######## design 1 ########
==> config.mk <==
export PLATFORM = sky130hd
export DESIGN_NAME = cpu_run_controller_flat
export DESIGN_NICKNAME = d
export VERILOG_FILES = /design/src/rtl/cpu_ctrl_pkg.sv /design/src/rtl/cpu_run_controller_if.sv /design/src/rtl/run_cycle_counter.sv /design/src/rtl/cpu_run_controller.sv /design/src/flat_wrapper.sv
export SDC_FILE = /design/constraint.sdc
export NUM_CORES = 1
export LEC_CHECK = 0
export ABC_AREA = 1
export CORE_UTILIZATION = 25
export CTS_CLUSTER_DIAMETER = 200
export DETAILED_ROUTE_END_ITERATION = 10
export PLACE_DENSITY = 0.55
export SKIP_LAST_GASP = 1
export SLEW_MARGIN = 20
export SYNTH_ARGS = -nofsm -noshare
export SYNTH_HDL_FRONTEND = slang
export SYNTH_SLANG_ARGS = --single-unit
==> constraint.sdc <==
create_clock -name clk -period 2.2 [get_ports clk]
set_input_delay 0.33 -clock clk [delete_from_list [all_inputs] [get_ports clk]]
set_output_delay 0.33 -clock clk [all_outputs]
set_load 0.005 [all_outputs]
==> src/rtl/cpu_ctrl_pkg.sv <==
// rtl/cpu_ctrl_pkg.sv - shared state encoding and constants for the CPU run controller
package cpu_ctrl_pkg;

  typedef enum logic [2:0] {
    IDLE      = 3'd0,
    LOAD      = 3'd1,
    RESET_CPU = 3'd2,
    RUN       = 3'd3,
    DONE      = 3'd4
  } ctrl_state_t;

  localparam int unsigned INSTR_ADDR_STEP = 4;

  // No halt opcode is matched; halting is purely PC- or budget-driven.
  localparam logic [31:0] HALT_OPCODE_NONE = 32'hFFFF_FFFF;

endpackage

==> src/rtl/cpu_run_controller_if.sv <==
// rtl/cpu_run_controller_if.sv - program load word stream (valid/ready with last)
interface cpu_run_controller_if;

  logic        load_valid;
  logic [31:0] load_data;
  logic        load_last;
  logic        load_ready;

  modport master (
    output load_valid,
    output load_data,
    output load_last,
    input  load_ready
  );

  modport slave (
    input  load_valid,
    input  load_data,
    input  load_last,
    output load_ready
  );

endinterface

==> src/rtl/run_cycle_counter.sv <==
// rtl/run_cycle_counter.sv - saturating RUN-cycle counter with clear and limit compare
module run_cycle_counter #(
  parameter int CYC_W = 16
) (
  input  logic             clk,
  input  logic             rst,
  input  logic             clr,
  input  logic             en,
  input  logic [CYC_W-1:0] limit,
  output logic [CYC_W-1:0] count,
  output logic             limit_hit
);

  logic [CYC_W-1:0] count_q, count_d;

  always_comb begin
    count_d = count_q;
    if (clr) begin
      count_d = '0;
    end else if (en && (count_q != '1)) begin
      count_d = count_q + CYC_W'(1);
    end
  end

  always_ff @(posedge clk) begin
    if (rst) begin
      count_q <= '0;
    end else begin
      count_q <= count_d;
    end
  end

  assign count = count_q;

  // One bit wider so a saturated count can never alias back onto the limit.
  assign limit_hit = (limit != '0) &&
                     (({1'b0, count_q} + (CYC_W+1)'(1)) == {1'b0, limit});

endmodule

==> src/rtl/cpu_run_controller.sv <==
// rtl/cpu_run_controller.sv - load/reset/run/freeze sequencer for the CPU; optional CPU_RUN_CTRL_CHECKSUM_EN
module cpu_run_controller
  import cpu_ctrl_pkg::*;
#(
  parameter int MAX_WORDS  = 64,
  parameter int ADDR_STEP  = INSTR_ADDR_STEP,
  parameter int RST_CYCLES = 2,
  parameter int CYC_W      = 16
) (
  input  logic                 clk,
  input  logic                 rst,
  input  logic                 start,
  cpu_run_controller_if.slave  load,
  input  logic [31:0]          halt_pc,
  input  logic [CYC_W-1:0]     cycle_limit,
  input  logic [31:0]          pc_obs,
  input  logic [31:0]          alu_obs,
  output logic                 cpu_rst,
  output logic                 initialize,
  output logic [31:0]          init_data,
  output logic [31:0]          init_addr,
  output logic                 busy,
  output logic                 done,
  output logic                 err,
  output logic [CYC_W-1:0]     cycles_run,
  output logic [31:0]          result
`ifdef CPU_RUN_CTRL_CHECKSUM_EN
  ,
  output logic [31:0]          checksum
`endif
);

  localparam int WC_W = $clog2(MAX_WORDS + 1);
  localparam int RC_W = (RST_CYCLES > 1) ? $clog2(RST_CYCLES) : 1;

  ctrl_state_t     state_q, state_d;
  logic [WC_W-1:0] wc_q, wc_d;
  logic [RC_W-1:0] rc_q, rc_d;
  logic            last_q, last_d;
  logic            initialize_q, initialize_d;
  logic [31:0]     init_data_q, init_data_d;
  logic [31:0]     init_addr_q, init_addr_d;
  logic            err_q, err_d;
  logic [31:0]     result_q, result_d;
`ifdef CPU_RUN_CTRL_CHECKSUM_EN
  logic [31:0]     csum_q, csum_d;
`endif

  logic accept;
  logic session_start;
  logic limit_hit;

  // last_q marks the write cycle of the final word, during which no more words are taken.
  assign load.load_ready = (state_q == LOAD) && !last_q;
  assign accept          = load.load_valid && load.load_ready;
  assign session_start   = start && ((state_q == IDLE) || (state_q == DONE));

  run_cycle_counter #(.CYC_W(CYC_W)) u_cycle_counter (
    .clk       (clk),
    .rst       (rst),
    .clr       (session_start),
    .en        (state_q == RUN),
    .limit     (cycle_limit),
    .count     (cycles_run),
    .limit_hit (limit_hit)
  );

  always_comb begin
    state_d      = state_q;
    wc_d         = wc_q;
    rc_d         = rc_q;
    last_d       = last_q;
    initialize_d = 1'b0;
    init_data_d  = init_data_q;
    init_addr_d  = init_addr_q;
    err_d        = err_q;
    result_d     = result_q;
`ifdef CPU_RUN_CTRL_CHECKSUM_EN
    csum_d       = csum_q;
`endif
    case (state_q)
      IDLE, DONE: begin
        if (start) begin
          state_d  = LOAD;
          wc_d     = '0;
          last_d   = 1'b0;
          err_d    = 1'b0;
          result_d = '0;
`ifdef CPU_RUN_CTRL_CHECKSUM_EN
          csum_d   = '0;
`endif
        end
      end
      LOAD: begin
        if (last_q) begin
          state_d = RESET_CPU;
          rc_d    = '0;
          last_d  = 1'b0;
        end else if (accept) begin
          if (wc_q == WC_W'(MAX_WORDS)) begin
            err_d   = 1'b1;
            state_d = DONE;
          end else begin
            initialize_d = 1'b1;
            init_data_d  = load.load_data;
            init_addr_d  = 32'(wc_q) * 32'(ADDR_STEP);
            wc_d         = wc_q + WC_W'(1);
            last_d       = load.load_last;
`ifdef CPU_RUN_CTRL_CHECKSUM_EN
            csum_d       = csum_q + load.load_data;
`endif
          end
        end
      end
      RESET_CPU: begin
        if (rc_q == RC_W'(RST_CYCLES - 1)) begin
          state_d = RUN;
        end else begin
          rc_d = rc_q + RC_W'(1);
        end
      end
      RUN: begin
        if ((pc_obs == halt_pc) || limit_hit) begin
          result_d = alu_obs;
          state_d  = DONE;
        end
      end
      default: state_d = IDLE;
    endcase
  end

  always_ff @(posedge clk) begin
    if (rst) begin
      state_q      <= IDLE;
      wc_q         <= '0;
      rc_q         <= '0;
      last_q       <= 1'b0;
      initialize_q <= 1'b0;
      init_data_q  <= '0;
      init_addr_q  <= '0;
      err_q        <= 1'b0;
      result_q     <= '0;
`ifdef CPU_RUN_CTRL_CHECKSUM_EN
      csum_q       <= '0;
`endif
    end else begin
      state_q      <= state_d;
      wc_q         <= wc_d;
      rc_q         <= rc_d;
      last_q       <= last_d;
      initialize_q <= initialize_d;
      init_data_q  <= init_data_d;
      init_addr_q  <= init_addr_d;
      err_q        <= err_d;
      result_q     <= result_d;
`ifdef CPU_RUN_CTRL_CHECKSUM_EN
      csum_q       <= csum_d;
`endif
    end
  end

  assign cpu_rst    = (state_q != RUN);
  assign initialize = initialize_q;
  assign init_data  = init_data_q;
  assign init_addr  = init_addr_q;
  assign busy       = (state_q != IDLE) && (state_q != DONE);
  assign done       = (state_q == DONE);
  assign err        = err_q;
  assign result     = result_q;
`ifdef CPU_RUN_CTRL_CHECKSUM_EN
  assign checksum   = csum_q;
`endif

endmodule

==> src/flat_wrapper.sv <==
// flat-port wrapper written by rule: the top's interface ports become plain ports
module cpu_run_controller_flat import cpu_ctrl_pkg::*;
#(
  parameter int MAX_WORDS  = 64,
  parameter int ADDR_STEP  = INSTR_ADDR_STEP,
  parameter int RST_CYCLES = 2,
  parameter int CYC_W      = 16
)
  (clk, rst, start, halt_pc, cycle_limit, pc_obs, alu_obs, cpu_rst, initialize, init_data, init_addr, busy, done, err, cycles_run, result, load_load_valid, load_load_data, load_load_last, load_load_ready);
  cpu_run_controller_if load_i ();
  input  logic clk;
  input  logic rst;
  input  logic start;
  input  logic [31:0] halt_pc;
  input  logic [CYC_W-1:0] cycle_limit;
  input  logic [31:0] pc_obs;
  input  logic [31:0] alu_obs;
  output logic cpu_rst;
  output logic initialize;
  output logic [31:0] init_data;
  output logic [31:0] init_addr;
  output logic busy;
  output logic done;
  output logic err;
  output logic [CYC_W-1:0] cycles_run;
  output logic [31:0] result;
  input wire logic [$bits(load_i.load_valid)-1:0] load_load_valid;
  input wire logic [$bits(load_i.load_data)-1:0] load_load_data;
  input wire logic [$bits(load_i.load_last)-1:0] load_load_last;
  output wire logic [$bits(load_i.load_ready)-1:0] load_load_ready;
  assign load_i.load_valid = load_load_valid;
  assign load_i.load_data = load_load_data;
  assign load_i.load_last = load_load_last;
  assign load_load_ready = load_i.load_ready;
  cpu_run_controller #(.MAX_WORDS(MAX_WORDS), .ADDR_STEP(ADDR_STEP), .RST_CYCLES(RST_CYCLES), .CYC_W(CYC_W)) u_core (.clk(clk), .rst(rst), .start(start), .load(load_i), .halt_pc(halt_pc), .cycle_limit(cycle_limit), .pc_obs(pc_obs), .alu_obs(alu_obs), .cpu_rst(cpu_rst), .initialize(initialize), .init_data(init_data), .init_addr(init_addr), .busy(busy), .done(done), .err(err), .cycles_run(cycles_run), .result(result));
endmodule
==> job_summary.md <==
### Flow metrics

| Metric | Value |
|---|---|
| Status | complete, no violations |
| Synth top cell by count | nor2_1 |
| Post-Route Utilization | 0.422 |
| Nets@finish | 1260 |
| Cells in synth_stat.txt | slightly above 800 |
| FF-to-FF setup slack | roughly 0.057 ns |
| Post-Route M1 WL | approximately 8000 µm |
| Hpwl dp | 13200 µm |
| Worst Clk Skew | 0.0105 ns |
| Final setup vio count | 0 |
| Met2 WL | 8040 µm |
| Number of enable flip-flop cells | 0 |
| Max Used Layer | met4 |
| Chip height | 150 µm |
| Synthesized instance count | between 800 and 900 |
| Vias per cell | ~4.3 |
| Number of max-cap violations | 0 |
| Biggest Area Class | buffers |
| Gr ovfl total | 0 |
| Hold Crit Start | u_core.err |
| Global placement routability congestion | 0.808 |
| Routed len/inst | between 10 and 15 µm |
| CTS root buffer | clkbuf_16 |
| Setup ws final | around 0.057 ns |
| Crit Path Category | flop to flop |
| Power Dens Cells | slightly above 900 nW/µm² |
| Met1 Use GR | 0.195 |
| Inst Count DP | approximately 1400 |
| WP data arrival | 2.39 ns |
| Slew Viols, Final | 0 |
| Synth Area per Inst | 6.59 µm² |
| LEAKAGE | 3.66 nW |
| Crit path to | u_core.state_q[2] |
| Mi-comb count | between 600 and 700 |
| Total GRT Usage | 0.156 |
| I/O Pins | 267 |
| Dominant cell area share | 0.371 |
| Num tapcells | 275 |
-- repair_timing --
action,4_1_cts,5_1_grt
endpoints found under the hold margin,0,0
cloned,1,2
hold buffers,0,0
endpoints found under the setup margin,26,39
resized,11,22
buffers inserted,1,1
pin swaps,1,7
-- report_power, final --
part           switching [mW]  leakage (nW)  total (mW)  internal (mW)
logic                    1.70          2.67        3.71           2.00
clock network           0.740         0.163        1.80           1.06
registers               0.304         0.826        2.67           2.37
-- worst max-delay path: stages (launching register included) --
cell	delay [ns]
dfxtp_2	0.36
buf_6	0.12
nand2_2	0.07
nor2_4	0.24
nand3_2	0.16
o21ai_2	0.15
nand3_1	0.08
nand2_1	0.09
nand2_1	0.06
nor2_1	0.11
nand2_2	0.10
nand2_8	0.15
clkbuf_16	0.17
nand3_1	0.06
nand2_1	0.08
nor2_1	0.03
-- logic make-up after synthesis --
family / after synthesis / synth area share
compound gates: 129 / 0.124
xor+xnor: 30 / 0.0483
fa+ha+maj: 3 / 0.00689
buf+inv: 132 / 0.115
flops: 101 / 0.371
other cells: 1 / 0.000689
simple gates: 430 / 0.334
### Where the registers sit, design 1

Other sequential cells in the stronger grey, the rest of the logic in the fainter grey.
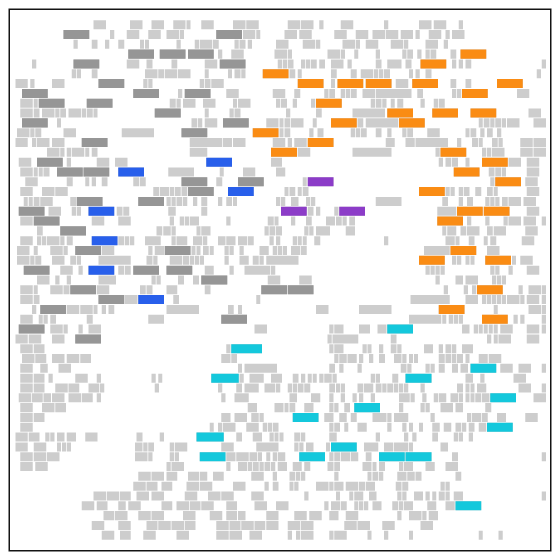
cyan -> `u_core.u_cycle_counter.count`  # flops 16
orange -> `u_core.result`  # flops 32, where north-east
purple -> `u_core.state_q`  # flops 3
blue -> `u_core.init_addr`  # flops 7


######## design 2 ########
[src/rtl/mix_pkg.sv]
// Shared MIX definitions: word geometry, load opcode range, register indices,
// load-sequencer states and the partial-field legality check.
package mix_pkg;

  localparam int WORD_W      = 31;
  localparam int BYTE_W      = 6;
  localparam int ADDR_W      = 12;
  localparam int OP_LD_FIRST = 8;
  localparam int OP_LD_LAST  = 23;

  localparam logic [2:0] REG_A  = 3'd0;
  localparam logic [2:0] REG_I1 = 3'd1;
  localparam logic [2:0] REG_I2 = 3'd2;
  localparam logic [2:0] REG_I3 = 3'd3;
  localparam logic [2:0] REG_I4 = 3'd4;
  localparam logic [2:0] REG_I5 = 3'd5;
  localparam logic [2:0] REG_I6 = 3'd6;
  localparam logic [2:0] REG_X  = 3'd7;

  typedef enum logic [1:0] {
    S_IDLE = 2'd0,
    S_REQ  = 2'd1,
    S_WB   = 2'd2,
    S_ERR  = 2'd3
  } ld_state_e;

  // F = 8L+R is usable only when L <= R <= 5.
  function automatic logic field_ok(input logic [5:0] f);
    return (f[5:3] <= f[2:0]) && (f[2:0] <= 3'd5);
  endfunction

endpackage

[src/rtl/field_sel.sv]
// Combinational MIX partial-field extractor: bytes max(L,1)..R right-justified,
// sign kept only when the field starts at 0.
module field_sel
  import mix_pkg::*;
(
  input  logic [WORD_W-1:0] word_i,
  input  logic [5:0]        field_i,
  output logic [WORD_W-1:0] word_o,
  output logic              valid_o
);

  logic [2:0]  l;
  logic [2:0]  r;
  logic [2:0]  lo;
  logic [29:0] shifted;
  logic [29:0] mag;
  logic        sign;

  always_comb begin
    l       = field_i[5:3];
    r       = field_i[2:0];
    lo      = (l == 3'd0) ? 3'd1 : l;
    valid_o = field_ok(field_i);
    shifted = '0;
    mag     = '0;
    if (valid_o) begin
      shifted = word_i[29:0] >> (BYTE_W * (5 - int'(r)));
      // (0:0) gives R - lo + 1 = 0 bytes, i.e. sign only.
      for (int j = 0; j < 5; j++) begin
        if (j < int'(r) - int'(lo) + 1) begin
          mag[j*BYTE_W +: BYTE_W] = shifted[j*BYTE_W +: BYTE_W];
        end
      end
    end
    sign   = (l == 3'd0) ? word_i[30] : 1'b0;
    word_o = {sign, mag};
  end

endmodule

[src/rtl/ld_seq.sv]
// MIX load sequencer (LDA..LDXN): validate, fetch operand over req/ack,
// extract field, apply negation and index truncation, issue one register write.
module ld_seq
  import mix_pkg::*;
#(
  parameter int TIMEOUT = 255
) (
  input  logic              clk,
  input  logic              rst,
  input  logic              start,
  input  logic [5:0]        opcode,
  input  logic [5:0]        field,
  input  logic [ADDR_W-1:0] addr,
  output logic              mem_req,
  output logic [ADDR_W-1:0] mem_addr,
  input  logic              mem_ack,
  input  logic [WORD_W-1:0] mem_data,
  output logic              wr_en,
  output logic [2:0]        wr_sel,
  output logic [WORD_W-1:0] wr_data,
  output logic              busy,
  output logic              done,
  output logic              err
);

  ld_state_e         state_q, state_d;
  logic              neg_q, neg_d;
  logic [2:0]        tgt_q, tgt_d;
  logic [5:0]        field_q, field_d;
  logic [ADDR_W-1:0] addr_q, addr_d;
  logic [9:0]        cnt_q, cnt_d;
  logic [2:0]        wr_sel_q, wr_sel_d;
  logic [WORD_W-1:0] wr_data_q, wr_data_d;

  logic [WORD_W-1:0] ext;
  logic              ext_valid;
  logic [WORD_W-1:0] wb_word;
  logic              sgn;
  logic              start_legal;

  field_sel u_field_sel (
    .word_i  (mem_data),
    .field_i (field_q),
    .word_o  (ext),
    .valid_o (ext_valid)
  );

  always_comb begin
    sgn = ext[30] ^ neg_q;
    if (tgt_q != REG_A && tgt_q != REG_X) begin
      wb_word = {sgn, 18'd0, ext[11:0]};
    end else begin
      wb_word = {sgn, ext[29:0]};
    end
  end

  assign start_legal = (opcode >= 6'(OP_LD_FIRST)) && (opcode <= 6'(OP_LD_LAST))
                       && field_ok(field);

  always_comb begin
    state_d   = state_q;
    neg_d     = neg_q;
    tgt_d     = tgt_q;
    field_d   = field_q;
    addr_d    = addr_q;
    cnt_d     = cnt_q;
    wr_sel_d  = wr_sel_q;
    wr_data_d = wr_data_q;
    case (state_q)
      S_IDLE: begin
        if (start) begin
          neg_d   = opcode[4];
          tgt_d   = opcode[2:0];
          field_d = field;
          addr_d  = addr;
          cnt_d   = '0;
          state_d = start_legal ? S_REQ : S_ERR;
        end
      end
      S_REQ: begin
        // Ack is checked first so it wins over a coincident timeout.
        if (mem_ack) begin
          if (ext_valid) begin
            wr_sel_d  = tgt_q;
            wr_data_d = wb_word;
            state_d   = S_WB;
          end else begin
            state_d = S_ERR;
          end
        end else if (cnt_q == 10'(TIMEOUT)) begin
          state_d = S_ERR;
        end else begin
          cnt_d = cnt_q + 10'd1;
        end
      end
      S_WB:    state_d = S_IDLE;
      S_ERR:   state_d = S_IDLE;
      default: state_d = S_IDLE;
    endcase
  end

  always_ff @(posedge clk or posedge rst) begin
    if (rst) begin
      state_q   <= S_IDLE;
      neg_q     <= 1'b0;
      tgt_q     <= '0;
      field_q   <= '0;
      addr_q    <= '0;
      cnt_q     <= '0;
      wr_sel_q  <= '0;
      wr_data_q <= '0;
    end else begin
      state_q   <= state_d;
      neg_q     <= neg_d;
      tgt_q     <= tgt_d;
      field_q   <= field_d;
      addr_q    <= addr_d;
      cnt_q     <= cnt_d;
      wr_sel_q  <= wr_sel_d;
      wr_data_q <= wr_data_d;
    end
  end

  assign mem_req  = (state_q == S_REQ);
  assign mem_addr = addr_q;
  assign wr_en    = (state_q == S_WB);
  assign wr_sel   = wr_sel_q;
  assign wr_data  = wr_data_q;
  assign busy     = (state_q != S_IDLE);
  assign done     = (state_q == S_WB) || (state_q == S_ERR);
  assign err      = (state_q == S_ERR);

endmodule
[config.mk]
export PLATFORM = sky130hd
export DESIGN_NAME = ld_seq
export DESIGN_NICKNAME = d
export VERILOG_FILES = /design/src/rtl/mix_pkg.sv /design/src/rtl/field_sel.sv /design/src/rtl/ld_seq.sv
export SDC_FILE = /design/constraint.sdc
export NUM_CORES = 1
export LEC_CHECK = 0
export CAP_MARGIN = 0
export CORE_UTILIZATION = 40
export DETAILED_ROUTE_END_ITERATION = 8
export PLACE_DENSITY = 0.72
export SYNTH_ARGS = -nofsm -noshare
export SYNTH_HDL_FRONTEND = slang
export SYNTH_SLANG_ARGS = --single-unit
[constraint.sdc]
create_clock -name clk -period 4.05 [get_ports clk]
set_clock_uncertainty 0.1 [all_clocks]
set_input_delay 0.81 -clock clk [delete_from_list [all_inputs] [get_ports clk]]
set_output_delay 0.81 -clock clk [all_outputs]
set_load 0.05 [all_outputs]
### Zoomed window, design 2

Scale bar: 20 µm. Region (2, 2) to (52, 52) µm. Cells in grey, sequential cells in the stronger grey; small squares are vias.
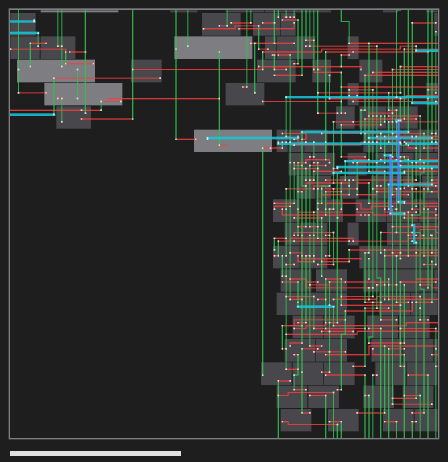
green -> metal 2
red -> metal 1
cyan -> metal 3
blue -> metal 4
cells with their middle in the window = 82
netlist names of flops here include = `wr_sel` (2)
sequential cells in the window = 4
most frequent = clkdlybuf4s50_1 (19), mux2i_1 (15), o221ai_1 (5)

### Cell outlines without signal wires, design 2

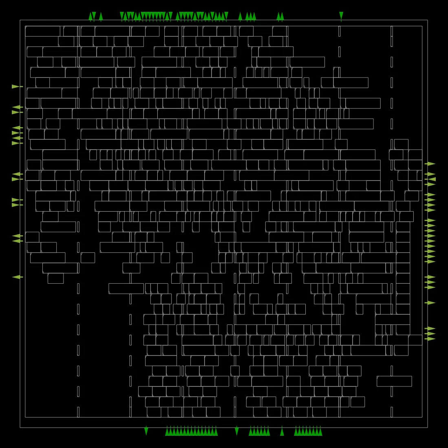
fillers: 1008
Post-Route Utilization: 0.544
Core Region: 10800 µm²
registers: 68

==> job_summary.md <==
### Flow metrics

| Metric | Value |
|---|---|
| Status | complete, no violations |
| Vias per cell | about 5.6 |
| RSZ-0062 raised after global routing | no |
| CP Cell Sequence | o21ai_0, ha_1, inv_1, fa_1, ha_1, nand3_1, ha_1, and3b_1, nand4_1, o21ai_0, or4_1, o31ai_2 |
| Nets@finish | 653 |
| CTS max path bufs | 2 |
| ANT cells | 0 |
| Chip height | roughly 110 µm |
| YS warnings | 0 |
| CTS tree | yes |
| Post-Layout Cell Count | a little over 700 |
| PortBufs | 109 |
| Top cell excl fill/tap | clkdlybuf4s50_1 |
| Final Hold Vio Count | 0 |
| Synth Area per Inst | approximately 9.6 µm² |
| Most frequent cells after synthesis | dfrtp_1, nand2_1, mux2i_1 |
| Seq share, synth | 0.381 |
| Crit path time final | 3.53 ns |
| Share of cells above drive strength 1 | 0.117 |
| Async SR Flop Fraction | 1.00 |
| R2R Path Start | field_q[5] |
### Where the registers sit, design 2

Other sequential cells in the stronger grey, the rest of the logic in the fainter grey.
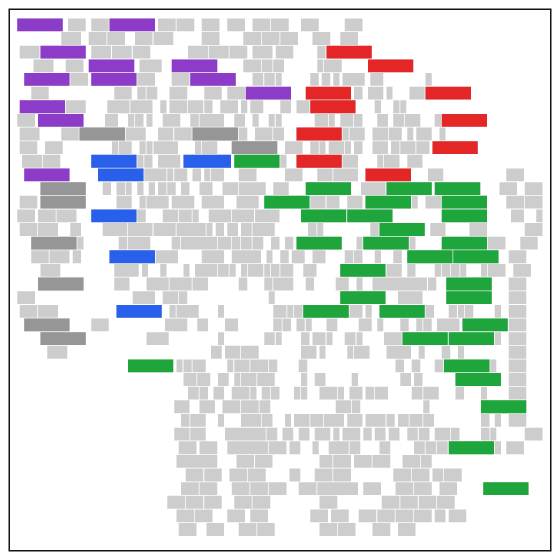
blue -> `field_q`  # flops 6
purple -> `mem_addr`  # flops 12, where north-west
red -> `cnt_q`  # flops 10
green -> `wr_data`  # flops 31, where east
not coloured = 9

==> area by class of cell <==
type                       instances  area [µm²]  area share
clock buffer                      10         138      0.0233
timing repair buffer             118        1160       0.196
clock inverter                     6        70.1      0.0119
sequential                        68        1700       0.289
multi-input combinational        348        2570       0.435
tap                              140         175      0.0297
inverter                          24        90.1      0.0153
==> routing by layer <==
layer | GRT usage | vias up
li1 | - | 1915
met1 | 0.287 | 1950
met2 | 0.367 | 132
met3 | 0.0418 | 20
met4 | 0.0528 | 0
met5 | 0 | -
==> registers in the layout, summed over array words and instances, names as in the netlist <==
name / flops
mem_addr: 12
wr_data: 31
neg_q: 1
state_q: 2
tgt_q: 3
wr_sel: 3
field_q: 6
cnt_q: 10
==> logic make-up (layout without fill, tap and decap cells) <==
group	count (synthesis)	after routing	share of synthesized area
multiplexers	62	62	0.157
buffers and inverters	51	158	0.0454
XOR/XNOR	13	13	0.0288
AND/OR/NAND/NOR	126	126	0.135
AND-OR/OR-AND	122	122	0.181
flip-flops	68	68	0.381
adder cells (fa/ha/maj)	25	25	0.0717

######## design 3 ########
### Where the registers sit, design 3

Other sequential cells in the stronger grey, the rest of the logic in the fainter grey.
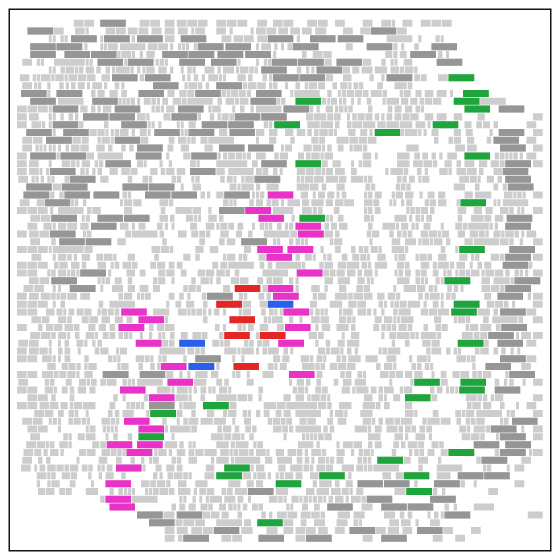
### Placement by cell class, design 3

Fill, decap, tap and diode cells in grey.
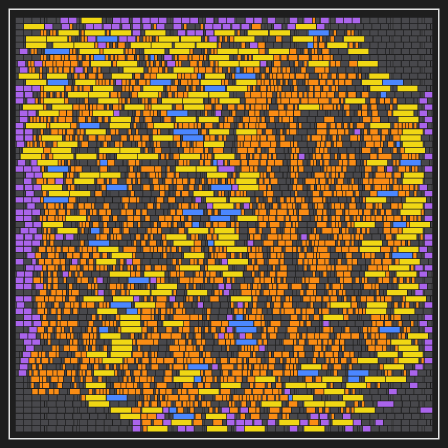
## src/rtl/muldiv_sequencer.sv

```systemverilog
// Iterative signed multiply (radix-2 Booth) / divide (restoring) engine driving the Hi/Lo pair.
// Optional MULDIV_ZERO_BYPASS_EN: zero operands skip the iterations and write 0 straight away.
module muldiv_sequencer #(
    parameter int DATA_W = 32
) (
    input  logic              clk,
    input  logic              reset,
    input  logic              start_mult,
    input  logic              start_div,
    input  logic [DATA_W-1:0] op_a,
    input  logic [DATA_W-1:0] op_b,
    output logic              busy,
    output logic              done,
    output logic              div_zero,
    output logic [DATA_W-1:0] mult_hi,
    output logic [DATA_W-1:0] mult_lo,
    output logic [DATA_W-1:0] div_hi,
    output logic [DATA_W-1:0] div_lo,
    output logic              hi_sel,
    output logic              lo_sel,
    output logic              hi_write,
    output logic              lo_write
);
    localparam int CNT_W = $clog2(DATA_W + 1);
    localparam logic [CNT_W-1:0] CNT_INIT = CNT_W'(DATA_W);
    localparam logic [CNT_W-1:0] CNT_LAST = CNT_W'(1);

    typedef enum logic [2:0] {S_IDLE, S_MULT, S_DIV, S_WRITE, S_DZERO} state_t;

    state_t              r_state, w_state_next;
    logic [DATA_W:0]     r_acc;
    logic [DATA_W-1:0]   r_q, r_m;
    logic                r_qm1, r_neg_q, r_neg_r, r_sel;
    logic [CNT_W-1:0]    r_cnt;
    logic [DATA_W-1:0]   r_mult_hi, r_mult_lo, r_div_hi, r_div_lo;

    logic                w_mult_bypass, w_div_bypass;
    logic [DATA_W-1:0]   w_abs_a, w_abs_b;
    logic [DATA_W:0]     w_m_ext, w_booth_sum, w_booth_acc;
    logic [DATA_W-1:0]   w_booth_q;
    logic [DATA_W:0]     w_div_sh, w_trial, w_div_acc;
    logic [DATA_W-1:0]   w_div_q, w_quot, w_rem;

`ifdef MULDIV_ZERO_BYPASS_EN
    assign w_mult_bypass = (op_a == '0) || (op_b == '0);
    assign w_div_bypass  = (op_a == '0);
`else
    assign w_mult_bypass = 1'b0;
    assign w_div_bypass  = 1'b0;
`endif

    assign w_abs_a = op_a[DATA_W-1] ? -op_a : op_a;
    assign w_abs_b = op_b[DATA_W-1] ? -op_b : op_b;

    // Booth step: acc is one bit wider so acc +/- multiplicand never overflows.
    assign w_m_ext = {r_m[DATA_W-1], r_m};
    always_comb begin
        w_booth_sum = r_acc;
        case ({r_q[0], r_qm1})
            2'b01:   w_booth_sum = r_acc + w_m_ext;
            2'b10:   w_booth_sum = r_acc - w_m_ext;
            default: w_booth_sum = r_acc;
        endcase
    end
    assign w_booth_acc = {w_booth_sum[DATA_W], w_booth_sum[DATA_W:1]};
    assign w_booth_q   = {w_booth_sum[0], r_q[DATA_W-1:1]};

    // Restoring step on magnitudes; the trial sign bit decides restore vs. keep.
    assign w_div_sh  = {r_acc[DATA_W-1:0], r_q[DATA_W-1]};
    assign w_trial   = w_div_sh - {1'b0, r_m};
    assign w_div_acc = w_trial[DATA_W] ? w_div_sh : w_trial;
    assign w_div_q   = {r_q[DATA_W-2:0], ~w_trial[DATA_W]};
    assign w_quot    = r_neg_q ? -w_div_q : w_div_q;
    assign w_rem     = r_neg_r ? -w_div_acc[DATA_W-1:0] : w_div_acc[DATA_W-1:0];

    always_comb begin
        w_state_next = r_state;
        busy         = 1'b1;
        done         = 1'b0;
        div_zero     = 1'b0;
        hi_write     = 1'b0;
        lo_write     = 1'b0;
        case (r_state)
            S_IDLE: begin
                busy = 1'b0;
                if (start_mult)
                    w_state_next = w_mult_bypass ? S_WRITE : S_MULT;
                else if (start_div) begin
                    if (op_b == '0)        w_state_next = S_DZERO;
                    else if (w_div_bypass) w_state_next = S_WRITE;
                    else                   w_state_next = S_DIV;
                end
            end
            S_MULT:  if (r_cnt == CNT_LAST) w_state_next = S_WRITE;
            S_DIV:   if (r_cnt == CNT_LAST) w_state_next = S_WRITE;
            S_WRITE: begin
                done         = 1'b1;
                hi_write     = 1'b1;
                lo_write     = 1'b1;
                w_state_next = S_IDLE;
            end
            S_DZERO: begin
                done         = 1'b1;
                div_zero     = 1'b1;
                w_state_next = S_IDLE;
            end
            default: w_state_next = S_IDLE;
        endcase
    end

    always_ff @(posedge clk or negedge reset) begin
        if (!reset) r_state <= S_IDLE;
        else        r_state <= w_state_next;
    end

    always_ff @(posedge clk or negedge reset) begin
        if (!reset) begin
            r_acc     <= '0;
            r_q       <= '0;
            r_m       <= '0;
            r_qm1     <= 1'b0;
            r_neg_q   <= 1'b0;
            r_neg_r   <= 1'b0;
            r_sel     <= 1'b0;
            r_cnt     <= '0;
            r_mult_hi <= '0;
            r_mult_lo <= '0;
            r_div_hi  <= '0;
            r_div_lo  <= '0;
        end else begin
            case (r_state)
                S_IDLE: begin
                    r_acc <= '0;
                    r_qm1 <= 1'b0;
                    r_cnt <= CNT_INIT;
                    if (start_mult) begin
                        r_sel <= 1'b1;
                        r_m   <= op_a;
                        r_q   <= op_b;
                        if (w_mult_bypass) begin
                            r_mult_hi <= '0;
                            r_mult_lo <= '0;
                        end
                    end else if (start_div) begin
                        r_sel   <= 1'b0;
                        r_m     <= w_abs_b;
                        r_q     <= w_abs_a;
                        r_neg_q <= op_a[DATA_W-1] ^ op_b[DATA_W-1];
                        r_neg_r <= op_a[DATA_W-1];
                        if (w_div_bypass && (op_b != '0)) begin
                            r_div_hi <= '0;
                            r_div_lo <= '0;
                        end
                    end
                end
                S_MULT: begin
                    r_acc <= w_booth_acc;
                    r_q   <= w_booth_q;
                    r_qm1 <= r_q[0];
                    r_cnt <= r_cnt - 1'b1;
                    if (r_cnt == CNT_LAST) begin
                        r_mult_hi <= w_booth_acc[DATA_W-1:0];
                        r_mult_lo <= w_booth_q;
                    end
                end
                S_DIV: begin
                    r_acc <= w_div_acc;
                    r_q   <= w_div_q;
                    r_cnt <= r_cnt - 1'b1;
                    if (r_cnt == CNT_LAST) begin
                        r_div_hi <= w_rem;
                        r_div_lo <= w_quot;
                    end
                end
                default: ;
            endcase
        end
    end

    assign mult_hi = r_mult_hi;
    assign mult_lo = r_mult_lo;
    assign div_hi  = r_div_hi;
    assign div_lo  = r_div_lo;
    assign hi_sel  = r_sel;
    assign lo_sel  = r_sel;
endmodule

```

## config.mk

```make
export PLATFORM = sky130hd
export DESIGN_NAME = muldiv_sequencer
export DESIGN_NICKNAME = d
export VERILOG_FILES = /design/src/rtl/muldiv_sequencer.sv
export SDC_FILE = /design/constraint.sdc
export NUM_CORES = 1
export LEC_CHECK = 0
export CAP_MARGIN = 5
export CORE_MARGIN = 2
export CORE_UTILIZATION = 52
export CTS_CLUSTER_DIAMETER = 60
export DETAILED_ROUTE_END_ITERATION = 8
export PLACE_DENSITY = 0.78
export SETUP_SLACK_MARGIN = 0.2
export SLEW_MARGIN = 0
export SYNTH_ARGS = -nofsm -noshare
export SYNTH_HDL_FRONTEND = slang
export SYNTH_SLANG_ARGS = --single-unit
```

## constraint.sdc

```tcl
create_clock -name clk -period 6.59 [get_ports clk]
set_clock_uncertainty 0.2 [all_clocks]
set_input_delay 1.318 -clock clk [delete_from_list [all_inputs] [get_ports clk]]
set_output_delay 1.318 -clock clk [all_outputs]
set_load 0.05 [all_outputs]
```

==> job_summary.md <==
### Flow metrics

| Metric | Value |
|---|---|
| Status | complete, no violations |
| Switching share of power | 0.535 |
| Synth Area in XOR/XNOR | 0.0938 |
| Synth top cell by count | nand2_1 |
| Vias per cell | about 6.4 |
| RSZ-0062 raised after global routing | no |
| Slew Viols, Final | 0 |
| Die width | 188 µm |
| Biggest Area Class | combinational gates |
| Logic cell area | ~11000 µm² |
| Global placement routability congestion | 0.978 |
| Logic share of the area | 0.517 |
| Most frequent cells in the layout | nand2_1, dfrtp_1, clkdlybuf4s50_1 |
| Post-Route WL | between 60000 and 70000 µm |
| WHS Path Cells | 2 |
| Synth mux share | 0.0299 |
| Crit path DRT | 6.83 ns |
| WP depth | 26 |
| Final setup vio count | 0 |
| I/O Pins | about 200 |
| Chip height | between 150 and 200 µm |
| Dominant cell area share | 0.338 |
| Simple logic cell fraction of the synthesized area | 0.186 |
| Cells in synth_stat.txt | ~2200 |
| Hold Crit Start | div_hi[22] |
| ANT cells | 0 |
| Hold WS | ~0.27 ns |
| Async SR Flop Fraction | 1.00 |
| Clock Pin Slew Worst Setup and Hold Paths | 0.06 ns |
| Total GRT Usage | 0.338 |
| Top cell excl fill/tap | nand2_1 |
| Routed Antenna Nets | 0 |
| Compound-Gate Fraction of Synth Area | 0.253 |
| Reg2reg path depth | 26 |
| Syn Nets | around 2300 |
| Comb area leader | AND-OR/OR-AND gates |
| Init Core Util | 0.528 |
| Crit Path Category | flop to flop |
| Final clock-cell share | 0.0496 |
| CP bufs+invs | 6 |
About 'Where the registers sit' of design 3:
blue -> `r_state`  # flops 3
green -> `r_acc`  # flops 33
magenta -> `r_m`  # flops 32
red -> `r_cnt`  # flops 6, where centre
not coloured = 164

About 'Placement by cell class' of design 3:
yellow -> flops  # cells 238, share of their area 29%
blue -> clock drivers and dummy loads  # cells 54, share of their area 5.1%
orange -> combinational and other logic  # cells 1812, share of their area 55%
purple -> other buffers and delay cells  # cells 242, share of their area 11%

==> state kept, by name (all words and copies together) (netlist names) <==
name,flops
r_q,32
r_neg_q,1
hi_sel,1
div_hi,32
r_neg_r,1
r_qm1,1
mult_lo,32
mult_hi,32
r_acc,33
r_cnt,6
r_m,32
div_lo,32
r_state,3
==> power by group through the flow <==
| stage | Sequential (mW) | Combinational, mW | Clock (mW) |
|---|---|---|---|
| after global routing | 3.02 | 9.78 | 1.80 |
| after floorplan | 3.68 | 5.33 | 0 |
| after CTS | 2.92 | 8.95 | 1.74 |
| final | 2.95 | 9.11 | 1.73 |
| after detailed placement | 2.93 | 8.89 | 0 |
| after global placement | 2.90 | 8.76 | 0 |
==> metal layers <==
layer | track usage | share of wire
met2 | 0.546 | 0.46
met1 | 0.447 | 0.40
met4 | 0.148 | 0.046
met5 | 0 | 0.00021
met3 | 0.0574 | 0.094
==> per-stage QoR <==
stage | total power, mW | instances | util
finish | 13.8 | 2794 | 0.631
global route | 14.6 | 2794 | 0.631
CTS | 13.6 | 2793 | 0.631
detailed placement | 11.8 | 2739 | 0.599
global placement | 11.7 | 2739 | 0.599
floorplan | 9.01 | 2191 | -

######## design 4 ########
**src/rtl/altr_hps_rst_seq_pkg.sv**
```systemverilog
// Shared types and parameter limits for the staged reset-release sequencer.
package altr_hps_rst_seq_pkg;

  typedef enum logic [2:0] {
    S_HOLD   = 3'd0,
    S_ACK    = 3'd1,
    S_DONE   = 3'd2,
    S_WARM   = 3'd3,
    S_WQUIET = 3'd4
  } state_e;

  localparam int unsigned STAGE_IDX_W = 3;

  localparam int unsigned STAGES_MIN  = 1;
  localparam int unsigned STAGES_MAX  = 8;
  localparam int unsigned GAP_MIN     = 1;
  localparam int unsigned GAP_MAX     = 255;
  localparam int unsigned ACK_TO_MAX  = 255;

  function automatic int unsigned max_u(input int unsigned a, input int unsigned b);
    return (a > b) ? a : b;
  endfunction

endpackage

```
**src/rtl/altr_hps_rst_seq_cntr.sv**
```systemverilog
// Clearable saturating up-counter with terminal-count compare; shared by the
// release-gap, warm-assert spacing and ack-timeout functions.
module altr_hps_rst_seq_cntr #(
  parameter int unsigned WIDTH   = 8,
  parameter int unsigned SAT_VAL = 255
) (
  input  logic             clk_i,
  input  logic             rst_ni,
  input  logic             clr_i,
  input  logic             inc_i,
  input  logic [WIDTH-1:0] tc_i,
  output logic [WIDTH-1:0] cnt_o,
  output logic             tc_hit_o
);

  localparam logic [WIDTH-1:0] SAT = WIDTH'(SAT_VAL);

  logic [WIDTH-1:0] cnt_q;
  logic [WIDTH-1:0] cnt_d;

  always_comb begin
    cnt_d = cnt_q;
    if (clr_i) begin
      cnt_d = '0;
    end else if (inc_i && (cnt_q != SAT)) begin
      cnt_d = cnt_q + 1'b1;
    end
  end

  always_ff @(posedge clk_i or negedge rst_ni) begin
    if (!rst_ni) begin
      cnt_q <= '0;
    end else begin
      cnt_q <= cnt_d;
    end
  end

  assign cnt_o    = cnt_q;
  assign tc_hit_o = (cnt_q == tc_i);

endmodule

```
**src/rtl/altr_hps_rst_seq.sv**
```systemverilog
// Staged reset-release sequencer: releases NUM_STAGES reset domains in order,
// gated by per-stage acks, and replays the sequence after a warm-reset request.
module altr_hps_rst_seq
  import altr_hps_rst_seq_pkg::*;
#(
  parameter int unsigned NUM_STAGES  = 4,
  parameter int unsigned GAP_CYC     = 8,
  parameter int unsigned ACK_TIMEOUT = 64,
  parameter int unsigned CNT_WIDTH   = 8
) (
  input  logic                   clk,
  input  logic                   i_rst_n,
  input  logic                   i_warm_req,
  input  logic [NUM_STAGES-1:0]  i_stage_ack,
  output logic [NUM_STAGES-1:0]  o_stage_rst_n,
  output logic                   o_seq_done,
  output logic                   o_timeout_err,
  output logic [STAGE_IDX_W-1:0] o_cur_stage
);

  localparam int unsigned          CNT_MAX  = max_u(GAP_CYC, ACK_TIMEOUT) - 1;
  localparam logic [CNT_WIDTH-1:0] GAP_TC   = CNT_WIDTH'(GAP_CYC - 1);
  localparam logic [CNT_WIDTH-1:0] ACK_TC   = CNT_WIDTH'((ACK_TIMEOUT > 0) ? ACK_TIMEOUT - 1 : 0);
  localparam logic [STAGE_IDX_W-1:0] LAST_IDX = STAGE_IDX_W'(NUM_STAGES - 1);

  state_e                 state_q;
  logic [STAGE_IDX_W-1:0] idx_q;
  logic [NUM_STAGES-1:0]  rst_q;
  logic                   done_q;
  logic                   err_q;

  logic [CNT_WIDTH-1:0]   cnt;
  logic [CNT_WIDTH-1:0]   cnt_tc;
  logic                   cnt_hit;
  logic                   cnt_zero;
  logic                   cnt_clr;
  logic                   cnt_inc;
  logic [NUM_STAGES-1:0]  idx_mask;
  logic                   ack_sel;
  logic                   ack_adv;
  logic                   ack_to;
  logic                   warm_last;

  assign idx_mask  = NUM_STAGES'(1) << idx_q;
  assign ack_sel   = |(i_stage_ack & idx_mask);
  assign cnt_tc    = (state_q == S_ACK) ? ACK_TC : GAP_TC;
  assign cnt_zero  = (cnt == '0);
  assign ack_adv   = (ACK_TIMEOUT == 0) || ack_sel || cnt_hit;
  // An ack seen on the timeout cycle wins; the error is only flagged without it.
  assign ack_to    = (ACK_TIMEOUT != 0) && !ack_sel && cnt_hit;
  assign warm_last = cnt_zero && (idx_q == '0);

  always_comb begin
    cnt_clr = 1'b1;
    cnt_inc = 1'b0;
    unique case (state_q)
      S_HOLD: begin
        cnt_clr = cnt_hit;
        cnt_inc = !cnt_hit;
      end
      S_ACK: begin
        cnt_clr = ack_adv;
        cnt_inc = !ack_adv;
      end
      S_WARM: begin
        cnt_clr = warm_last || cnt_hit;
        cnt_inc = !(warm_last || cnt_hit);
      end
      default: begin
        cnt_clr = 1'b1;
        cnt_inc = 1'b0;
      end
    endcase
  end

  altr_hps_rst_seq_cntr #(
    .WIDTH   (CNT_WIDTH),
    .SAT_VAL (CNT_MAX)
  ) u_cntr (
    .clk_i    (clk),
    .rst_ni   (i_rst_n),
    .clr_i    (cnt_clr),
    .inc_i    (cnt_inc),
    .tc_i     (cnt_tc),
    .cnt_o    (cnt),
    .tc_hit_o (cnt_hit)
  );

  always_ff @(posedge clk or negedge i_rst_n) begin
    if (!i_rst_n) begin
      state_q <= S_HOLD;
      idx_q   <= '0;
      rst_q   <= '0;
      done_q  <= 1'b0;
      err_q   <= 1'b0;
    end else begin
      unique case (state_q)
        S_HOLD: begin
          if (cnt_hit) begin
            rst_q   <= rst_q | idx_mask;
            state_q <= S_ACK;
          end
        end
        S_ACK: begin
          if (ack_adv) begin
            if (ack_to) err_q <= 1'b1;
            if (idx_q == LAST_IDX) begin
              done_q  <= 1'b1;
              state_q <= S_DONE;
            end else begin
              idx_q   <= idx_q + 1'b1;
              state_q <= S_HOLD;
            end
          end
        end
        S_DONE: begin
          if (i_warm_req) begin
            done_q  <= 1'b0;
            idx_q   <= LAST_IDX;
            state_q <= S_WARM;
          end
        end
        S_WARM: begin
          // Assert the current stage at the start of each gap window.
          if (cnt_zero) rst_q <= rst_q & ~idx_mask;
          if (warm_last) begin
            state_q <= S_WQUIET;
          end else if (cnt_hit) begin
            idx_q <= idx_q - 1'b1;
          end
        end
        S_WQUIET: begin
          if (!i_warm_req) begin
            idx_q   <= '0;
            state_q <= S_HOLD;
          end
        end
        default: begin
          state_q <= S_HOLD;
        end
      endcase
    end
  end

  assign o_stage_rst_n = rst_q;
  assign o_seq_done    = done_q;
  assign o_timeout_err = err_q;
  assign o_cur_stage   = idx_q;

`ifdef ALTR_HPS_SIMULATION
  initial begin
    if ((NUM_STAGES < STAGES_MIN) || (NUM_STAGES > STAGES_MAX) ||
        (GAP_CYC < GAP_MIN) || (GAP_CYC > GAP_MAX) ||
        (ACK_TIMEOUT > ACK_TO_MAX) ||
        ((64'd1 << CNT_WIDTH) <= 64'(max_u(GAP_CYC, ACK_TIMEOUT)))) begin
      $display("altr_hps_rst_seq: illegal parameters N=%0d GAP=%0d TO=%0d W=%0d",
               NUM_STAGES, GAP_CYC, ACK_TIMEOUT, CNT_WIDTH);
      $finish;
    end
  end
`endif

endmodule

```
**config.mk**
```make
export PLATFORM = sky130hd
export DESIGN_NAME = altr_hps_rst_seq
export DESIGN_NICKNAME = d
export VERILOG_FILES = /design/src/rtl/altr_hps_rst_seq_pkg.sv /design/src/rtl/altr_hps_rst_seq_cntr.sv /design/src/rtl/altr_hps_rst_seq.sv
export SDC_FILE = /design/constraint.sdc
export NUM_CORES = 1
export LEC_CHECK = 0
export CAP_MARGIN = 20
export CORE_MARGIN = 2
export CORE_UTILIZATION = 38
export CTS_CLUSTER_DIAMETER = 50
export DETAILED_ROUTE_END_ITERATION = 10
export PLACE_DENSITY_LB_ADDON = 0.08
export SETUP_SLACK_MARGIN = 0.05
export SYNTH_ARGS = -nofsm -noshare
export SYNTH_HDL_FRONTEND = slang
export SYNTH_SLANG_ARGS = --single-unit
```
**constraint.sdc**
```tcl
create_clock -name clk -period 6.1 [get_ports clk]
set_input_delay 0.915 -clock clk [delete_from_list [all_inputs] [get_ports clk]]
set_output_delay 0.915 -clock clk [all_outputs]
set_load 0.01 [all_outputs]
```
### Where the registers sit, design 4

Other sequential cells in the stronger grey, the rest of the logic in the fainter grey.
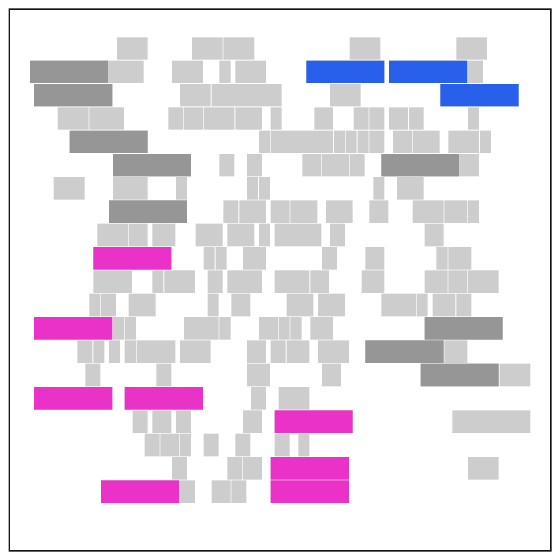
blue -> `o_cur_stage`  # flops 3
magenta -> `u_cntr.cnt_o`  # flops 8
not coloured = 9

==> job_summary.md <==
### Flow metrics

| Metric | Value |
|---|---|
| Status | complete, no violations |
| Post-Route M1 WL | 1530 µm |
| Fmax | between 300 and 400 MHz |
| Share of cells above drive strength 1 | 0.0870 |
| Post-Route WL | 3120 µm |
| Clock Latency Late Sink | just over 0.3 ns |
| Initial DRC count | 57 |
| Leading area contributor after synthesis | dfrtp_1 |
| M2 GR Usage | 0.275 |
| Beginning of the critical path | i_stage_ack[2] |
| CP top delay family | AND-OR/OR-AND gates |
| Clock Pin Slew Worst Setup and Hold Paths | 0.11 ns |
| CTS Sinks | 20 |
| Reg2reg path depth | 7 |
| Peak VDD IR | about 170 µV |
| LEAKAGE | between 0.6 and 0.7 nW |
| Final setup vio count | 0 |
-- kinds of logic (layout without fill, tap and decap cells) --
| logic type | count (synthesis) | in the layout | synth area share |
|---|---|---|---|
| AND/OR/NAND/NOR | 61 | 61 | 0.255 |
| AND-OR/OR-AND | 40 | 40 | 0.210 |
| flip-flops | 20 | 20 | 0.379 |
| buffers and inverters | 14 | 28 | 0.0407 |
| multiplexers | 8 | 8 | 0.0748 |
| adder cells (fa/ha/maj) | 3 | 3 | 0.0341 |
| XOR/XNOR | 1 | 1 | 0.00663 |
-- placed cells by master (no fill, tap or decap), drive strengths merged, types with 2 or more instances in the layout --
cell type      instances
a31o                   2
nand2b                 3
mux2                   5
clkdlybuf4s50         15
nor2b                  2
ha                     2
o22ai                  2
nand3b                 2
a21o                   3
nand2                 16
mux2i                  2
a31oi                  2
o21ai                  6
nand3                  6
inv                    9
and3                   2
nor2                   6
or3                    8
dfrtp                 20
nor3                   6
or4b                   2
clkbuf                 4
a21oi                 12
-- area by class of cell --
type                    count  area, µm²  share of cell area
multi-input cells         113        767               0.493
flip-flops and latches     20        500               0.322
repair buffers             16        175               0.113
well taps                  46       57.6              0.0370
inverters                   9       33.8              0.0217
clock buffers               3       22.5              0.0145

######## design 5 ########
### Placement by cell class, design 5

Fill, decap, tap and diode cells in grey.
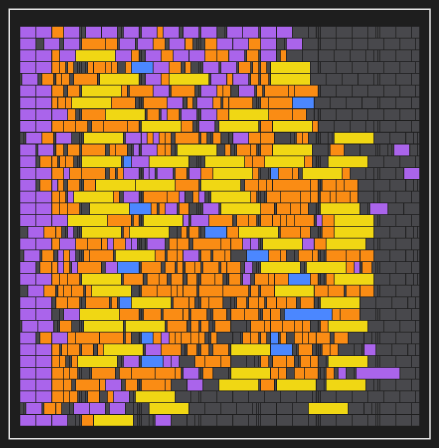
### Signal metal coverage by tile, design 5

Scale bar: 20 µm. The die is cut into 19 by 20 equal tiles; black is low, pale yellow is high, scaled to the fullest tile. Values are wire area over tile area, all layers added.
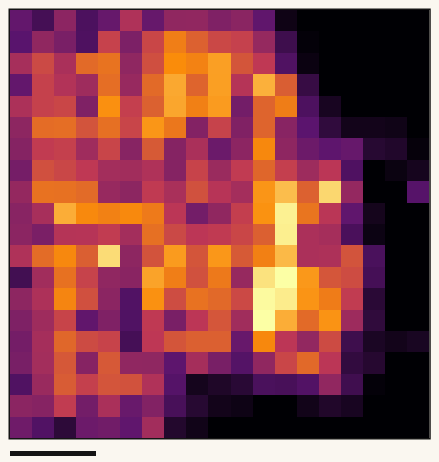
### Cell outlines without signal wires, design 5

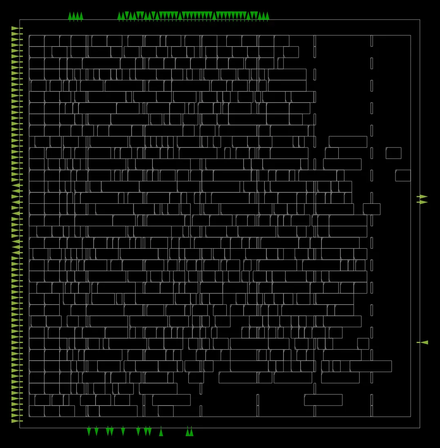
`src/rtl/seg_disp_arbiter.sv`:
```
// Time-shares one 6-digit display between an alarm source (0, preempting) and two value sources.
// Optional blinking of source 0 when SEG_ARB_BLINK_EN is defined.
module seg_disp_arbiter #(
  parameter int CNT_1MS  = 50000,
  parameter int SLOT_MS  = 2000,
  parameter int BLANK_MS = 100,
  parameter int BLINK_MS = 500
) (
  input  logic        clk,
  input  logic        rst_n,
  input  logic [2:0]  req,
  input  logic [23:0] data0,
  input  logic [23:0] data1,
  input  logic [23:0] data2,
  input  logic [5:0]  point0,
  input  logic [5:0]  point1,
  input  logic [5:0]  point2,
  output logic [2:0]  gnt,
  output logic [23:0] seg_data_6,
  output logic [5:0]  point,
  output logic        seg_en
);

  localparam logic [1:0] S_IDLE  = 2'd0;
  localparam logic [1:0] S_SHOW  = 2'd1;
  localparam logic [1:0] S_BLANK = 2'd2;

  localparam int CYC_W  = $clog2(CNT_1MS + 1);
  localparam int MS_MAX = (SLOT_MS > BLANK_MS) ? SLOT_MS : BLANK_MS;
  localparam int MS_W   = $clog2(MS_MAX + 1);

  if (CNT_1MS < 1 || SLOT_MS < 1 || BLANK_MS < 1 || BLINK_MS < 1) begin : g_bad_param
    $error("seg_disp_arbiter: all timing parameters must be >= 1");
  end

  logic [1:0]       r_state;
  logic [1:0]       r_cur;
  logic [CYC_W-1:0] r_cyc;
  logic [MS_W-1:0]  r_ms;

  logic [1:0]  w_nstate;
  logic [1:0]  w_ncur;
  logic [1:0]  w_cur;
  logic [1:0]  w_n1;
  logic [1:0]  w_n2;
  logic        w_clr;
  logic        w_tick;
  logic        w_slot_end;
  logic        w_blank_end;
  logic        w_en_show;
  logic [23:0] w_sel_data;
  logic [5:0]  w_sel_point;

  function automatic logic [1:0] inc3(input logic [1:0] c);
    return (c == 2'd2) ? 2'd0 : 2'(c + 2'd1);
  endfunction

  // An illegal index 3 is folded onto source 0.
  assign w_cur       = (r_cur == 2'd3) ? 2'd0 : r_cur;
  assign w_n1        = inc3(w_cur);
  assign w_n2        = inc3(w_n1);
  assign w_tick      = (r_cyc == CYC_W'(CNT_1MS - 1));
  assign w_slot_end  = w_tick && (r_ms == MS_W'(SLOT_MS - 1));
  assign w_blank_end = w_tick && (r_ms == MS_W'(BLANK_MS - 1));

  always_comb begin
    w_nstate = r_state;
    w_ncur   = w_cur;
    w_clr    = 1'b0;
    case (r_state)
      S_IDLE: begin
        if (|req) begin
          w_nstate = S_SHOW;
          w_ncur   = req[0] ? 2'd0 : (req[1] ? 2'd1 : 2'd2);
          w_clr    = 1'b1;
        end
      end
      S_SHOW: begin
        if (req[0] && w_cur != 2'd0) begin
          w_ncur = 2'd0;
          w_clr  = 1'b1;
        end else if (!req[w_cur]) begin
          w_nstate = S_BLANK;
          w_clr    = 1'b1;
        end else if (w_slot_end) begin
          // Another requester waits: go dark first; otherwise re-grant in place.
          if (req[w_n1] || req[w_n2]) w_nstate = S_BLANK;
          w_clr = 1'b1;
        end
      end
      S_BLANK: begin
        if (req[0]) begin
          w_nstate = S_SHOW;
          w_ncur   = 2'd0;
          w_clr    = 1'b1;
        end else if (w_blank_end) begin
          w_clr = 1'b1;
          if (req[w_n1]) begin
            w_nstate = S_SHOW;
            w_ncur   = w_n1;
          end else if (req[w_n2]) begin
            w_nstate = S_SHOW;
            w_ncur   = w_n2;
          end else if (req[w_cur]) begin
            w_nstate = S_SHOW;
          end else begin
            w_nstate = S_IDLE;
          end
        end
      end
      default: begin
        w_nstate = S_IDLE;
        w_ncur   = 2'd0;
        w_clr    = 1'b1;
      end
    endcase
  end

  always_comb begin
    case (w_ncur)
      2'd1:    begin w_sel_data = data1; w_sel_point = point1; end
      2'd2:    begin w_sel_data = data2; w_sel_point = point2; end
      default: begin w_sel_data = data0; w_sel_point = point0; end
    endcase
  end

`ifdef SEG_ARB_BLINK_EN
  localparam int BLINK_W = $clog2(BLINK_MS + 1);

  logic [BLINK_W-1:0] r_bms;
  logic               r_phase;
  logic               w_bwrap;
  logic               w_nphase;

  assign w_bwrap = w_tick && (r_bms == BLINK_W'(BLINK_MS - 1));

  always_comb begin
    w_nphase = r_phase;
    if (w_clr)        w_nphase = 1'b1;
    else if (w_bwrap) w_nphase = ~r_phase;
  end

  always_ff @(posedge clk or negedge rst_n) begin
    if (!rst_n) begin
      r_bms   <= '0;
      r_phase <= 1'b1;
    end else begin
      r_phase <= w_nphase;
      if (w_clr || w_bwrap) r_bms <= '0;
      else if (w_tick)      r_bms <= r_bms + 1'b1;
    end
  end

  assign w_en_show = (w_ncur != 2'd0) || w_nphase;
`else
  assign w_en_show = 1'b1;
`endif

  always_ff @(posedge clk or negedge rst_n) begin
    if (!rst_n) begin
      r_state    <= S_IDLE;
      r_cur      <= 2'd0;
      r_cyc      <= '0;
      r_ms       <= '0;
      gnt        <= 3'b000;
      seg_data_6 <= 24'h0;
      point      <= 6'h0;
      seg_en     <= 1'b0;
    end else begin
      r_state <= w_nstate;
      r_cur   <= w_ncur;
      if (w_clr || w_tick) r_cyc <= '0;
      else                 r_cyc <= r_cyc + 1'b1;
      if (w_clr)       r_ms <= '0;
      else if (w_tick) r_ms <= r_ms + 1'b1;
      // Outputs follow the next state so they change on the same edge as the FSM.
      gnt    <= (w_nstate == S_SHOW) ? (3'b001 << w_ncur) : 3'b000;
      seg_en <= (w_nstate == S_SHOW) && w_en_show;
      if (w_nstate == S_SHOW) begin
        seg_data_6 <= w_sel_data;
        point      <= w_sel_point;
      end else if (w_nstate == S_IDLE) begin
        seg_data_6 <= 24'h0;
        point      <= 6'h0;
      end
    end
  end

endmodule
```
`config.mk`:
```
export PLATFORM = sky130hd
export DESIGN_NAME = seg_disp_arbiter
export DESIGN_NICKNAME = d
export VERILOG_FILES = /design/src/rtl/seg_disp_arbiter.sv
export SDC_FILE = /design/constraint.sdc
export NUM_CORES = 1
export LEC_CHECK = 0
export CAP_MARGIN = 40
export CORE_AREA = 2 2 95 97
export DETAILED_ROUTE_END_ITERATION = 10
export DIE_AREA = 0 0 97 99
export GPL_TIMING_DRIVEN = 0
export PLACE_DENSITY = 0.95
export SLEW_MARGIN = 20
export SYNTH_ARGS = -nofsm -noshare
export SYNTH_HDL_FRONTEND = slang
export SYNTH_SLANG_ARGS = --single-unit
```
`constraint.sdc`:
```
create_clock -name clk -period 9.4 [get_ports clk]
set_input_delay 1.88 -clock clk [delete_from_list [all_inputs] [get_ports clk]]
set_output_delay 1.88 -clock clk [all_outputs]
set_load 0.02 [all_outputs]
```
==> job_summary.md <==
### Flow metrics

| Metric | Value |
|---|---|
| Crit Path Category | primary input to flop |
| Crit path DRT | around 9.7 ns |
| Synth top cell by count | dfrtp_1 |
| Antenna violations before repair | 0 |
| Post-Layout Cell Count | between 700 and 800 |
| Max stage delay on crit path | between 0.6 and 0.7 ns |
| Core Region | between 8000 and 9000 µm² |
| Postcts setup bufs | 0 |
| Hold WS | 0.494 ns |
| Hold WC Path Type | flop to flop |
| Most frequent cells in the layout | clkdlybuf4s50_1, dfrtp_1, nand2_1 |
| Leading area contributor after synthesis | dfrtp_1 |
| Synthesis-to-layout area growth | 37.0% |
| LEAKAGE | between 2 and 2.5 nW |
| Peak VDD IR | ~200 µV |
| Simple logic cell fraction of the synthesized area | 0.184 |
| Synth Area in XOR/XNOR | 0.0481 |
| R2R Path Start | r_ms[2] |
| Post_cts resized | 0 |
| Status | complete, no violations |
| Cell Type Count | 54 |
| Dominant cell area share | 0.372 |
| Seq share, synth | 0.372 |
| Die area | about 9600 µm² |
| Placed cell areas | 5800 µm² |
About 'Placement by cell class' of design 5:
blue -> clock drivers and dummy loads  # cells 15, share of their area 3.1%
yellow -> flops  # cells 65, share of their area 28%
orange -> combinational and other logic  # cells 362, share of their area 44%
purple -> other buffers and delay cells  # cells 166, share of their area 26%

About 'Signal metal coverage by tile' of design 5:
fullest tile = 0.54
tiles over half the peak = 37%
mean over tiles = 0.21

About 'Cell outlines without signal wires' of design 5:
registers: 65
fillers: 574
FP Rows: 34

-- power by group --
group | switching [mW] | internal, mW | total (mW)
combinational | 0.600 | 0.466 | 1.07
sequential | 0.0519 | 0.365 | 0.417
clock | 0.113 | 0.119 | 0.232
total | 0.764 | 0.950 | 1.71
-- final cells by class --
class                           count  area (µm²)  area share
Tap cell                          108         135      0.0226
Sequential cell                    65        1630       0.272
Timing Repair Buffer              128        1300       0.217
Clock inverter                      6        60.1      0.0100
Buffer                             38         198      0.0330
Clock buffer                        9         124      0.0207
Inverter                           38         143      0.0238
Multi-Input combinational cell    324        2400       0.402
-- worst reg2reg max path: cells and delay by family (launching register included) --
kind	cells	cell delay, ns
compound gates	4	0.85
fa+ha+maj	1	0.31
buf+inv	3	0.81
flops	1	0.36
mux	1	0.18
simple gates	4	1.04
-- registers in the layout, summed over array words and instances (netlist names) --
register    count
r_cyc          16
r_cur           2
point           6
r_ms           11
seg_en          1
gnt             3
seg_data_6     24
r_state         2
-- routing by layer --
metal,GRT usage,up-vias
met5,0,-
met4,0.0899,0
met3,0.0645,26
met2,0.464,168
met1,0.281,2063
li1,-,1976

######## design 6 ########
## src/rtl/gpio_bank.sv

```systemverilog
// rtl/gpio_bank.sv - memory-mapped GPIO bank with direction, atomic set/clear and edge interrupts
module gpio_bank #(
    parameter logic [31:0] BASE_ADDR   = 32'h0000_0400,
    parameter int          WIDTH       = 32,
    parameter int          SYNC_STAGES = 2
) (
    input  logic             clock,
    input  logic             reset,
    input  logic [31:0]      address,
    input  logic [31:0]      wdata,
    input  logic [3:0]       byte_en,
    input  logic             memwrite,
    input  logic             memread,
    output logic [31:0]      rdata,
    output logic             hit,
    input  logic [WIDTH-1:0] gpio_in,
    output logic [WIDTH-1:0] gpio_out,
    output logic [WIDTH-1:0] gpio_oe,
    output logic             irq
);

    localparam logic [2:0] OFF_OUT    = 3'd0;
    localparam logic [2:0] OFF_DIR    = 3'd1;
    localparam logic [2:0] OFF_IN     = 3'd2;
    localparam logic [2:0] OFF_IE     = 3'd3;
    localparam logic [2:0] OFF_EDGE   = 3'd4;
    localparam logic [2:0] OFF_STATUS = 3'd5;
    localparam logic [2:0] OFF_SET    = 3'd6;
    localparam logic [2:0] OFF_CLR    = 3'd7;

    logic [WIDTH-1:0] out_q;
    logic [WIDTH-1:0] dir_q;
    logic [WIDTH-1:0] ie_q;
    logic [WIDTH-1:0] edge_q;
    logic [WIDTH-1:0] status_q;
    logic [WIDTH-1:0] prev_q;
    logic [WIDTH-1:0] in_q;
    logic [SYNC_STAGES-1:0][WIDTH-1:0] sync_q;

    logic [2:0]       offset;
    logic             wr_en;
    logic [31:0]      lane_mask;
    logic [WIDTH-1:0] wmask;
    logic [WIDTH-1:0] wbits;
    logic [WIDTH-1:0] merged;
    logic [WIDTH-1:0] evt;
    logic [WIDTH-1:0] status_clr;
    logic [WIDTH-1:0] rsel;
    logic             unused_addr_bits;

    assign hit              = (address[31:5] == BASE_ADDR[31:5]);
    assign offset           = address[4:2];
    assign unused_addr_bits = ^address[1:0];
    assign wr_en            = hit & memwrite;

    // Byte lanes expanded to bit mask, then cut to the implemented pins.
    assign lane_mask = {{8{byte_en[3]}}, {8{byte_en[2]}}, {8{byte_en[1]}}, {8{byte_en[0]}}};
    assign wmask     = lane_mask[WIDTH-1:0];
    assign wbits     = wdata[WIDTH-1:0] & wmask;

    assign in_q = sync_q[SYNC_STAGES-1];
    assign evt  = ((edge_q & ~in_q & prev_q) | (~edge_q & in_q & ~prev_q)) & ie_q;

    assign status_clr = (wr_en && offset == OFF_STATUS) ? wbits : '0;

    always_comb begin
        merged = '0;
        case (offset)
            OFF_OUT:  merged = (out_q  & ~wmask) | wbits;
            OFF_DIR:  merged = (dir_q  & ~wmask) | wbits;
            OFF_IE:   merged = (ie_q   & ~wmask) | wbits;
            OFF_EDGE: merged = (edge_q & ~wmask) | wbits;
            default:  merged = '0;
        endcase
    end

    always_ff @(posedge clock) begin
        if (reset) begin
            out_q    <= '0;
            dir_q    <= '0;
            ie_q     <= '0;
            edge_q   <= '0;
            status_q <= '0;
            prev_q   <= '0;
            sync_q   <= '0;
        end else begin
            sync_q[0] <= gpio_in;
            for (int i = 1; i < SYNC_STAGES; i++) begin
                sync_q[i] <= sync_q[i-1];
            end
            prev_q <= in_q;
            // New events are OR-ed after the clear so a same-cycle event survives.
            status_q <= (status_q & ~status_clr) | evt;
            if (wr_en) begin
                case (offset)
                    OFF_OUT:  out_q  <= merged;
                    OFF_DIR:  dir_q  <= merged;
                    OFF_IE:   ie_q   <= merged;
                    OFF_EDGE: edge_q <= merged;
                    OFF_SET:  out_q  <= out_q | wbits;
                    OFF_CLR:  out_q  <= out_q & ~wbits;
                    default:  ;
                endcase
            end
        end
    end

    always_comb begin
        rsel  = '0;
        rdata = '0;
        case (offset)
            OFF_OUT:    rsel = out_q;
            OFF_DIR:    rsel = dir_q;
            OFF_IN:     rsel = in_q;
            OFF_IE:     rsel = ie_q;
            OFF_EDGE:   rsel = edge_q;
            OFF_STATUS: rsel = status_q;
            default:    rsel = '0;
        endcase
        if (hit && memread) begin
            rdata[WIDTH-1:0] = rsel;
        end
    end

    assign gpio_out = out_q;
    assign gpio_oe  = dir_q;
    assign irq      = |(status_q & ie_q);

endmodule

```

## config.mk

```make
export PLATFORM = sky130hd
export DESIGN_NAME = gpio_bank
export DESIGN_NICKNAME = d
export VERILOG_FILES = /design/src/rtl/gpio_bank.sv
export SDC_FILE = /design/constraint.sdc
export NUM_CORES = 1
export LEC_CHECK = 0
export ABC_AREA = 1
export CAP_MARGIN = 10
export CORE_ASPECT_RATIO = 1.2
export CORE_MARGIN = 5
export CORE_UTILIZATION = 51
export CTS_BUF_LIST = sky130_fd_sc_hd__clkbuf_4
export CTS_CLUSTER_DIAMETER = 150
export DETAILED_ROUTE_END_ITERATION = 10
export PLACE_DENSITY_LB_ADDON = 0.05
export SLEW_MARGIN = 20
export SYNTH_ARGS = -nofsm -noshare
export SYNTH_HDL_FRONTEND = slang
export SYNTH_SLANG_ARGS = --single-unit
```

## constraint.sdc

```tcl
create_clock -name clock -period 1.6 [get_ports clock]
set_input_delay 0.32 -clock clock [delete_from_list [all_inputs] [get_ports clock]]
set_output_delay 0.32 -clock clock [all_outputs]
set_load 0.005 [all_outputs]
```

==> job_summary.md <==
### Flow metrics

| Metric | Value |
|---|---|
| GR peak layer | met2 |
| Setup ws final | -0.624 ns |
| Final setup vio count | 33 |
| Cell Type Count | 35 |
| First-pass GRT wire length | about 76000 µm |
| Init Core Util | 0.518 |
| Cells in synth_stat.txt | about 2100 |
| Dominant cell area share | 0.387 |
| YS warnings | 0 |
| Failing checks | setup timing |
| Share of cells above drive strength 1 | 0.243 |
| Status | complete, but fails checks |
| Number of enable flip-flop cells | 0 |
| Vias in the first global route | ~15000 |
| Synth area leaders | dfxtp_1, nand2_1, nor2_1, inv_1, nand4_1 |
| Reg2reg path depth | 9 |
| CTS tree | yes |
==> kinds of logic after synthesis <==
kind of cell / after synthesis / synth area share
simple gates: 1156 / 0.364
buf+inv: 447 / 0.136
flops: 256 / 0.387
compound gates: 232 / 0.113
==> timing repair <==
item	4_1_cts	5_1_grt
cloned	3	2
endpoints found under the hold margin	2	0
resized	541	59
setup buffers	25	13
hold buffers	1	0
setup endpoints to repair	142	75
pin swaps	20	20
==> final cells by class <==
cell class / instances / share of cell area
clock buffer: 97 / 0.0392
tap: 330 / 0.0222
inverter: 331 / 0.0671
antenna: 2 / 0.000270
timing repair buffer: 458 / 0.221
sequential: 256 / 0.282
clock inverter: 19 / 0.00829
multi-input combinational: 1388 / 0.361
==> worst max-delay path: stages, from the launching register on <==
cell	delay, ns
dfxtp_1	0.31
nand2_1	0.13
nand4_1	0.21
nor4_2	0.31
nand2_1	0.14
clkbuf_2	0.14
==> report_power, final <==
part	internal [mW]	total (mW)	switching, mW	leakage (nW)
Sequential	6.46	6.52	0.0546	2.12
Clock	3.27	6.03	2.76	0.521
Combinational	0.544	1.39	0.850	6.64
Total	10.3	13.9	3.66	9.28
### Placement by cell class, design 6

Fill, decap, tap and diode cells in grey.
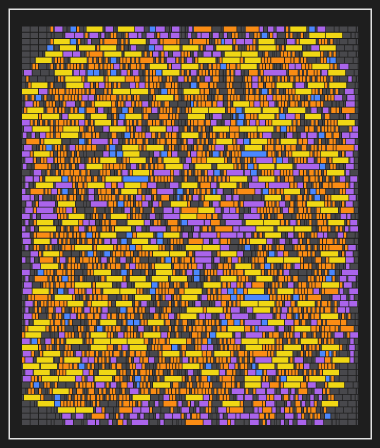
orange -> combinational and other logic  # cells 1719, share of their area 44%
blue -> clock drivers and dummy loads  # cells 116, share of their area 4.9%
yellow -> flops  # cells 256, share of their area 29%
purple -> other buffers and delay cells  # cells 458, share of their area 23%

### Wiring by layer, design 6

Scale bar: 50 µm. Only two layers are drawn.
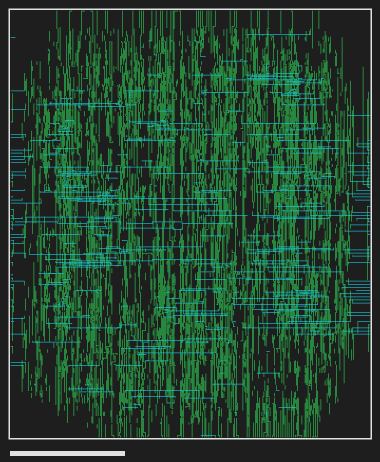
cyan -> metal 3  # wire length 3820 µm
green -> metal 2  # wire length 23.4 mm


######## design 7 ########
### Where the registers sit, design 7

Other sequential cells in the stronger grey, the rest of the logic in the fainter grey.
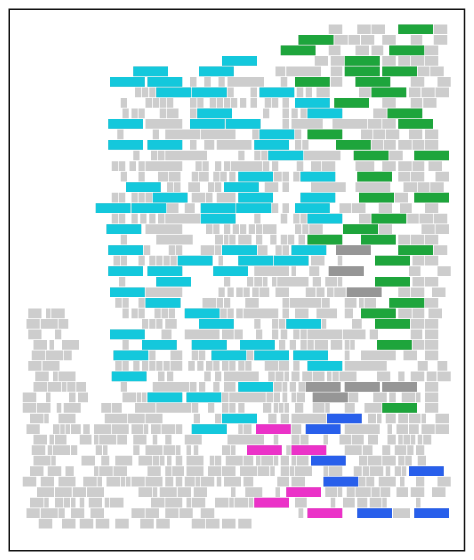
### Placement by cell class, design 7

Fill, decap, tap and diode cells in grey.
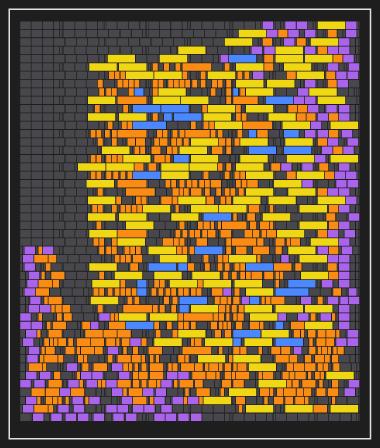
### Zoomed window, design 7

Scale bar: 20 µm. Region (4, 10) to (54, 60) µm. Cells in grey, sequential cells in the stronger grey; small squares are vias.
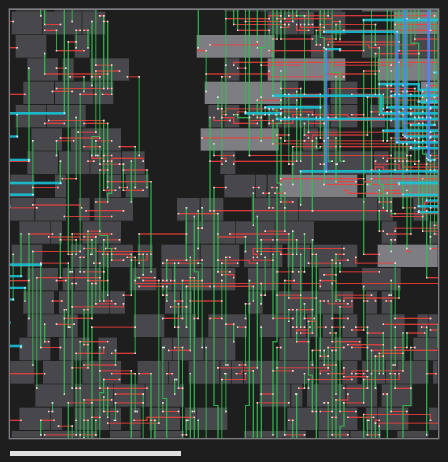
<file path="src/rtl/relu_pkg.sv">
// Shared fixed-point constants and the ReLU-clamp pass-mask rule used by the
// forward check and the backward gradient gate.
package relu_pkg;

    localparam int unsigned INTEGER_WIDTH      = 16;
    localparam int unsigned DEF_FRACTION_WIDTH = 15;
    localparam int unsigned DEF_DATA_WIDTH     = 1 + INTEGER_WIDTH + DEF_FRACTION_WIDTH;
    localparam int unsigned WORD_WIDTH         = 64;

    // Operands arrive sign-extended to WORD_WIDTH so one function serves any DATA_WIDTH.
    function automatic logic relu_pass_mask(input logic [WORD_WIDTH-1:0] x,
                                            input logic [WORD_WIDTH-1:0] max_v,
                                            input int unsigned           frac_w);
        logic [WORD_WIDTH-1:0] mag_mask;
        logic [WORD_WIDTH-1:0] frac_mask;
        logic [WORD_WIDTH-1:0] x_int;
        logic [WORD_WIDTH-1:0] m_int;
        logic [WORD_WIDTH-1:0] x_frac;
        logic [WORD_WIDTH-1:0] m_frac;
        logic                  lt;
        mag_mask  = {1'b0, {(WORD_WIDTH-1){1'b1}}};
        frac_mask = (WORD_WIDTH'(1) << frac_w) - WORD_WIDTH'(1);
        x_int     = (x & mag_mask) >> frac_w;
        m_int     = (max_v & mag_mask) >> frac_w;
        x_frac    = x & frac_mask;
        m_frac    = max_v & frac_mask;
        lt        = (x_int < m_int) | ((x_int == m_int) & (x_frac < m_frac));
        return ~x[WORD_WIDTH-1] & ~max_v[WORD_WIDTH-1] & lt;
    endfunction

endpackage

</file>
<file path="src/rtl/relu_mask_fifo.sv">
// 1-bit circular buffer of pass masks with an occupancy counter that has
// Depth+1 states, so full and empty never alias.
module relu_mask_fifo #(
    parameter int unsigned Depth = 64
) (
    input  logic                       clk_i,
    input  logic                       rst_ni,
    input  logic                       flush_i,
    input  logic                       push_i,
    input  logic                       mask_i,
    input  logic                       pop_i,
    output logic                       mask_o,
    output logic [$clog2(Depth+1)-1:0] count_o,
    output logic                       full_o,
    output logic                       empty_o
);

    localparam int unsigned PtrW = $clog2(Depth);
    localparam int unsigned CntW = $clog2(Depth + 1);

    logic [Depth-1:0] mem_q, mem_d;
    logic [PtrW-1:0]  wr_ptr_q, wr_ptr_d;
    logic [PtrW-1:0]  rd_ptr_q, rd_ptr_d;
    logic [CntW-1:0]  count_q, count_d;
    logic             push_ok, pop_ok;

    assign full_o  = (count_q == CntW'(Depth));
    assign empty_o = (count_q == '0);
    assign push_ok = push_i & ~full_o;
    assign pop_ok  = pop_i & ~empty_o;
    assign mask_o  = mem_q[rd_ptr_q];
    assign count_o = count_q;

    always_comb begin
        mem_d    = mem_q;
        wr_ptr_d = wr_ptr_q;
        rd_ptr_d = rd_ptr_q;
        count_d  = count_q;
        if (flush_i) begin
            wr_ptr_d = '0;
            rd_ptr_d = '0;
            count_d  = '0;
        end else begin
            if (push_ok) begin
                mem_d[wr_ptr_q] = mask_i;
                wr_ptr_d        = wr_ptr_q + PtrW'(1);
            end
            if (pop_ok) begin
                rd_ptr_d = rd_ptr_q + PtrW'(1);
            end
            case ({push_ok, pop_ok})
                2'b10:   count_d = count_q + CntW'(1);
                2'b01:   count_d = count_q - CntW'(1);
                default: count_d = count_q;
            endcase
        end
    end

    always_ff @(posedge clk_i or negedge rst_ni) begin
        if (!rst_ni) begin
            mem_q    <= '0;
            wr_ptr_q <= '0;
            rd_ptr_q <= '0;
            count_q  <= '0;
        end else begin
            mem_q    <= mem_d;
            wr_ptr_q <= wr_ptr_d;
            rd_ptr_q <= rd_ptr_d;
            count_q  <= count_d;
        end
    end

endmodule

</file>
<file path="src/rtl/relu_backprop_gate.sv">
// Backward ReLU-clamp gate: stores a pass bit per forward element and zeroes
// returning gradients whose forward input fell outside [0, max_relu).
module relu_backprop_gate
    import relu_pkg::*;
#(
    parameter int unsigned DATA_WIDTH     = DEF_DATA_WIDTH,
    parameter int unsigned FRACTION_WIDTH = DEF_FRACTION_WIDTH,
    parameter int unsigned MASK_DEPTH     = 64
) (
    input  logic                            i_clk,
    input  logic                            i_rst_n,
    input  logic                            i_flush,
    input  logic [DATA_WIDTH-1:0]           i_max_relu,
    output logic                            o_invalid_max_relu,
    input  logic                            i_fwd_valid,
    output logic                            o_fwd_ready,
    input  logic [DATA_WIDTH-1:0]           i_fwd_data,
    input  logic                            i_grad_valid,
    output logic                            o_grad_ready,
    input  logic [DATA_WIDTH-1:0]           i_grad_data,
    output logic                            o_grad_valid,
    input  logic                            i_grad_ready,
    output logic [DATA_WIDTH-1:0]           o_grad_data,
    output logic [$clog2(MASK_DEPTH+1)-1:0] o_mask_count
);

    logic                  fwd_mask;
    logic                  rd_mask;
    logic                  full, empty;
    logic                  push, pop;
    logic                  out_valid_q;
    logic [DATA_WIDTH-1:0] out_data_q;

    assign o_invalid_max_relu = i_max_relu[DATA_WIDTH-1];
    assign fwd_mask = relu_pass_mask(WORD_WIDTH'($signed(i_fwd_data)),
                                     WORD_WIDTH'($signed(i_max_relu)), FRACTION_WIDTH);

    assign o_fwd_ready  = ~full;
    assign o_grad_ready = ~empty & (~out_valid_q | i_grad_ready);
    assign push         = i_fwd_valid & o_fwd_ready;
    assign pop          = i_grad_valid & o_grad_ready;

    relu_mask_fifo #(
        .Depth (MASK_DEPTH)
    ) u_mask_fifo (
        .clk_i   (i_clk),
        .rst_ni  (i_rst_n),
        .flush_i (i_flush),
        .push_i  (push),
        .mask_i  (fwd_mask),
        .pop_i   (pop),
        .mask_o  (rd_mask),
        .count_o (o_mask_count),
        .full_o  (full),
        .empty_o (empty)
    );

    always_ff @(posedge i_clk or negedge i_rst_n) begin
        if (!i_rst_n) begin
            out_valid_q <= 1'b0;
            out_data_q  <= '0;
        end else if (i_flush) begin
            out_valid_q <= 1'b0;
            out_data_q  <= '0;
        end else if (pop) begin
            out_valid_q <= 1'b1;
            out_data_q  <= rd_mask ? i_grad_data : '0;
        end else if (out_valid_q && i_grad_ready) begin
            out_valid_q <= 1'b0;
        end
    end

    assign o_grad_valid = out_valid_q;
    assign o_grad_data  = out_data_q;

endmodule

</file>
<file path="config.mk">
export PLATFORM = sky130hd
export DESIGN_NAME = relu_backprop_gate
export DESIGN_NICKNAME = d
export VERILOG_FILES = /design/src/rtl/relu_pkg.sv /design/src/rtl/relu_mask_fifo.sv /design/src/rtl/relu_backprop_gate.sv
export SDC_FILE = /design/constraint.sdc
export NUM_CORES = 1
export LEC_CHECK = 0
export CORE_ASPECT_RATIO = 1.2
export CORE_MARGIN = 3
export CORE_UTILIZATION = 45
export CTS_CLUSTER_SIZE = 16
export DETAILED_ROUTE_END_ITERATION = 8
export PLACE_DENSITY = 0.72
export SYNTH_ARGS = -nofsm -noshare
export SYNTH_HDL_FRONTEND = slang
export SYNTH_SLANG_ARGS = --single-unit
</file>
<file path="constraint.sdc">
create_clock -name i_clk -period 4.65 [get_ports i_clk]
set_input_delay 0.6975 -clock i_clk [delete_from_list [all_inputs] [get_ports i_clk]]
set_output_delay 0.6975 -clock i_clk [all_outputs]
set_load 0.05 [all_outputs]
</file>
==> job_summary.md <==
### Flow metrics

| Metric | Value |
|---|---|
| Final TNS setup | 0 ns |
| P_clk | 1.31 mW |
| Status | complete, no violations |
| Postcts setup bufs | 0 |
| Final setup vio count | 0 |
| Most frequent cells in the layout | clkdlybuf4s50_1, dfrtp_1, o21ai_0 |
| Vias in the first global route | 6071 |
| CP Cell Sequence | or4_4, nor4_2, and2b_1, clkdlybuf4s50_1 |
| Sequential share of power | 0.328 |
| Synthesized instance count | between 600 and 700 |
| Die area | about 16000 µm² |
| CP endpoint kind | output port |
| Cell Type Count | between 50 and 60 |
| RR Endpoint | u_mask_fifo.count_o[6] |
| Max Used Layer | met4 |
| Crit path DRT | 3.95 ns |
| Fillers | 1201 |
| Post-Route M1 WL | roughly 7500 µm |
| Compound-Gate Fraction of Synth Area | 0.180 |
| LEAKAGE | between 3 and 4 nW |
| Max FFs per register | 64 |
| Type of origin of the critical path | flop |
| Peak VDD IR | approximately 280 µV |
| Clock Pin Slew Worst Setup and Hold Paths | ~0.060 ns |
| Met3 usage | 0.0553 |
| DR pass1 iterations | 6 |
Notes on 'Where the registers sit' of design 7 above:
magenta -> `u_mask_fifo.wr_ptr_q`  # flops 6, where south
blue -> `u_mask_fifo.count_o`  # flops 7, where south-east
cyan -> `u_mask_fifo.mem_q`  # flops 64
green -> `o_grad_data`  # flops 32
not coloured = 7

Notes on 'Placement by cell class' of design 7 above:
yellow -> flops  # cells 116, share of their area 34%
blue -> clock drivers and dummy loads  # cells 32, share of their area 7.0%
purple -> other buffers and delay cells  # cells 152, share of their area 18%
orange -> combinational and other logic  # cells 517, share of their area 41%

Notes on 'Zoomed window' of design 7 above:
red -> metal 1
cyan -> metal 3
green -> metal 2
blue -> metal 4
netlist names of flops here include = `u_mask_fifo.mem_q` (9)
most frequent = clkdlybuf4s50_1 (41), inv_1 (28), ha_1 (26)
cells with their middle in the window = 184
sequential cells in the window = 9

worst reg2reg max path: stages (launching register included):
cell,delay (ns)
dfrtp_1,0.47
nor4_2,0.52
a21oi_1,0.19
or3_1,0.53
xnor2_1,0.18
ha_1,0.24
or4_1,0.44
a311o_1,0.38
a211oi_1,0.27
nor3_1,0.08
cell type report:
| cell class | instances | area (µm²) | area share |
|---|---|---|---|
| inverter | 36 | 135 | 0.0154 |
| multi-input combinational | 481 | 3390 | 0.386 |
| clock buffer | 19 | 453 | 0.0516 |
| sequential | 116 | 2900 | 0.331 |
| clock inverter | 13 | 148 | 0.0168 |
| timing repair buffer | 152 | 1500 | 0.171 |
| tap | 200 | 250 | 0.0285 |
Yosys cell counts (all sizes together), types with 4 or more instances:
cell type	instances	area [µm²]
a22o	32	280
inv	36	135
xnor2	9	78.8
or3	4	25.0
ha	36	450
and3	4	25.0
xor2	7	61.3
nand3	75	375
dfrtp	116	2900
a21o	6	45.0
nand4	12	75.1
nor2b	8	50.1
mux4	14	353
mux2i	19	190
buf	22	168
nand2	17	63.8
nor2	35	131
o21ai	134	671
a22oi	5	37.5
nor3	9	56.3
clkbuf	30	114
a21oi	12	60.1

######## design 8 ########
==> config.mk <==
export PLATFORM = sky130hd
export DESIGN_NAME = packet_mem_arbiter
export DESIGN_NICKNAME = d
export VERILOG_FILES = /design/src/rtl/packet_mem_arbiter.sv
export SDC_FILE = /design/constraint.sdc
export NUM_CORES = 1
export LEC_CHECK = 0
export CORE_ASPECT_RATIO = 0.5
export CORE_UTILIZATION = 42
export CTS_CLUSTER_DIAMETER = 100
export DETAILED_ROUTE_END_ITERATION = 10
export PLACE_DENSITY = 0.86
export SETUP_SLACK_MARGIN = 0.5
export SKIP_CTS_REPAIR_TIMING = 1
export SLEW_MARGIN = 20
export SYNTH_ARGS = -nofsm -noshare
export SYNTH_HDL_FRONTEND = slang
export SYNTH_SLANG_ARGS = --single-unit
==> constraint.sdc <==
create_clock -name CLK -period 6.2 [get_ports CLK]
set_clock_uncertainty 0.15 [all_clocks]
set_input_delay 1.55 -clock CLK [delete_from_list [all_inputs] [get_ports CLK]]
set_output_delay 1.55 -clock CLK [all_outputs]
set_load 0.05 [all_outputs]
==> src/rtl/packet_mem_arbiter.sv <==
// Three-way arbiter sharing a single-port packet memory between RX (writes),
// TX (reads) and a host port, with a starvation guard for the host.
module packet_mem_arbiter #(
    parameter int ADDR_W        = 15,
    parameter int DATA_W        = 16,
    parameter int HOST_MAX_WAIT = 8
) (
    input  logic              CLK,
    input  logic              reset_n,
    input  logic              rx_req,
    input  logic              tx_req,
    input  logic              host_req,
    input  logic [ADDR_W-1:0] rx_addr,
    input  logic [ADDR_W-1:0] tx_addr,
    input  logic [ADDR_W-1:0] host_addr,
    input  logic [DATA_W-1:0] rx_wdata,
    input  logic [DATA_W-1:0] host_wdata,
    input  logic              host_we,
    output logic              rx_gnt,
    output logic              tx_gnt,
    output logic              host_gnt,
    output logic              mem_en,
    output logic              mem_we,
    output logic [ADDR_W-1:0] mem_addr,
    output logic [DATA_W-1:0] mem_wdata,
    input  logic [DATA_W-1:0] mem_rdata,
    output logic [DATA_W-1:0] rd_data,
    output logic              tx_rvalid,
    output logic              host_rvalid
);

    typedef enum logic [1:0] {
        TAG_NONE = 2'd0,
        TAG_TX   = 2'd1,
        TAG_HOST = 2'd2
    } tag_t;

    localparam logic [7:0] MAX_WAIT = 8'(HOST_MAX_WAIT);

    logic [7:0] host_wait_cnt;
    logic       last_host;
    tag_t       tag_s1;

    // Starved host beats RX; otherwise RX first, then TX/host round-robin.
    always_comb begin
        rx_gnt   = 1'b0;
        tx_gnt   = 1'b0;
        host_gnt = 1'b0;
        if (reset_n) begin
            if (host_req && host_wait_cnt >= MAX_WAIT)
                host_gnt = 1'b1;
            else if (rx_req)
                rx_gnt = 1'b1;
            else if (tx_req && (!host_req || last_host))
                tx_gnt = 1'b1;
            else if (host_req)
                host_gnt = 1'b1;
        end
    end

    always_ff @(posedge CLK or negedge reset_n) begin
        if (!reset_n) begin
            mem_en        <= 1'b0;
            mem_we        <= 1'b0;
            mem_addr      <= '0;
            mem_wdata     <= '0;
            host_wait_cnt <= 8'd0;
            last_host     <= 1'b1;
            tag_s1        <= TAG_NONE;
            tx_rvalid     <= 1'b0;
            host_rvalid   <= 1'b0;
        end else begin
            mem_en <= rx_gnt | tx_gnt | host_gnt;
            mem_we <= rx_gnt | (host_gnt & host_we);
            if (rx_gnt) begin
                mem_addr  <= rx_addr;
                mem_wdata <= rx_wdata;
            end else if (tx_gnt) begin
                mem_addr  <= tx_addr;
            end else if (host_gnt) begin
                mem_addr  <= host_addr;
                mem_wdata <= host_wdata;
            end

            if (host_gnt || !host_req)
                host_wait_cnt <= 8'd0;
            else if (host_wait_cnt != 8'd255)
                host_wait_cnt <= host_wait_cnt + 8'd1;

            // RX grants leave the round-robin pointer untouched.
            if (tx_gnt)
                last_host <= 1'b0;
            else if (host_gnt)
                last_host <= 1'b1;

            // Memory returns data one cycle after the strobe, so the owner tag
            // rides two stages: grant -> tag_s1 -> rvalid.
            if (tx_gnt)
                tag_s1 <= TAG_TX;
            else if (host_gnt && !host_we)
                tag_s1 <= TAG_HOST;
            else
                tag_s1 <= TAG_NONE;
            tx_rvalid   <= (tag_s1 == TAG_TX);
            host_rvalid <= (tag_s1 == TAG_HOST);
        end
    end

    assign rd_data = mem_rdata;

endmodule

### Placement by cell class, design 8

Fill, decap, tap and diode cells in grey.
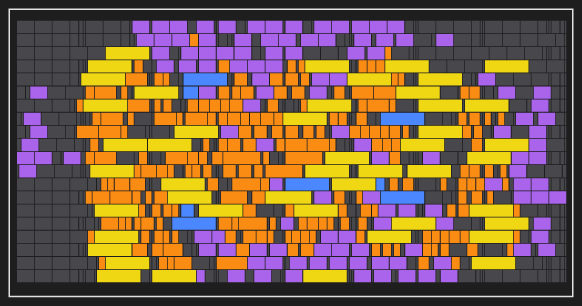
purple -> other buffers and delay cells  # cells 123, share of their area 31%
blue -> clock drivers and dummy loads  # cells 8, share of their area 3.8%
yellow -> flops  # cells 46, share of their area 30%
orange -> combinational and other logic  # cells 217, share of their area 35%

==> job_summary.md <==
### Flow metrics

| Metric | Value |
|---|---|
| Status | complete, no violations |
| Core Region | 6210 µm² |
| Comb pwr | 362 µW |
| CTS tree | yes |
| Worst path most repeated cell | clkdlybuf4s50_1 |
| Placed cell areas | slightly below 4000 µm² |
| Yosys adder share | 0.00908 |
| Cell Type Count | about 43 |
| Async SR Flop Fraction | 1.00 |
| Peak VDD IR | about 130 µV |
| Share of cells above drive strength 1 | 0.0964 |
| Synthesis-to-layout area growth | 45.2% |
| Routed Antenna Nets | 0 |
| Fmax | between 150 and 200 MHz |
| Top cell excl fill/tap | clkdlybuf4s50_1 |
| Leading area contributor after synthesis | dfrtp_1 |
| Cell Area, Synth | around 2800 µm² |
| Final TNS setup | 0 ns |
| Final setup vio count | 0 |
| Init Core Util | 0.444 |
| Final Hold Vio Count | 0 |
| Gr ovfl total | 0 |
| DR pass1 iterations | 4 |
| RR Endpoint | mem_addr[7] |
| Max_slew headroom | 0.433 |
| Number of max-cap violations | 0 |
| Crit Path Category | primary input to output port |
| Synth mux share | 0.00726 |
| Synthesized instance count | between 200 and 300 |
| Post-Route WL | between 7000 and 8000 µm |
| Beginning of the critical path | host_req |
| CP endpoint kind | output port |
| CP Cell Sequence | clkdlybuf4s50_1, and2b_1, nor4_4, clkdlybuf4s50_1 |
| Register Area | 1150 µm² |
-- sequential cells by signal, summed over array words and instances (netlist names) --
| register | count |
|---|---|
| tx_rvalid | 1 |
| last_host | 1 |
| host_rvalid | 1 |
| mem_we | 1 |
| host_wait_cnt | 8 |
| tag_s1 | 2 |
| mem_addr | 15 |
| mem_en | 1 |
| mem_wdata | 16 |
-- metal layers --
layer	global-route usage	share of wire	vias up
met4	0.0868	0.018	0
met5	0	0	-
met3	0.0429	0.061	18
li1	-	-	1246
met1	0.288	0.41	1247
met2	0.411	0.51	87
-- metrics by stage --
stage	hold slack, ns	utilization	instances
after CTS	0.284	0.645	482
after global placement	0.264	0.621	474
final	0.283	0.645	482
after global routing	0.295	0.645	482
after detailed placement	0.276	0.621	474
after floorplan	0.245	-	299
-- area by class of cell --
class / count / area share
Inverter: 7 / 0.00656
Tap cell: 88 / 0.0275
Clock inverter: 3 / 0.00531
Multi-Input combinational cell: 210 / 0.337
Clock buffer: 5 / 0.0313
Timing Repair Buffer: 123 / 0.304
Sequential cell: 46 / 0.288
-- critical path: cells and delay by family --
kind,cells,cell delay [ns]
buffers and inverters,2,1.50
AND/OR/NAND/NOR,2,0.83

######## design 9 ########
[src/rtl/fabric_pkg.sv]
// Shared definitions for the fabric chain: per-stage mode encodings and the
// width of one stage's mode field inside the configuration shift register.
package fabric_pkg;

  localparam int MODE_W = 2;

  typedef enum logic [MODE_W-1:0] {
    MODE_BYPASS = 2'b00,
    MODE_MAC    = 2'b01,
    MODE_SWAP   = 2'b10,
    MODE_ZERO   = 2'b11
  } mode_e;

endpackage

[src/rtl/fabric_chain_stage.sv]
// One stage of the fabric chain: a mac_cluster, the mode mux selecting what
// the stage forwards, and the pipeline register (lanes + valid) that all
// stages advance in lockstep.
module fabric_chain_stage
  import fabric_pkg::*;
#(
  parameter int DATA_W = 8
) (
  input  logic              clk,
  input  logic              rst_n,
  input  logic              advance,
  input  logic [MODE_W-1:0] mode,
  input  logic              in_valid,
  input  logic [DATA_W-1:0] in_a,
  input  logic [DATA_W-1:0] in_b,
  output logic              out_valid,
  output logic [DATA_W-1:0] out_a,
  output logic [DATA_W-1:0] out_b
);

  logic [DATA_W-1:0] mac0_s;
  logic [DATA_W-1:0] mac1_s;
  logic [DATA_W-1:0] nxt_a_s;
  logic [DATA_W-1:0] nxt_b_s;
  logic              valid_r;
  logic [DATA_W-1:0] a_r;
  logic [DATA_W-1:0] b_r;

  // Lane A feeds both multiplier inputs of slot 0, lane B those of slot 1.
  mac_cluster #(.DATA_W(DATA_W)) u_mac (
    .a0   (in_a),
    .b0   (in_a),
    .a1   (in_b),
    .b1   (in_b),
    .out0 (mac0_s),
    .out1 (mac1_s)
  );

  // Select the lane values this stage forwards according to its mode.
  always_comb begin
    nxt_a_s = in_a;
    nxt_b_s = in_b;
    case (mode_e'(mode))
      MODE_BYPASS: begin
        nxt_a_s = in_a;
        nxt_b_s = in_b;
      end
      MODE_MAC: begin
        nxt_a_s = mac0_s;
        nxt_b_s = mac1_s;
      end
      MODE_SWAP: begin
        nxt_a_s = in_b;
        nxt_b_s = in_a;
      end
      MODE_ZERO: begin
        nxt_a_s = {DATA_W{1'b0}};
        nxt_b_s = {DATA_W{1'b0}};
      end
      default: begin
        nxt_a_s = in_a;
        nxt_b_s = in_b;
      end
    endcase
  end

  // Pipeline register: captures on a chain-wide advance, holds otherwise.
  always_ff @(posedge clk or negedge rst_n) begin
    if (!rst_n) begin
      valid_r <= 1'b0;
      a_r     <= {DATA_W{1'b0}};
      b_r     <= {DATA_W{1'b0}};
    end else if (advance) begin
      valid_r <= in_valid;
      a_r     <= nxt_a_s;
      b_r     <= nxt_b_s;
    end
  end

  assign out_valid = valid_r;
  assign out_a     = a_r;
  assign out_b     = b_r;

endmodule

[src/rtl/mac_cluster.sv]
// Behavioural stand-in for the mac_cluster macro so the chain elaborates on
// its own. Only the port shape matters to the chain; the arithmetic here is a
// simple per-lane product truncated to the lane width.
module mac_cluster #(
  parameter int DATA_W = 8
) (
  input  logic [DATA_W-1:0] a0,
  input  logic [DATA_W-1:0] b0,
  input  logic [DATA_W-1:0] a1,
  input  logic [DATA_W-1:0] b1,
  output logic [DATA_W-1:0] out0,
  output logic [DATA_W-1:0] out1
);

  assign out0 = a0 * b0;
  assign out1 = a1 * b1;

endmodule

[src/rtl/fabric_chain.sv]
// fabric_chain: NUM_CLUSTERS mode-configurable stages in a fixed-latency
// pipeline with valid/ready handshakes and a serial configuration port.
// New modes are staged in a shift register and committed only once the pipe
// has drained, so data in flight always completes under the old modes.
// Optional feature: define FABRIC_CHAIN_CFG_READBACK_EN to drive config_out
// from the top of the shift register for daisy-chaining; otherwise it is 0.
module fabric_chain
  import fabric_pkg::*;
#(
  parameter int NUM_CLUSTERS = 8,
  parameter int DATA_W       = 8
) (
  input  logic                clk,
  input  logic                rst_n,
  input  logic                cfg_en,
  input  logic                config_in,
  output logic                config_out,
  output logic                cfg_done,
  input  logic                in_valid,
  output logic                in_ready,
  input  logic [2*DATA_W-1:0] in_data,
  output logic                out_valid,
  input  logic                out_ready,
  output logic [2*DATA_W-1:0] out_data
);

  localparam int CFG_W = MODE_W * NUM_CLUSTERS;

  logic                  advance_s;
  logic                  xfer_s;
  logic                  busy_s;
  logic                  cfg_fall_s;
  logic                  commit_s;
  logic [NUM_CLUSTERS:0] valid_s;
  logic [DATA_W-1:0]     lane_a_s [NUM_CLUSTERS+1];
  logic [DATA_W-1:0]     lane_b_s [NUM_CLUSTERS+1];
  logic [CFG_W-1:0]      shift_r;
  logic [CFG_W-1:0]      modes_r;
  logic                  cfg_en_d_r;
  logic                  commit_pending_r;
  logic                  cfg_done_r;

  // Index 0 of the lane/valid arrays is the chain input; index k+1 is stage k.
  assign advance_s   = !valid_s[NUM_CLUSTERS] | out_ready;
  assign in_ready    = advance_s & !cfg_en & !commit_pending_r;
  assign xfer_s      = in_valid & in_ready;
  assign valid_s[0]  = xfer_s;
  assign lane_a_s[0] = in_data[DATA_W-1:0];
  assign lane_b_s[0] = in_data[2*DATA_W-1:DATA_W];
  assign busy_s      = |valid_s[NUM_CLUSTERS:1];
  assign cfg_fall_s  = cfg_en_d_r & !cfg_en;
  assign commit_s    = commit_pending_r & !cfg_en & !busy_s;

  for (genvar k = 0; k < NUM_CLUSTERS; k++) begin : g_stage
    fabric_chain_stage #(.DATA_W(DATA_W)) u_stage (
      .clk       (clk),
      .rst_n     (rst_n),
      .advance   (advance_s),
      .mode      (modes_r[MODE_W*k +: MODE_W]),
      .in_valid  (valid_s[k]),
      .in_a      (lane_a_s[k]),
      .in_b      (lane_b_s[k]),
      .out_valid (valid_s[k+1]),
      .out_a     (lane_a_s[k+1]),
      .out_b     (lane_b_s[k+1])
    );
  end

  assign out_valid = valid_s[NUM_CLUSTERS];
  assign out_data  = {lane_a_s[NUM_CLUSTERS], lane_b_s[NUM_CLUSTERS]};
  assign cfg_done  = cfg_done_r;

  // Configuration: serial shift, commit scheduling and the active mode copy.
  always_ff @(posedge clk or negedge rst_n) begin
    if (!rst_n) begin
      shift_r          <= {CFG_W{1'b0}};
      modes_r          <= {CFG_W{1'b0}};
      cfg_en_d_r       <= 1'b0;
      commit_pending_r <= 1'b0;
      cfg_done_r       <= 1'b0;
    end else begin
      cfg_en_d_r <= cfg_en;
      cfg_done_r <= commit_s;
      if (cfg_en) begin
        shift_r <= {shift_r[CFG_W-2:0], config_in};
      end
      // A re-asserted cfg_en cancels any commit still waiting for the drain.
      if (cfg_en) begin
        commit_pending_r <= 1'b0;
      end else if (cfg_fall_s) begin
        commit_pending_r <= 1'b1;
      end else if (commit_s) begin
        commit_pending_r <= 1'b0;
      end
      if (commit_s) begin
        modes_r <= shift_r;
      end
    end
  end

`ifdef FABRIC_CHAIN_CFG_READBACK_EN
  assign config_out = shift_r[CFG_W-1];
`else
  assign config_out = 1'b0;
`endif

endmodule

[config.mk]
export PLATFORM = sky130hd
export DESIGN_NAME = fabric_chain
export DESIGN_NICKNAME = d
export VERILOG_FILES = /design/src/rtl/fabric_pkg.sv /design/src/rtl/fabric_chain_stage.sv /design/src/rtl/mac_cluster.sv /design/src/rtl/fabric_chain.sv
export SDC_FILE = /design/constraint.sdc
export NUM_CORES = 1
export LEC_CHECK = 0
export CORE_MARGIN = 5
export CORE_UTILIZATION = 35
export DETAILED_ROUTE_END_ITERATION = 7
export PLACE_DENSITY = 0.57
export SLEW_MARGIN = 10
export SYNTH_ARGS = -nofsm -noshare
export SYNTH_HDL_FRONTEND = slang
export SYNTH_HIERARCHICAL = 1
export SYNTH_SLANG_ARGS = --single-unit
[constraint.sdc]
create_clock -name clk -period 4.99 [get_ports clk]
set_clock_uncertainty 0.05 [all_clocks]
set_input_delay 0.499 -clock clk [delete_from_list [all_inputs] [get_ports clk]]
set_output_delay 0.499 -clock clk [all_outputs]
set_load 0.1 [all_outputs]
### Signal metal coverage by tile, design 9

Scale bar: 100 µm. The die is cut into 27 by 27 equal tiles; black is low, pale yellow is high, scaled to the fullest tile. Values are wire area over tile area, all layers added.
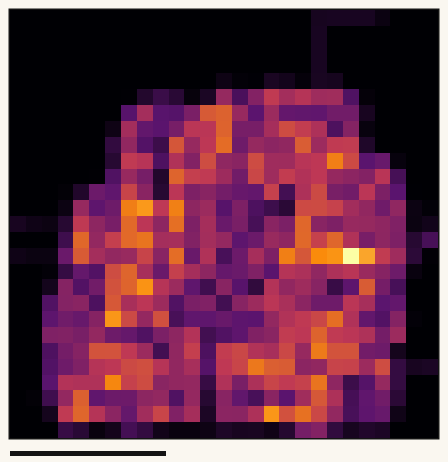
nearly empty tiles = 33%
tiles over half the peak = 14%
mean over tiles = 0.11
emptiest ninth of the die = north-west

### Placement by cell class, design 9

Fill, decap, tap and diode cells in grey.
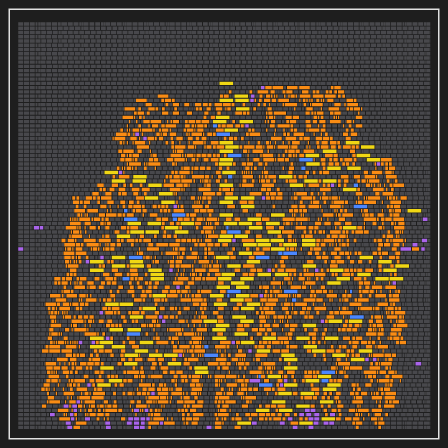
blue -> clock drivers and dummy loads  # cells 32, share of their area 2.2%
yellow -> flops  # cells 171, share of their area 17%
purple -> other buffers and delay cells  # cells 87, share of their area 3.1%
orange -> combinational and other logic  # cells 2206, share of their area 78%

==> job_summary.md <==
### Flow metrics

| Metric | Value |
|---|---|
| Hpwl dp | about 38000 µm |
| Non-CTS inverters | 333 |
| ANT cells | 0 |
| Synth Area per Inst | 9.92 µm² |
| Final Hold Vio Count | 0 |
| Mi-comb count | roughly 1900 |
| LEAKAGE | 12.6 nW |
| Status | complete, no violations |
| Chip height | ~270 µm |
| Top cell excl fill/tap | inv_1 |
| Synth Flop Type | dfrtp_1 |
| Register Area | between 4000 and 5000 µm² |
| Synth Area in XOR/XNOR | 0.102 |
| Cells in synth_stat.txt | 2461 |
| Number of remaining DRC errors | 0 |
| CP Cell Sequence | nand2_1, fa_1, fa_1, inv_1, fa_1, inv_1, fa_1, xor2_1, xnor3_1, xnor3_1, xnor3_1, mux2i_1, o221ai_2 |
| Post-Route Utilization | 0.380 |
| Yosys adder share | 0.289 |
| Met1 Use GR | 0.199 |
==> path summary, 6_finish.rpt <==
kind / end / slack, ns / startpoint / cells after the start
min in group clk: commit_pending_r / 0.43 / cfg_en_d_r / 1
min: g_stage[6].u_stage/out_b[2] / 0.06 / rst_n / 1
min reg2reg: commit_pending_r / 0.43 / cfg_en_d_r / 1
max reg2reg: g_stage[3].u_stage/out_b[7] / 0.43 / g_stage[2].u_stage/out_b[2] / 13
max: g_stage[3].u_stage/out_b[7] / 0.43 / g_stage[2].u_stage/out_b[2] / 13
max in group asynchronous: modes_r[0] / 3.85 / rst_n / 2
==> flip-flops by register name (all words and copies together) (netlist names) <==
register	count
cfg_done	1
g_stage.u_stage/out_a	64
modes_r	16
cfg_en_d_r	1
shift_r	16
commit_pending_r	1
g_stage.u_stage/out_valid	8
g_stage.u_stage/out_b	64
==> kinds of logic after synthesis <==
group,count (synthesis)
DFF,171
buffers and inverters,417
muxes,168
AOI/OAI and AO/OA,194
and+or+nand+nor,854
adders and majority gates,448
other,1
xor gates and xnor gates,208
==> power breakdown <==
group / switching, mW / internal, mW / total [mW]
Sequential: 1.48 / 1.97 / 3.44
Clock: 0.627 / 0.669 / 1.30
Combinational: 5.26 / 5.29 / 10.6

######## design 10 ########
### Where the registers sit, design 10

Other sequential cells in the stronger grey, the rest of the logic in the fainter grey.
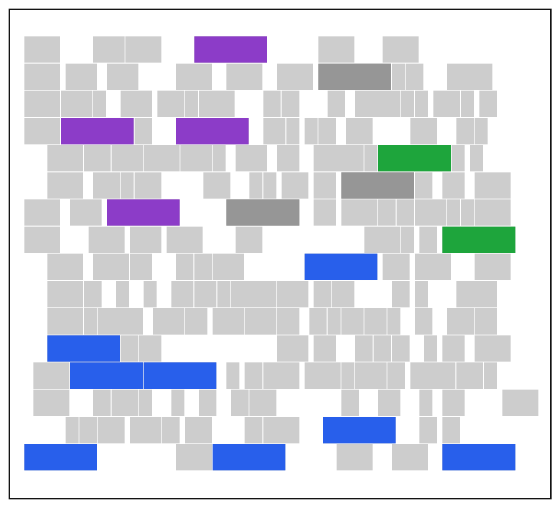
### Wiring by layer, design 10

Scale bar: 20 µm. Only two layers are drawn.
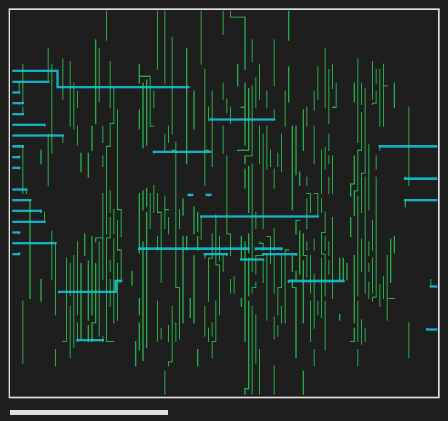
### config.mk
export PLATFORM = sky130hd
export DESIGN_NAME = bist_misr_analyzer_flat
export DESIGN_NICKNAME = d
export VERILOG_FILES = /design/src/rtl/bist_pkg.sv /design/src/rtl/bist_misr_analyzer_if.sv /design/src/rtl/misr_next.sv /design/src/rtl/bist_misr_analyzer.sv /design/src/flat_wrapper.sv
export SDC_FILE = /design/constraint.sdc
export NUM_CORES = 1
export LEC_CHECK = 0
export CORE_ASPECT_RATIO = 0.9
export CORE_UTILIZATION = 50
export DETAILED_ROUTE_END_ITERATION = 8
export PLACE_DENSITY_LB_ADDON = 0.05
export SYNTH_ARGS = -nofsm -noshare
export SYNTH_HDL_FRONTEND = slang
export SYNTH_SLANG_ARGS = --single-unit
### constraint.sdc
create_clock -name clk -period 3.7 [get_ports clk]
set_clock_uncertainty 0.15 [all_clocks]
set_input_delay 0.74 -clock clk [delete_from_list [all_inputs] [get_ports clk]]
set_output_delay 0.74 -clock clk [all_outputs]
set_load 0.01 [all_outputs]
### src/rtl/bist_pkg.sv
// rtl/bist_pkg.sv - shared types and default constants for BIST response compaction
//
// Purpose: FSM state encoding plus the default width-4 MISR polynomial and seed,
// shared by bist_misr_analyzer, misr_next and any other BIST-path block.
// Ports: none (package).

package bist_pkg;

  typedef enum logic [1:0] {
    IDLE    = 2'd0,
    COMPACT = 2'd1,
    COMPARE = 2'd2,
    DONE    = 2'd3
  } state_t;

  // x^4 + x + 1, x^4 term implied
  localparam logic [3:0] POLY_W4 = 4'b0011;
  localparam logic [3:0] SEED_W4 = 4'b0000;

endpackage

### src/rtl/bist_misr_analyzer_if.sv
// rtl/bist_misr_analyzer_if.sv - control/sample/result bundle of the MISR analyzer
//
// Purpose: groups run control, the sample stream and the result outputs.
// Ports (signals):
//   start, sample_valid, sample_data, expected_count, golden_sig : master -> slave
//   busy, done, pass, signature, sample_count                    : slave -> master
//   timeout (only with MISR_TIMEOUT_EN)                           : slave -> master
// Modports: master (BIST controller side), slave (analyzer side).
// Configuration macro: MISR_TIMEOUT_EN adds the timeout signal.

interface bist_misr_analyzer_if #(
  parameter int WIDTH = 4,
  parameter int CNT_W = 8
);
  logic             start;
  logic             sample_valid;
  logic [WIDTH-1:0] sample_data;
  logic [CNT_W-1:0] expected_count;
  logic [WIDTH-1:0] golden_sig;
  logic             busy;
  logic             done;
  logic             pass;
  logic [WIDTH-1:0] signature;
  logic [CNT_W-1:0] sample_count;
`ifdef MISR_TIMEOUT_EN
  logic             timeout;
`endif

  modport master (
    output start, sample_valid, sample_data, expected_count, golden_sig,
    input  busy, done, pass, signature, sample_count
`ifdef MISR_TIMEOUT_EN
    , input timeout
`endif
  );

  modport slave (
    input  start, sample_valid, sample_data, expected_count, golden_sig,
    output busy, done, pass, signature, sample_count
`ifdef MISR_TIMEOUT_EN
    , output timeout
`endif
  );
endinterface

### src/rtl/misr_next.sv
// rtl/misr_next.sv - combinational Galois-form MISR next-state function
//
// Purpose: next[i] = sig[i-1] (0 for i=0) ^ (POLY[i] & sig[WIDTH-1]) ^ data[i].
// Ports:
//   i_sig  [WIDTH] current signature
//   i_data [WIDTH] sample folded in this step
//   o_next [WIDTH] next signature

module misr_next
  import bist_pkg::*;
#(
  parameter int               WIDTH = 4,
  parameter logic [WIDTH-1:0] POLY  = WIDTH'(POLY_W4)
) (
  input  logic [WIDTH-1:0] i_sig,
  input  logic [WIDTH-1:0] i_data,
  output logic [WIDTH-1:0] o_next
);

  logic [WIDTH-1:0] w_shift;
  logic [WIDTH-1:0] w_fb;

  assign w_shift = {i_sig[WIDTH-2:0], 1'b0};
  // Bit shifted out of the top is reinjected at every tap of the polynomial
  assign w_fb    = POLY & {WIDTH{i_sig[WIDTH-1]}};
  assign o_next  = w_shift ^ w_fb ^ i_data;

endmodule

### src/rtl/bist_misr_analyzer.sv
// rtl/bist_misr_analyzer.sv - BIST response compactor: MISR, sample counter, golden compare
//
// Purpose: folds expected_count qualified samples into a MISR, then compares the
// signature with golden_sig and reports done/pass. All outputs are registered.
// Ports:
//   clk   rising-edge clock
//   rst_n synchronous active-low reset
//   bus   bist_misr_analyzer_if.slave (start, sample stream, expected_count,
//         golden_sig in; busy, done, pass, signature, sample_count[, timeout] out)
// Configuration macro: MISR_TIMEOUT_EN - abort a run after TIMEOUT_CYCLES
// consecutive COMPACT cycles without a sample (done=1, pass=0, timeout=1).

module bist_misr_analyzer
  import bist_pkg::*;
#(
  parameter int               WIDTH = 4,
  parameter int               CNT_W = 8,
  parameter logic [WIDTH-1:0] POLY  = WIDTH'(POLY_W4),
  parameter logic [WIDTH-1:0] SEED  = WIDTH'(SEED_W4)
`ifdef MISR_TIMEOUT_EN
  , parameter int             TIMEOUT_CYCLES = 16
`endif
) (
  input  logic                 clk,
  input  logic                 rst_n,
  bist_misr_analyzer_if.slave  bus
);

  state_t           r_state, w_state_nxt;
  logic [WIDTH-1:0] r_sig, w_sig_nxt, w_misr;
  logic [CNT_W-1:0] r_cnt, w_cnt_nxt, w_cnt_inc;
  logic             r_busy, w_busy_nxt;
  logic             r_done, w_done_nxt;
  logic             r_pass, w_pass_nxt;
  logic             w_start_ok;
  logic             w_zero_run;
  logic             w_last;
  logic             w_to_hit;

`ifdef MISR_TIMEOUT_EN
  localparam int IDLE_W = $clog2(TIMEOUT_CYCLES + 1);
  logic [IDLE_W-1:0] r_idle, w_idle_nxt;
  logic              r_timeout, w_timeout_nxt;
`endif

  misr_next #(
    .WIDTH (WIDTH),
    .POLY  (POLY)
  ) u_misr_next (
    .i_sig  (r_sig),
    .i_data (bus.sample_data),
    .o_next (w_misr)
  );

  // start only matters when no run is in flight
  assign w_start_ok = bus.start && ((r_state == IDLE) || (r_state == DONE));
  assign w_zero_run = (bus.expected_count == '0);
  assign w_cnt_inc  = r_cnt + CNT_W'(1);
  // The sample that brings the count up to expected_count ends compaction
  assign w_last     = bus.sample_valid && (w_cnt_inc == bus.expected_count);

`ifdef MISR_TIMEOUT_EN
  assign w_to_hit = (r_state == COMPACT) && !bus.sample_valid &&
                    ((r_idle + IDLE_W'(1)) == IDLE_W'(TIMEOUT_CYCLES));
`else
  assign w_to_hit = 1'b0;
`endif

  // State register and registered outputs
  always_ff @(posedge clk) begin
    if (!rst_n) begin
      r_state <= IDLE;
      r_sig   <= SEED;
      r_cnt   <= '0;
      r_busy  <= 1'b0;
      r_done  <= 1'b0;
      r_pass  <= 1'b0;
`ifdef MISR_TIMEOUT_EN
      r_idle    <= '0;
      r_timeout <= 1'b0;
`endif
    end else begin
      r_state <= w_state_nxt;
      r_sig   <= w_sig_nxt;
      r_cnt   <= w_cnt_nxt;
      r_busy  <= w_busy_nxt;
      r_done  <= w_done_nxt;
      r_pass  <= w_pass_nxt;
`ifdef MISR_TIMEOUT_EN
      r_idle    <= w_idle_nxt;
      r_timeout <= w_timeout_nxt;
`endif
    end
  end

  // Next-state logic
  always_comb begin
    w_state_nxt = r_state;
    case (r_state)
      IDLE, DONE: begin
        if (w_start_ok) w_state_nxt = w_zero_run ? COMPARE : COMPACT;
      end
      COMPACT: begin
        if (w_last)        w_state_nxt = COMPARE;
        else if (w_to_hit) w_state_nxt = DONE;
      end
      COMPARE: w_state_nxt = DONE;
      default: w_state_nxt = IDLE;
    endcase
  end

  // Next values of the registered outputs and datapath
  always_comb begin
    w_sig_nxt  = r_sig;
    w_cnt_nxt  = r_cnt;
    w_done_nxt = r_done;
    w_pass_nxt = r_pass;
    w_busy_nxt = (w_state_nxt == COMPACT) || (w_state_nxt == COMPARE);
`ifdef MISR_TIMEOUT_EN
    w_idle_nxt    = r_idle;
    w_timeout_nxt = r_timeout;
`endif
    case (r_state)
      IDLE, DONE: begin
        if (w_start_ok) begin
          w_sig_nxt  = SEED;
          w_cnt_nxt  = '0;
          w_done_nxt = 1'b0;
          w_pass_nxt = 1'b0;
`ifdef MISR_TIMEOUT_EN
          w_idle_nxt    = '0;
          w_timeout_nxt = 1'b0;
`endif
        end
      end
      COMPACT: begin
        if (bus.sample_valid) begin
          w_sig_nxt = w_misr;
          w_cnt_nxt = w_cnt_inc;
`ifdef MISR_TIMEOUT_EN
          w_idle_nxt = '0;
`endif
        end else begin
`ifdef MISR_TIMEOUT_EN
          w_idle_nxt = r_idle + IDLE_W'(1);
`endif
          if (w_to_hit) begin
            w_done_nxt = 1'b1;
            w_pass_nxt = 1'b0;
`ifdef MISR_TIMEOUT_EN
            w_timeout_nxt = 1'b1;
`endif
          end
        end
      end
      COMPARE: begin
        w_done_nxt = 1'b1;
        w_pass_nxt = (r_sig == bus.golden_sig);
      end
      default: ;
    endcase
  end

  assign bus.busy         = r_busy;
  assign bus.done         = r_done;
  assign bus.pass         = r_pass;
  assign bus.signature    = r_sig;
  assign bus.sample_count = r_cnt;
`ifdef MISR_TIMEOUT_EN
  assign bus.timeout      = r_timeout;
`endif

endmodule

### src/flat_wrapper.sv
// flat-port wrapper written by rule: the top's interface ports become plain ports
module bist_misr_analyzer_flat import bist_pkg::*;
#(
  parameter int               WIDTH = 4,
  parameter int               CNT_W = 8,
  parameter logic [WIDTH-1:0] POLY  = WIDTH'(POLY_W4),
  parameter logic [WIDTH-1:0] SEED  = WIDTH'(SEED_W4)

)
  (clk, rst_n, bus_start, bus_sample_valid, bus_sample_data, bus_expected_count, bus_golden_sig, bus_busy, bus_done, bus_pass, bus_signature, bus_sample_count);
  bist_misr_analyzer_if #(.WIDTH(WIDTH), .CNT_W(CNT_W)) bus_i ();
  input  logic clk;
  input  logic rst_n;
  input wire logic [$bits(bus_i.start)-1:0] bus_start;
  input wire logic [$bits(bus_i.sample_valid)-1:0] bus_sample_valid;
  input wire logic [$bits(bus_i.sample_data)-1:0] bus_sample_data;
  input wire logic [$bits(bus_i.expected_count)-1:0] bus_expected_count;
  input wire logic [$bits(bus_i.golden_sig)-1:0] bus_golden_sig;
  output wire logic [$bits(bus_i.busy)-1:0] bus_busy;
  output wire logic [$bits(bus_i.done)-1:0] bus_done;
  output wire logic [$bits(bus_i.pass)-1:0] bus_pass;
  output wire logic [$bits(bus_i.signature)-1:0] bus_signature;
  output wire logic [$bits(bus_i.sample_count)-1:0] bus_sample_count;
  assign bus_i.start = bus_start;
  assign bus_i.sample_valid = bus_sample_valid;
  assign bus_i.sample_data = bus_sample_data;
  assign bus_i.expected_count = bus_expected_count;
  assign bus_i.golden_sig = bus_golden_sig;
  assign bus_busy = bus_i.busy;
  assign bus_done = bus_i.done;
  assign bus_pass = bus_i.pass;
  assign bus_signature = bus_i.signature;
  assign bus_sample_count = bus_i.sample_count;
  bist_misr_analyzer #(.WIDTH(WIDTH), .CNT_W(CNT_W), .POLY(POLY), .SEED(SEED)) u_core (.clk(clk), .rst_n(rst_n), .bus(bus_i));
endmodule
==> job_summary.md <==
### Flow metrics

| Metric | Value |
|---|---|
| Largest net degree at the start of global routing | 16 |
| Hold Crit Start | u_core.bus.done |
| YS warnings | 0 |
| Crit path time final | 2.34 ns |
| CTS Sinks | 17 |
| Core Region | 2240 µm² |
| Net switching power | 124 µW |
| R2R Path Start | u_core.r_state[0] |
| Clock Latency Late Sink | 0.30 ns |
| Dominant cell area share | 0.279 |
| Registers | 17 |
| Post_cts resized | 0 |
| Crit path to | bus_sample_count[5] |
| Post-Route Utilization | 0.693 |
| Total GRT Usage | 0.238 |
| Comb pwr | approximately 110 µW |
| Synth Area per Inst | a little under 8 µm² |
| I/O Pins | 35 |
| Register Area | ~340 µm² |
| Clock power share | 0.254 |
| Reg2reg path depth | 6 |
| Leading area contributor after synthesis | dfxtp_1 |
| Max stage delay on crit path | around 0.60 ns |
| Power Dens Cells | roughly 260 nW/µm² |
| Peak VDD IR | approximately 210 µV |
| Number of enable flip-flop cells | 0 |
| Dpl ws | 1.09 ns |
| Post-Route WL | between 2000 and 3000 µm |
| Count of tool warnings | 27 |
| WP data arrival | 1.45 ns |
| Top cell excl fill/tap | clkdlybuf4s50_1 |
| Cell Type Count | 38 |
| Seq share, synth | 0.279 |
| Biggest Area Class | combinational gates |
| Switching share of power | 0.303 |
| Status | complete, no violations |
| ANT cells | 0 |
| Max_slew headroom | 0.617 |
| Routed len/inst | ~14 µm |
| CTS root buffer | clkbuf_4 |
| Power, Total | ~400 µW |
| Final setup vio count | 0 |
| RR Endpoint | u_core.bus.sample_count[3] |
## Picture notes: 'Where the registers sit' of design 10
purple -> `u_core.bus.signature`  # flops 4
blue -> `u_core.bus.sample_count`  # flops 8
green -> `u_core.r_state`  # flops 2
not coloured = 3

## Picture notes: 'Wiring by layer' of design 10
green -> metal 2  # wire length 1360 µm
cyan -> metal 3  # wire length 155 µm

-- state kept, by name, summed over array words and instances (netlist names) --
register	cells
u_core.bus.busy	1
u_core.bus.done	1
u_core.bus.pass	1
u_core.bus.signature	4
u_core.bus.sample_count	8
u_core.r_state	2
-- routing by layer --
| metal | part of all wire | wire (µm) | track usage | vias to the layer above |
|---|---|---|---|---|
| met3 | 0.053 | 154 | 0.0623 | 5 |
| li1 | - | - | - | 618 |
| met5 | 0 | 0 | 0 | - |
| met1 | 0.47 | 1380 | 0.328 | 573 |
| met4 | 0.0079 | 23 | 0.0769 | 0 |
| met2 | 0.47 | 1360 | 0.358 | 43 |
-- logic make-up (layout without fill, tap and decap cells) --
family                   count (synthesis)  count (layout)  synth area share
XOR/XNOR                                16              16             0.115
adder cells (fa/ha/maj)                  3               3            0.0308
buffers and inverters                   12              41            0.0637
AND/OR/NAND/NOR                         63              63             0.268
AND-OR/OR-AND                           43              43             0.227
multiplexers                             2               2            0.0164
flip-flops                              17              17             0.279
-- through the flow --
step	area, µm²	std cells
after floorplan	1220	156
after global placement	1530	208
after detailed placement	1530	208
after CTS	1550	212
after global routing	1550	212
final	1550	212

######## design 11 ########
### Signal metal coverage by tile, design 11

Scale bar: 50 µm. The die is cut into 22 by 22 equal tiles; black is low, pale yellow is high, scaled to the fullest tile. Values are wire area over tile area, all layers added.
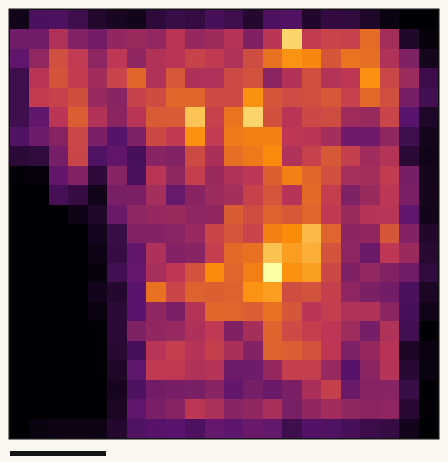
### Placement by cell class, design 11

Fill, decap, tap and diode cells in grey.
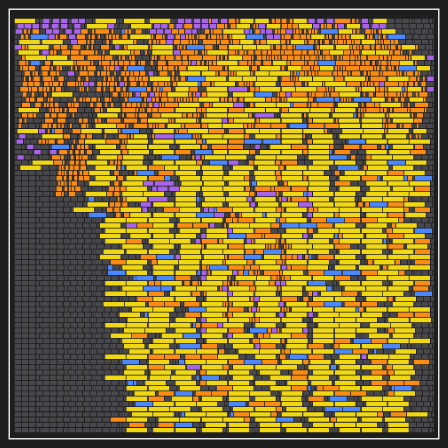
[src/rtl/am_envelope_det.sv]
// rtl/am_envelope_det.sv - AM envelope detector: DC removal, full-wave rectify, boxcar average
module am_envelope_det #(
    parameter int DATA_W   = 16,
    parameter int AVG_LOG2 = 5,
    parameter int DC_SHIFT = 10
) (
    input  logic              clk,
    input  logic              rst,
    input  logic [DATA_W-1:0] din,
    input  logic              din_valid,
    input  logic              dc_mode,
    input  logic [DATA_W-1:0] dc_offset,
    output logic [DATA_W-1:0] dout,
    output logic              dout_valid,
    output logic [DATA_W-1:0] dc_est
);

    localparam int DEPTH = 1 << AVG_LOG2;
    localparam int SUM_W = DATA_W + AVG_LOG2;
    localparam int ACC_W = DATA_W + DC_SHIFT;
    localparam logic [AVG_LOG2:0] FILL_FULL = (AVG_LOG2 + 1)'(DEPTH);
    localparam logic [AVG_LOG2:0] FILL_LAST = (AVG_LOG2 + 1)'(DEPTH - 1);

    // DC tracker
    logic [ACC_W-1:0] dc_acc;
    logic [ACC_W-1:0] dc_acc_next;

    // Wraps mod 2^ACC_W in the middle, but the true result always fits ACC_W bits.
    assign dc_acc_next = dc_acc + ACC_W'(din) - (dc_acc >> DC_SHIFT);

    always_ff @(posedge clk) begin
        if (rst) begin
            dc_acc <= {dc_offset, {DC_SHIFT{1'b0}}};
            dc_est <= dc_offset;
        end else if (din_valid) begin
            dc_acc <= dc_acc_next;
            dc_est <= dc_acc_next[ACC_W-1:DC_SHIFT];
        end
    end

    // S1: offset subtraction at DATA_W+1 bits signed
    logic [DATA_W-1:0]        off;
    logic signed [DATA_W:0]   ac_next;
    logic signed [DATA_W:0]   ac_r;
    logic                     v1;

    assign off     = dc_mode ? dc_est : dc_offset;
    assign ac_next = $signed({1'b0, din}) - $signed({1'b0, off});

    always_ff @(posedge clk) begin
        if (rst) begin
            v1 <= 1'b0;
        end else begin
            v1 <= din_valid;
            if (din_valid) begin
                ac_r <= ac_next;
            end
        end
    end

    // S2: full-wave rectification; |ac| <= 2^DATA_W-1 so no saturation needed
    logic [DATA_W-1:0] mag_next;
    logic [DATA_W-1:0] mag_r;
    logic              v2;

    assign mag_next = ac_r[DATA_W] ? (~ac_r[DATA_W-1:0] + DATA_W'(1)) : ac_r[DATA_W-1:0];

    always_ff @(posedge clk) begin
        if (rst) begin
            v2 <= 1'b0;
        end else begin
            v2 <= v1;
            if (v1) begin
                mag_r <= mag_next;
            end
        end
    end

    // S3a: circular buffer; oldest reads as 0 until the window has filled
    logic [DATA_W-1:0]   win_mem [DEPTH];
    logic [AVG_LOG2-1:0] wr_ptr;
    logic [AVG_LOG2:0]   fill;
    logic [DATA_W-1:0]   mag3;
    logic [DATA_W-1:0]   oldest3;
    logic                v3;
    logic                emit3;

    always_ff @(posedge clk) begin
        if (v2) begin
            win_mem[wr_ptr] <= mag_r;
        end
    end

    always_ff @(posedge clk) begin
        if (rst) begin
            v3     <= 1'b0;
            emit3  <= 1'b0;
            wr_ptr <= '0;
            fill   <= '0;
        end else begin
            v3    <= v2;
            emit3 <= v2 && (fill >= FILL_LAST);
            if (v2) begin
                mag3    <= mag_r;
                oldest3 <= (fill == FILL_FULL) ? win_mem[wr_ptr] : '0;
                wr_ptr  <= wr_ptr + AVG_LOG2'(1);
                if (fill != FILL_FULL) begin
                    fill <= fill + (AVG_LOG2 + 1)'(1);
                end
            end
        end
    end

    // S3b: running sum and output; dout only moves when a pulse is issued
    logic [SUM_W-1:0] sum;
    logic [SUM_W-1:0] sum_next;

    assign sum_next = sum + SUM_W'(mag3) - SUM_W'(oldest3);

    always_ff @(posedge clk) begin
        if (rst) begin
            sum        <= '0;
            dout       <= '0;
            dout_valid <= 1'b0;
        end else begin
            dout_valid <= v3 && emit3;
            if (v3) begin
                sum <= sum_next;
                if (emit3) begin
                    dout <= sum_next[SUM_W-1:AVG_LOG2];
                end
            end
        end
    end

endmodule

[config.mk]
export PLATFORM = sky130hd
export DESIGN_NAME = am_envelope_det
export DESIGN_NICKNAME = d
export VERILOG_FILES = /design/src/rtl/am_envelope_det.sv
export SDC_FILE = /design/constraint.sdc
export NUM_CORES = 1
export LEC_CHECK = 0
export CAP_MARGIN = 30
export CORE_MARGIN = 2
export CORE_UTILIZATION = 62
export CTS_CLUSTER_SIZE = 28
export DETAILED_ROUTE_END_ITERATION = 8
export MAX_ROUTING_LAYER = met4
export PLACE_DENSITY = 0.88
export SYNTH_ARGS = -nofsm -noshare
export SYNTH_HDL_FRONTEND = slang
export SYNTH_SLANG_ARGS = --single-unit
export TNS_END_PERCENT = 30
[constraint.sdc]
create_clock -name clk -period 4.3 [get_ports clk]
set_input_delay 0.86 -clock clk [delete_from_list [all_inputs] [get_ports clk]]
set_output_delay 0.86 -clock clk [all_outputs]
set_load 0.03 [all_outputs]
==> job_summary.md <==
### Flow metrics

| Metric | Value |
|---|---|
| Status | complete, no violations |
| Global placement routability congestion | about 0.95 |
| WP depth | 14 |
| Synthesized instance count | 1879 |
| Registers | about 670 |
| Pwr top | sequential cells |
| Async SR Flop Fraction | 0 |
| Synth Area per Inst | ~16 µm² |
| Type of origin of the critical path | primary input |
| Die width | 222 µm |
| YS warnings | 0 |
| Final setup vio count | 0 |
| Logic cell area | 8940 µm² |
| Reg2reg path depth | 14 |
| Comb power frac | 0.226 |
| Die area | between 40000 and 50000 µm² |
| Final clock-cell share | 0.0611 |
| Share of cells above drive strength 1 | 0.154 |
| Flops out of synthesis | between 600 and 700 |
## Picture notes: 'Signal metal coverage by tile' of design 11
nearly empty tiles = 12%
tiles over half the peak = 29%
emptiest ninth of the die = south-west
fullest tile = 0.79
mean over tiles = 0.28

## Picture notes: 'Placement by cell class' of design 11
purple -> other buffers and delay cells  # cells 143, share of their area 4.4%
yellow -> flops  # cells 672, share of their area 60%
orange -> combinational and other logic  # cells 1125, share of their area 29%
blue -> clock drivers and dummy loads  # cells 119, share of their area 6.3%

-- logic make-up after synthesis --
family	count (synthesis)	synth area share
flops	672	0.664
compound gates	321	0.0731
simple gates	301	0.0482
buf+inv	254	0.0329
mux	164	0.110
fa+ha+maj	103	0.0522
xor+xnor	64	0.0195
-- sequential cells by signal, indices dropped and copies added (netlist names) --
register	count
fill	6
mag_r	16
oldest3	16
v2	1
sum	21
dc_acc	26
dout_valid	1
dc_est	16
mag3	16
v3	1
wr_ptr	5
win_mem	512
dout	16
ac_r	17
v1	1
emit3	1
-- through the flow --
stage / instances / hold slack, ns
after detailed placement: 2545 / 0.447
after global routing: 2668 / 0.479
after global placement: 2533 / 0.443
after CTS: 2664 / 0.456
after floorplan: 1879 / 0.430
final: 2669 / 0.454
-- layer usage --
metal / share of wire / routed length, µm
met3: 0.11 / 8780
met4: 0.060 / 4750
met5: 0 / 0
met1: 0.34 / 26800
met2: 0.49 / 39300
-- worst min-delay path: stages (launching register included) --
cell and delay (ns):
dfxtp_1 0.31, nand2_1 0.05, a21oi_1 0.05


## Gallery

Placement by cell class.
Fill, decap, tap and diode cells in grey.
picture 1
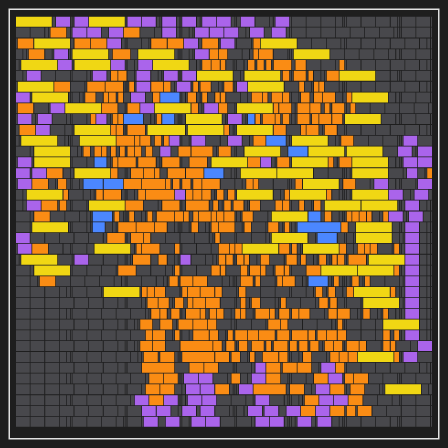
picture 2
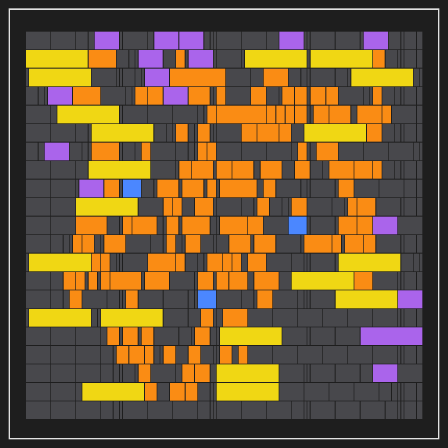
picture 3
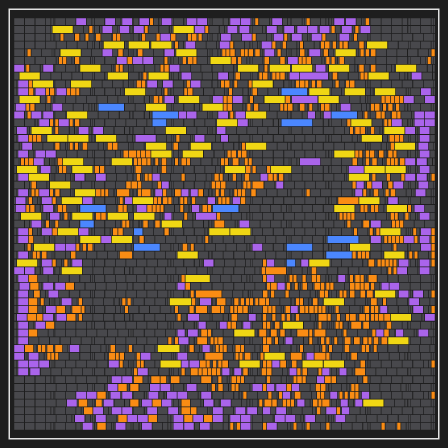
picture 4
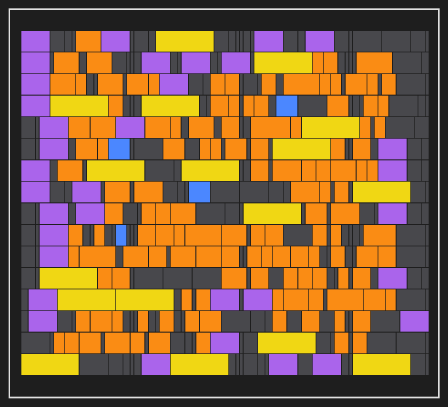
picture 2: design 4
picture 4: design 10
picture 3: design 1
picture 1: design 2


==> layout pictures side by side <==
Zoomed window.
Plate I
Scale bar: 20 µm. Region (14, 22) to (64, 72) µm. Cells in grey, sequential cells in the stronger grey; small squares are vias.
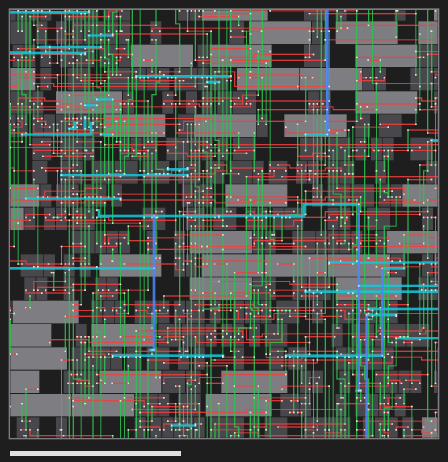
Plate II
Scale bar: 20 µm. Region (12, 12) to (62, 62) µm. Cells in grey, sequential cells in the stronger grey; small squares are vias.
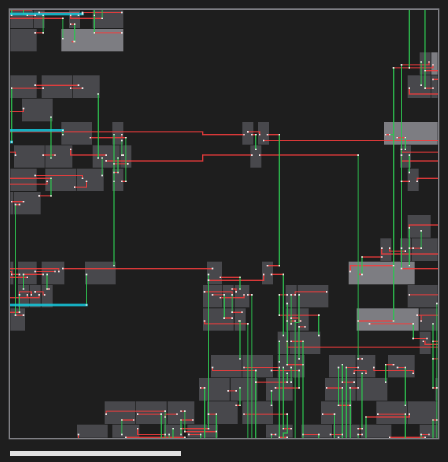
Plate III
Scale bar: 20 µm. Region (22, 22) to (72, 72) µm. Cells in grey, sequential cells in the stronger grey; small squares are vias.
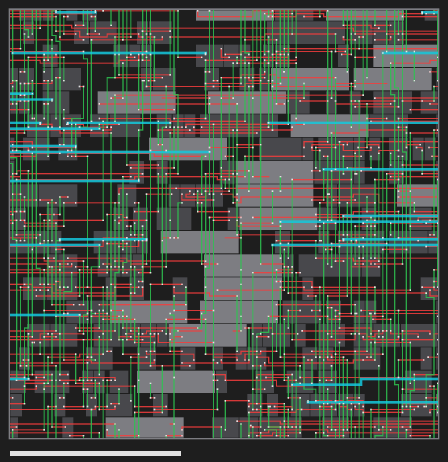
Plate IV
Scale bar: 20 µm. Region (30, 30) to (80, 80) µm. Cells in grey, sequential cells in the stronger grey; small squares are vias.
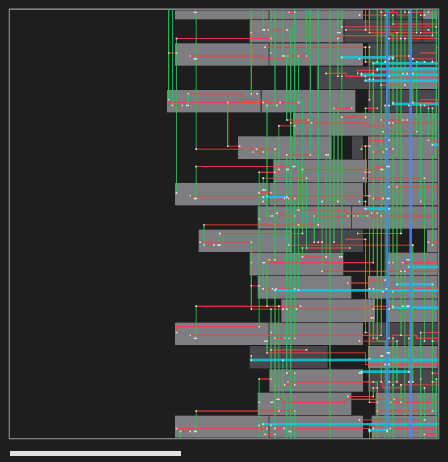
Plate V
Scale bar: 20 µm. Region (44, 44) to (94, 94) µm. Cells in grey, sequential cells in the stronger grey; small squares are vias.
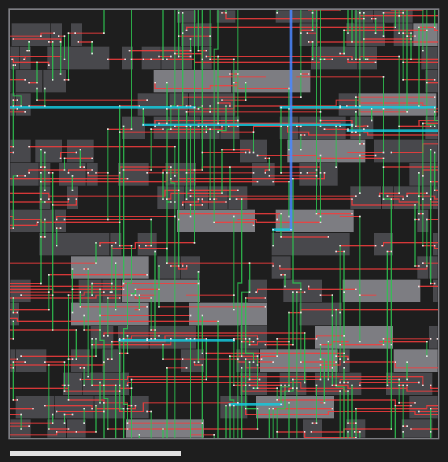
Plate VI
Scale bar: 20 µm. Region (0, 0) to (50, 50) µm. Cells in grey, sequential cells in the stronger grey; small squares are vias.
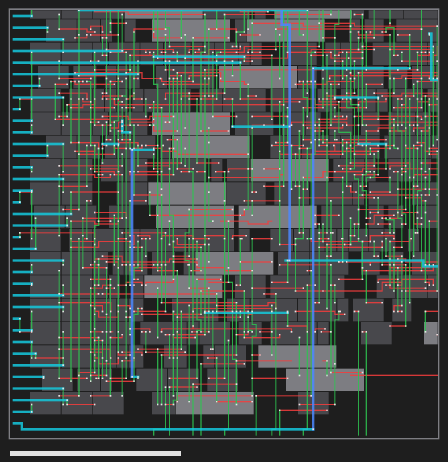
Plate IV comes from design 11.
Plate VI comes from design 5.
Plate III comes from design 3.
Plate I comes from design 6.
Plate V comes from design 9.
Plate II comes from design 1.
Of these, largest die: Plate V

Power and IR drop assume default switching activity.
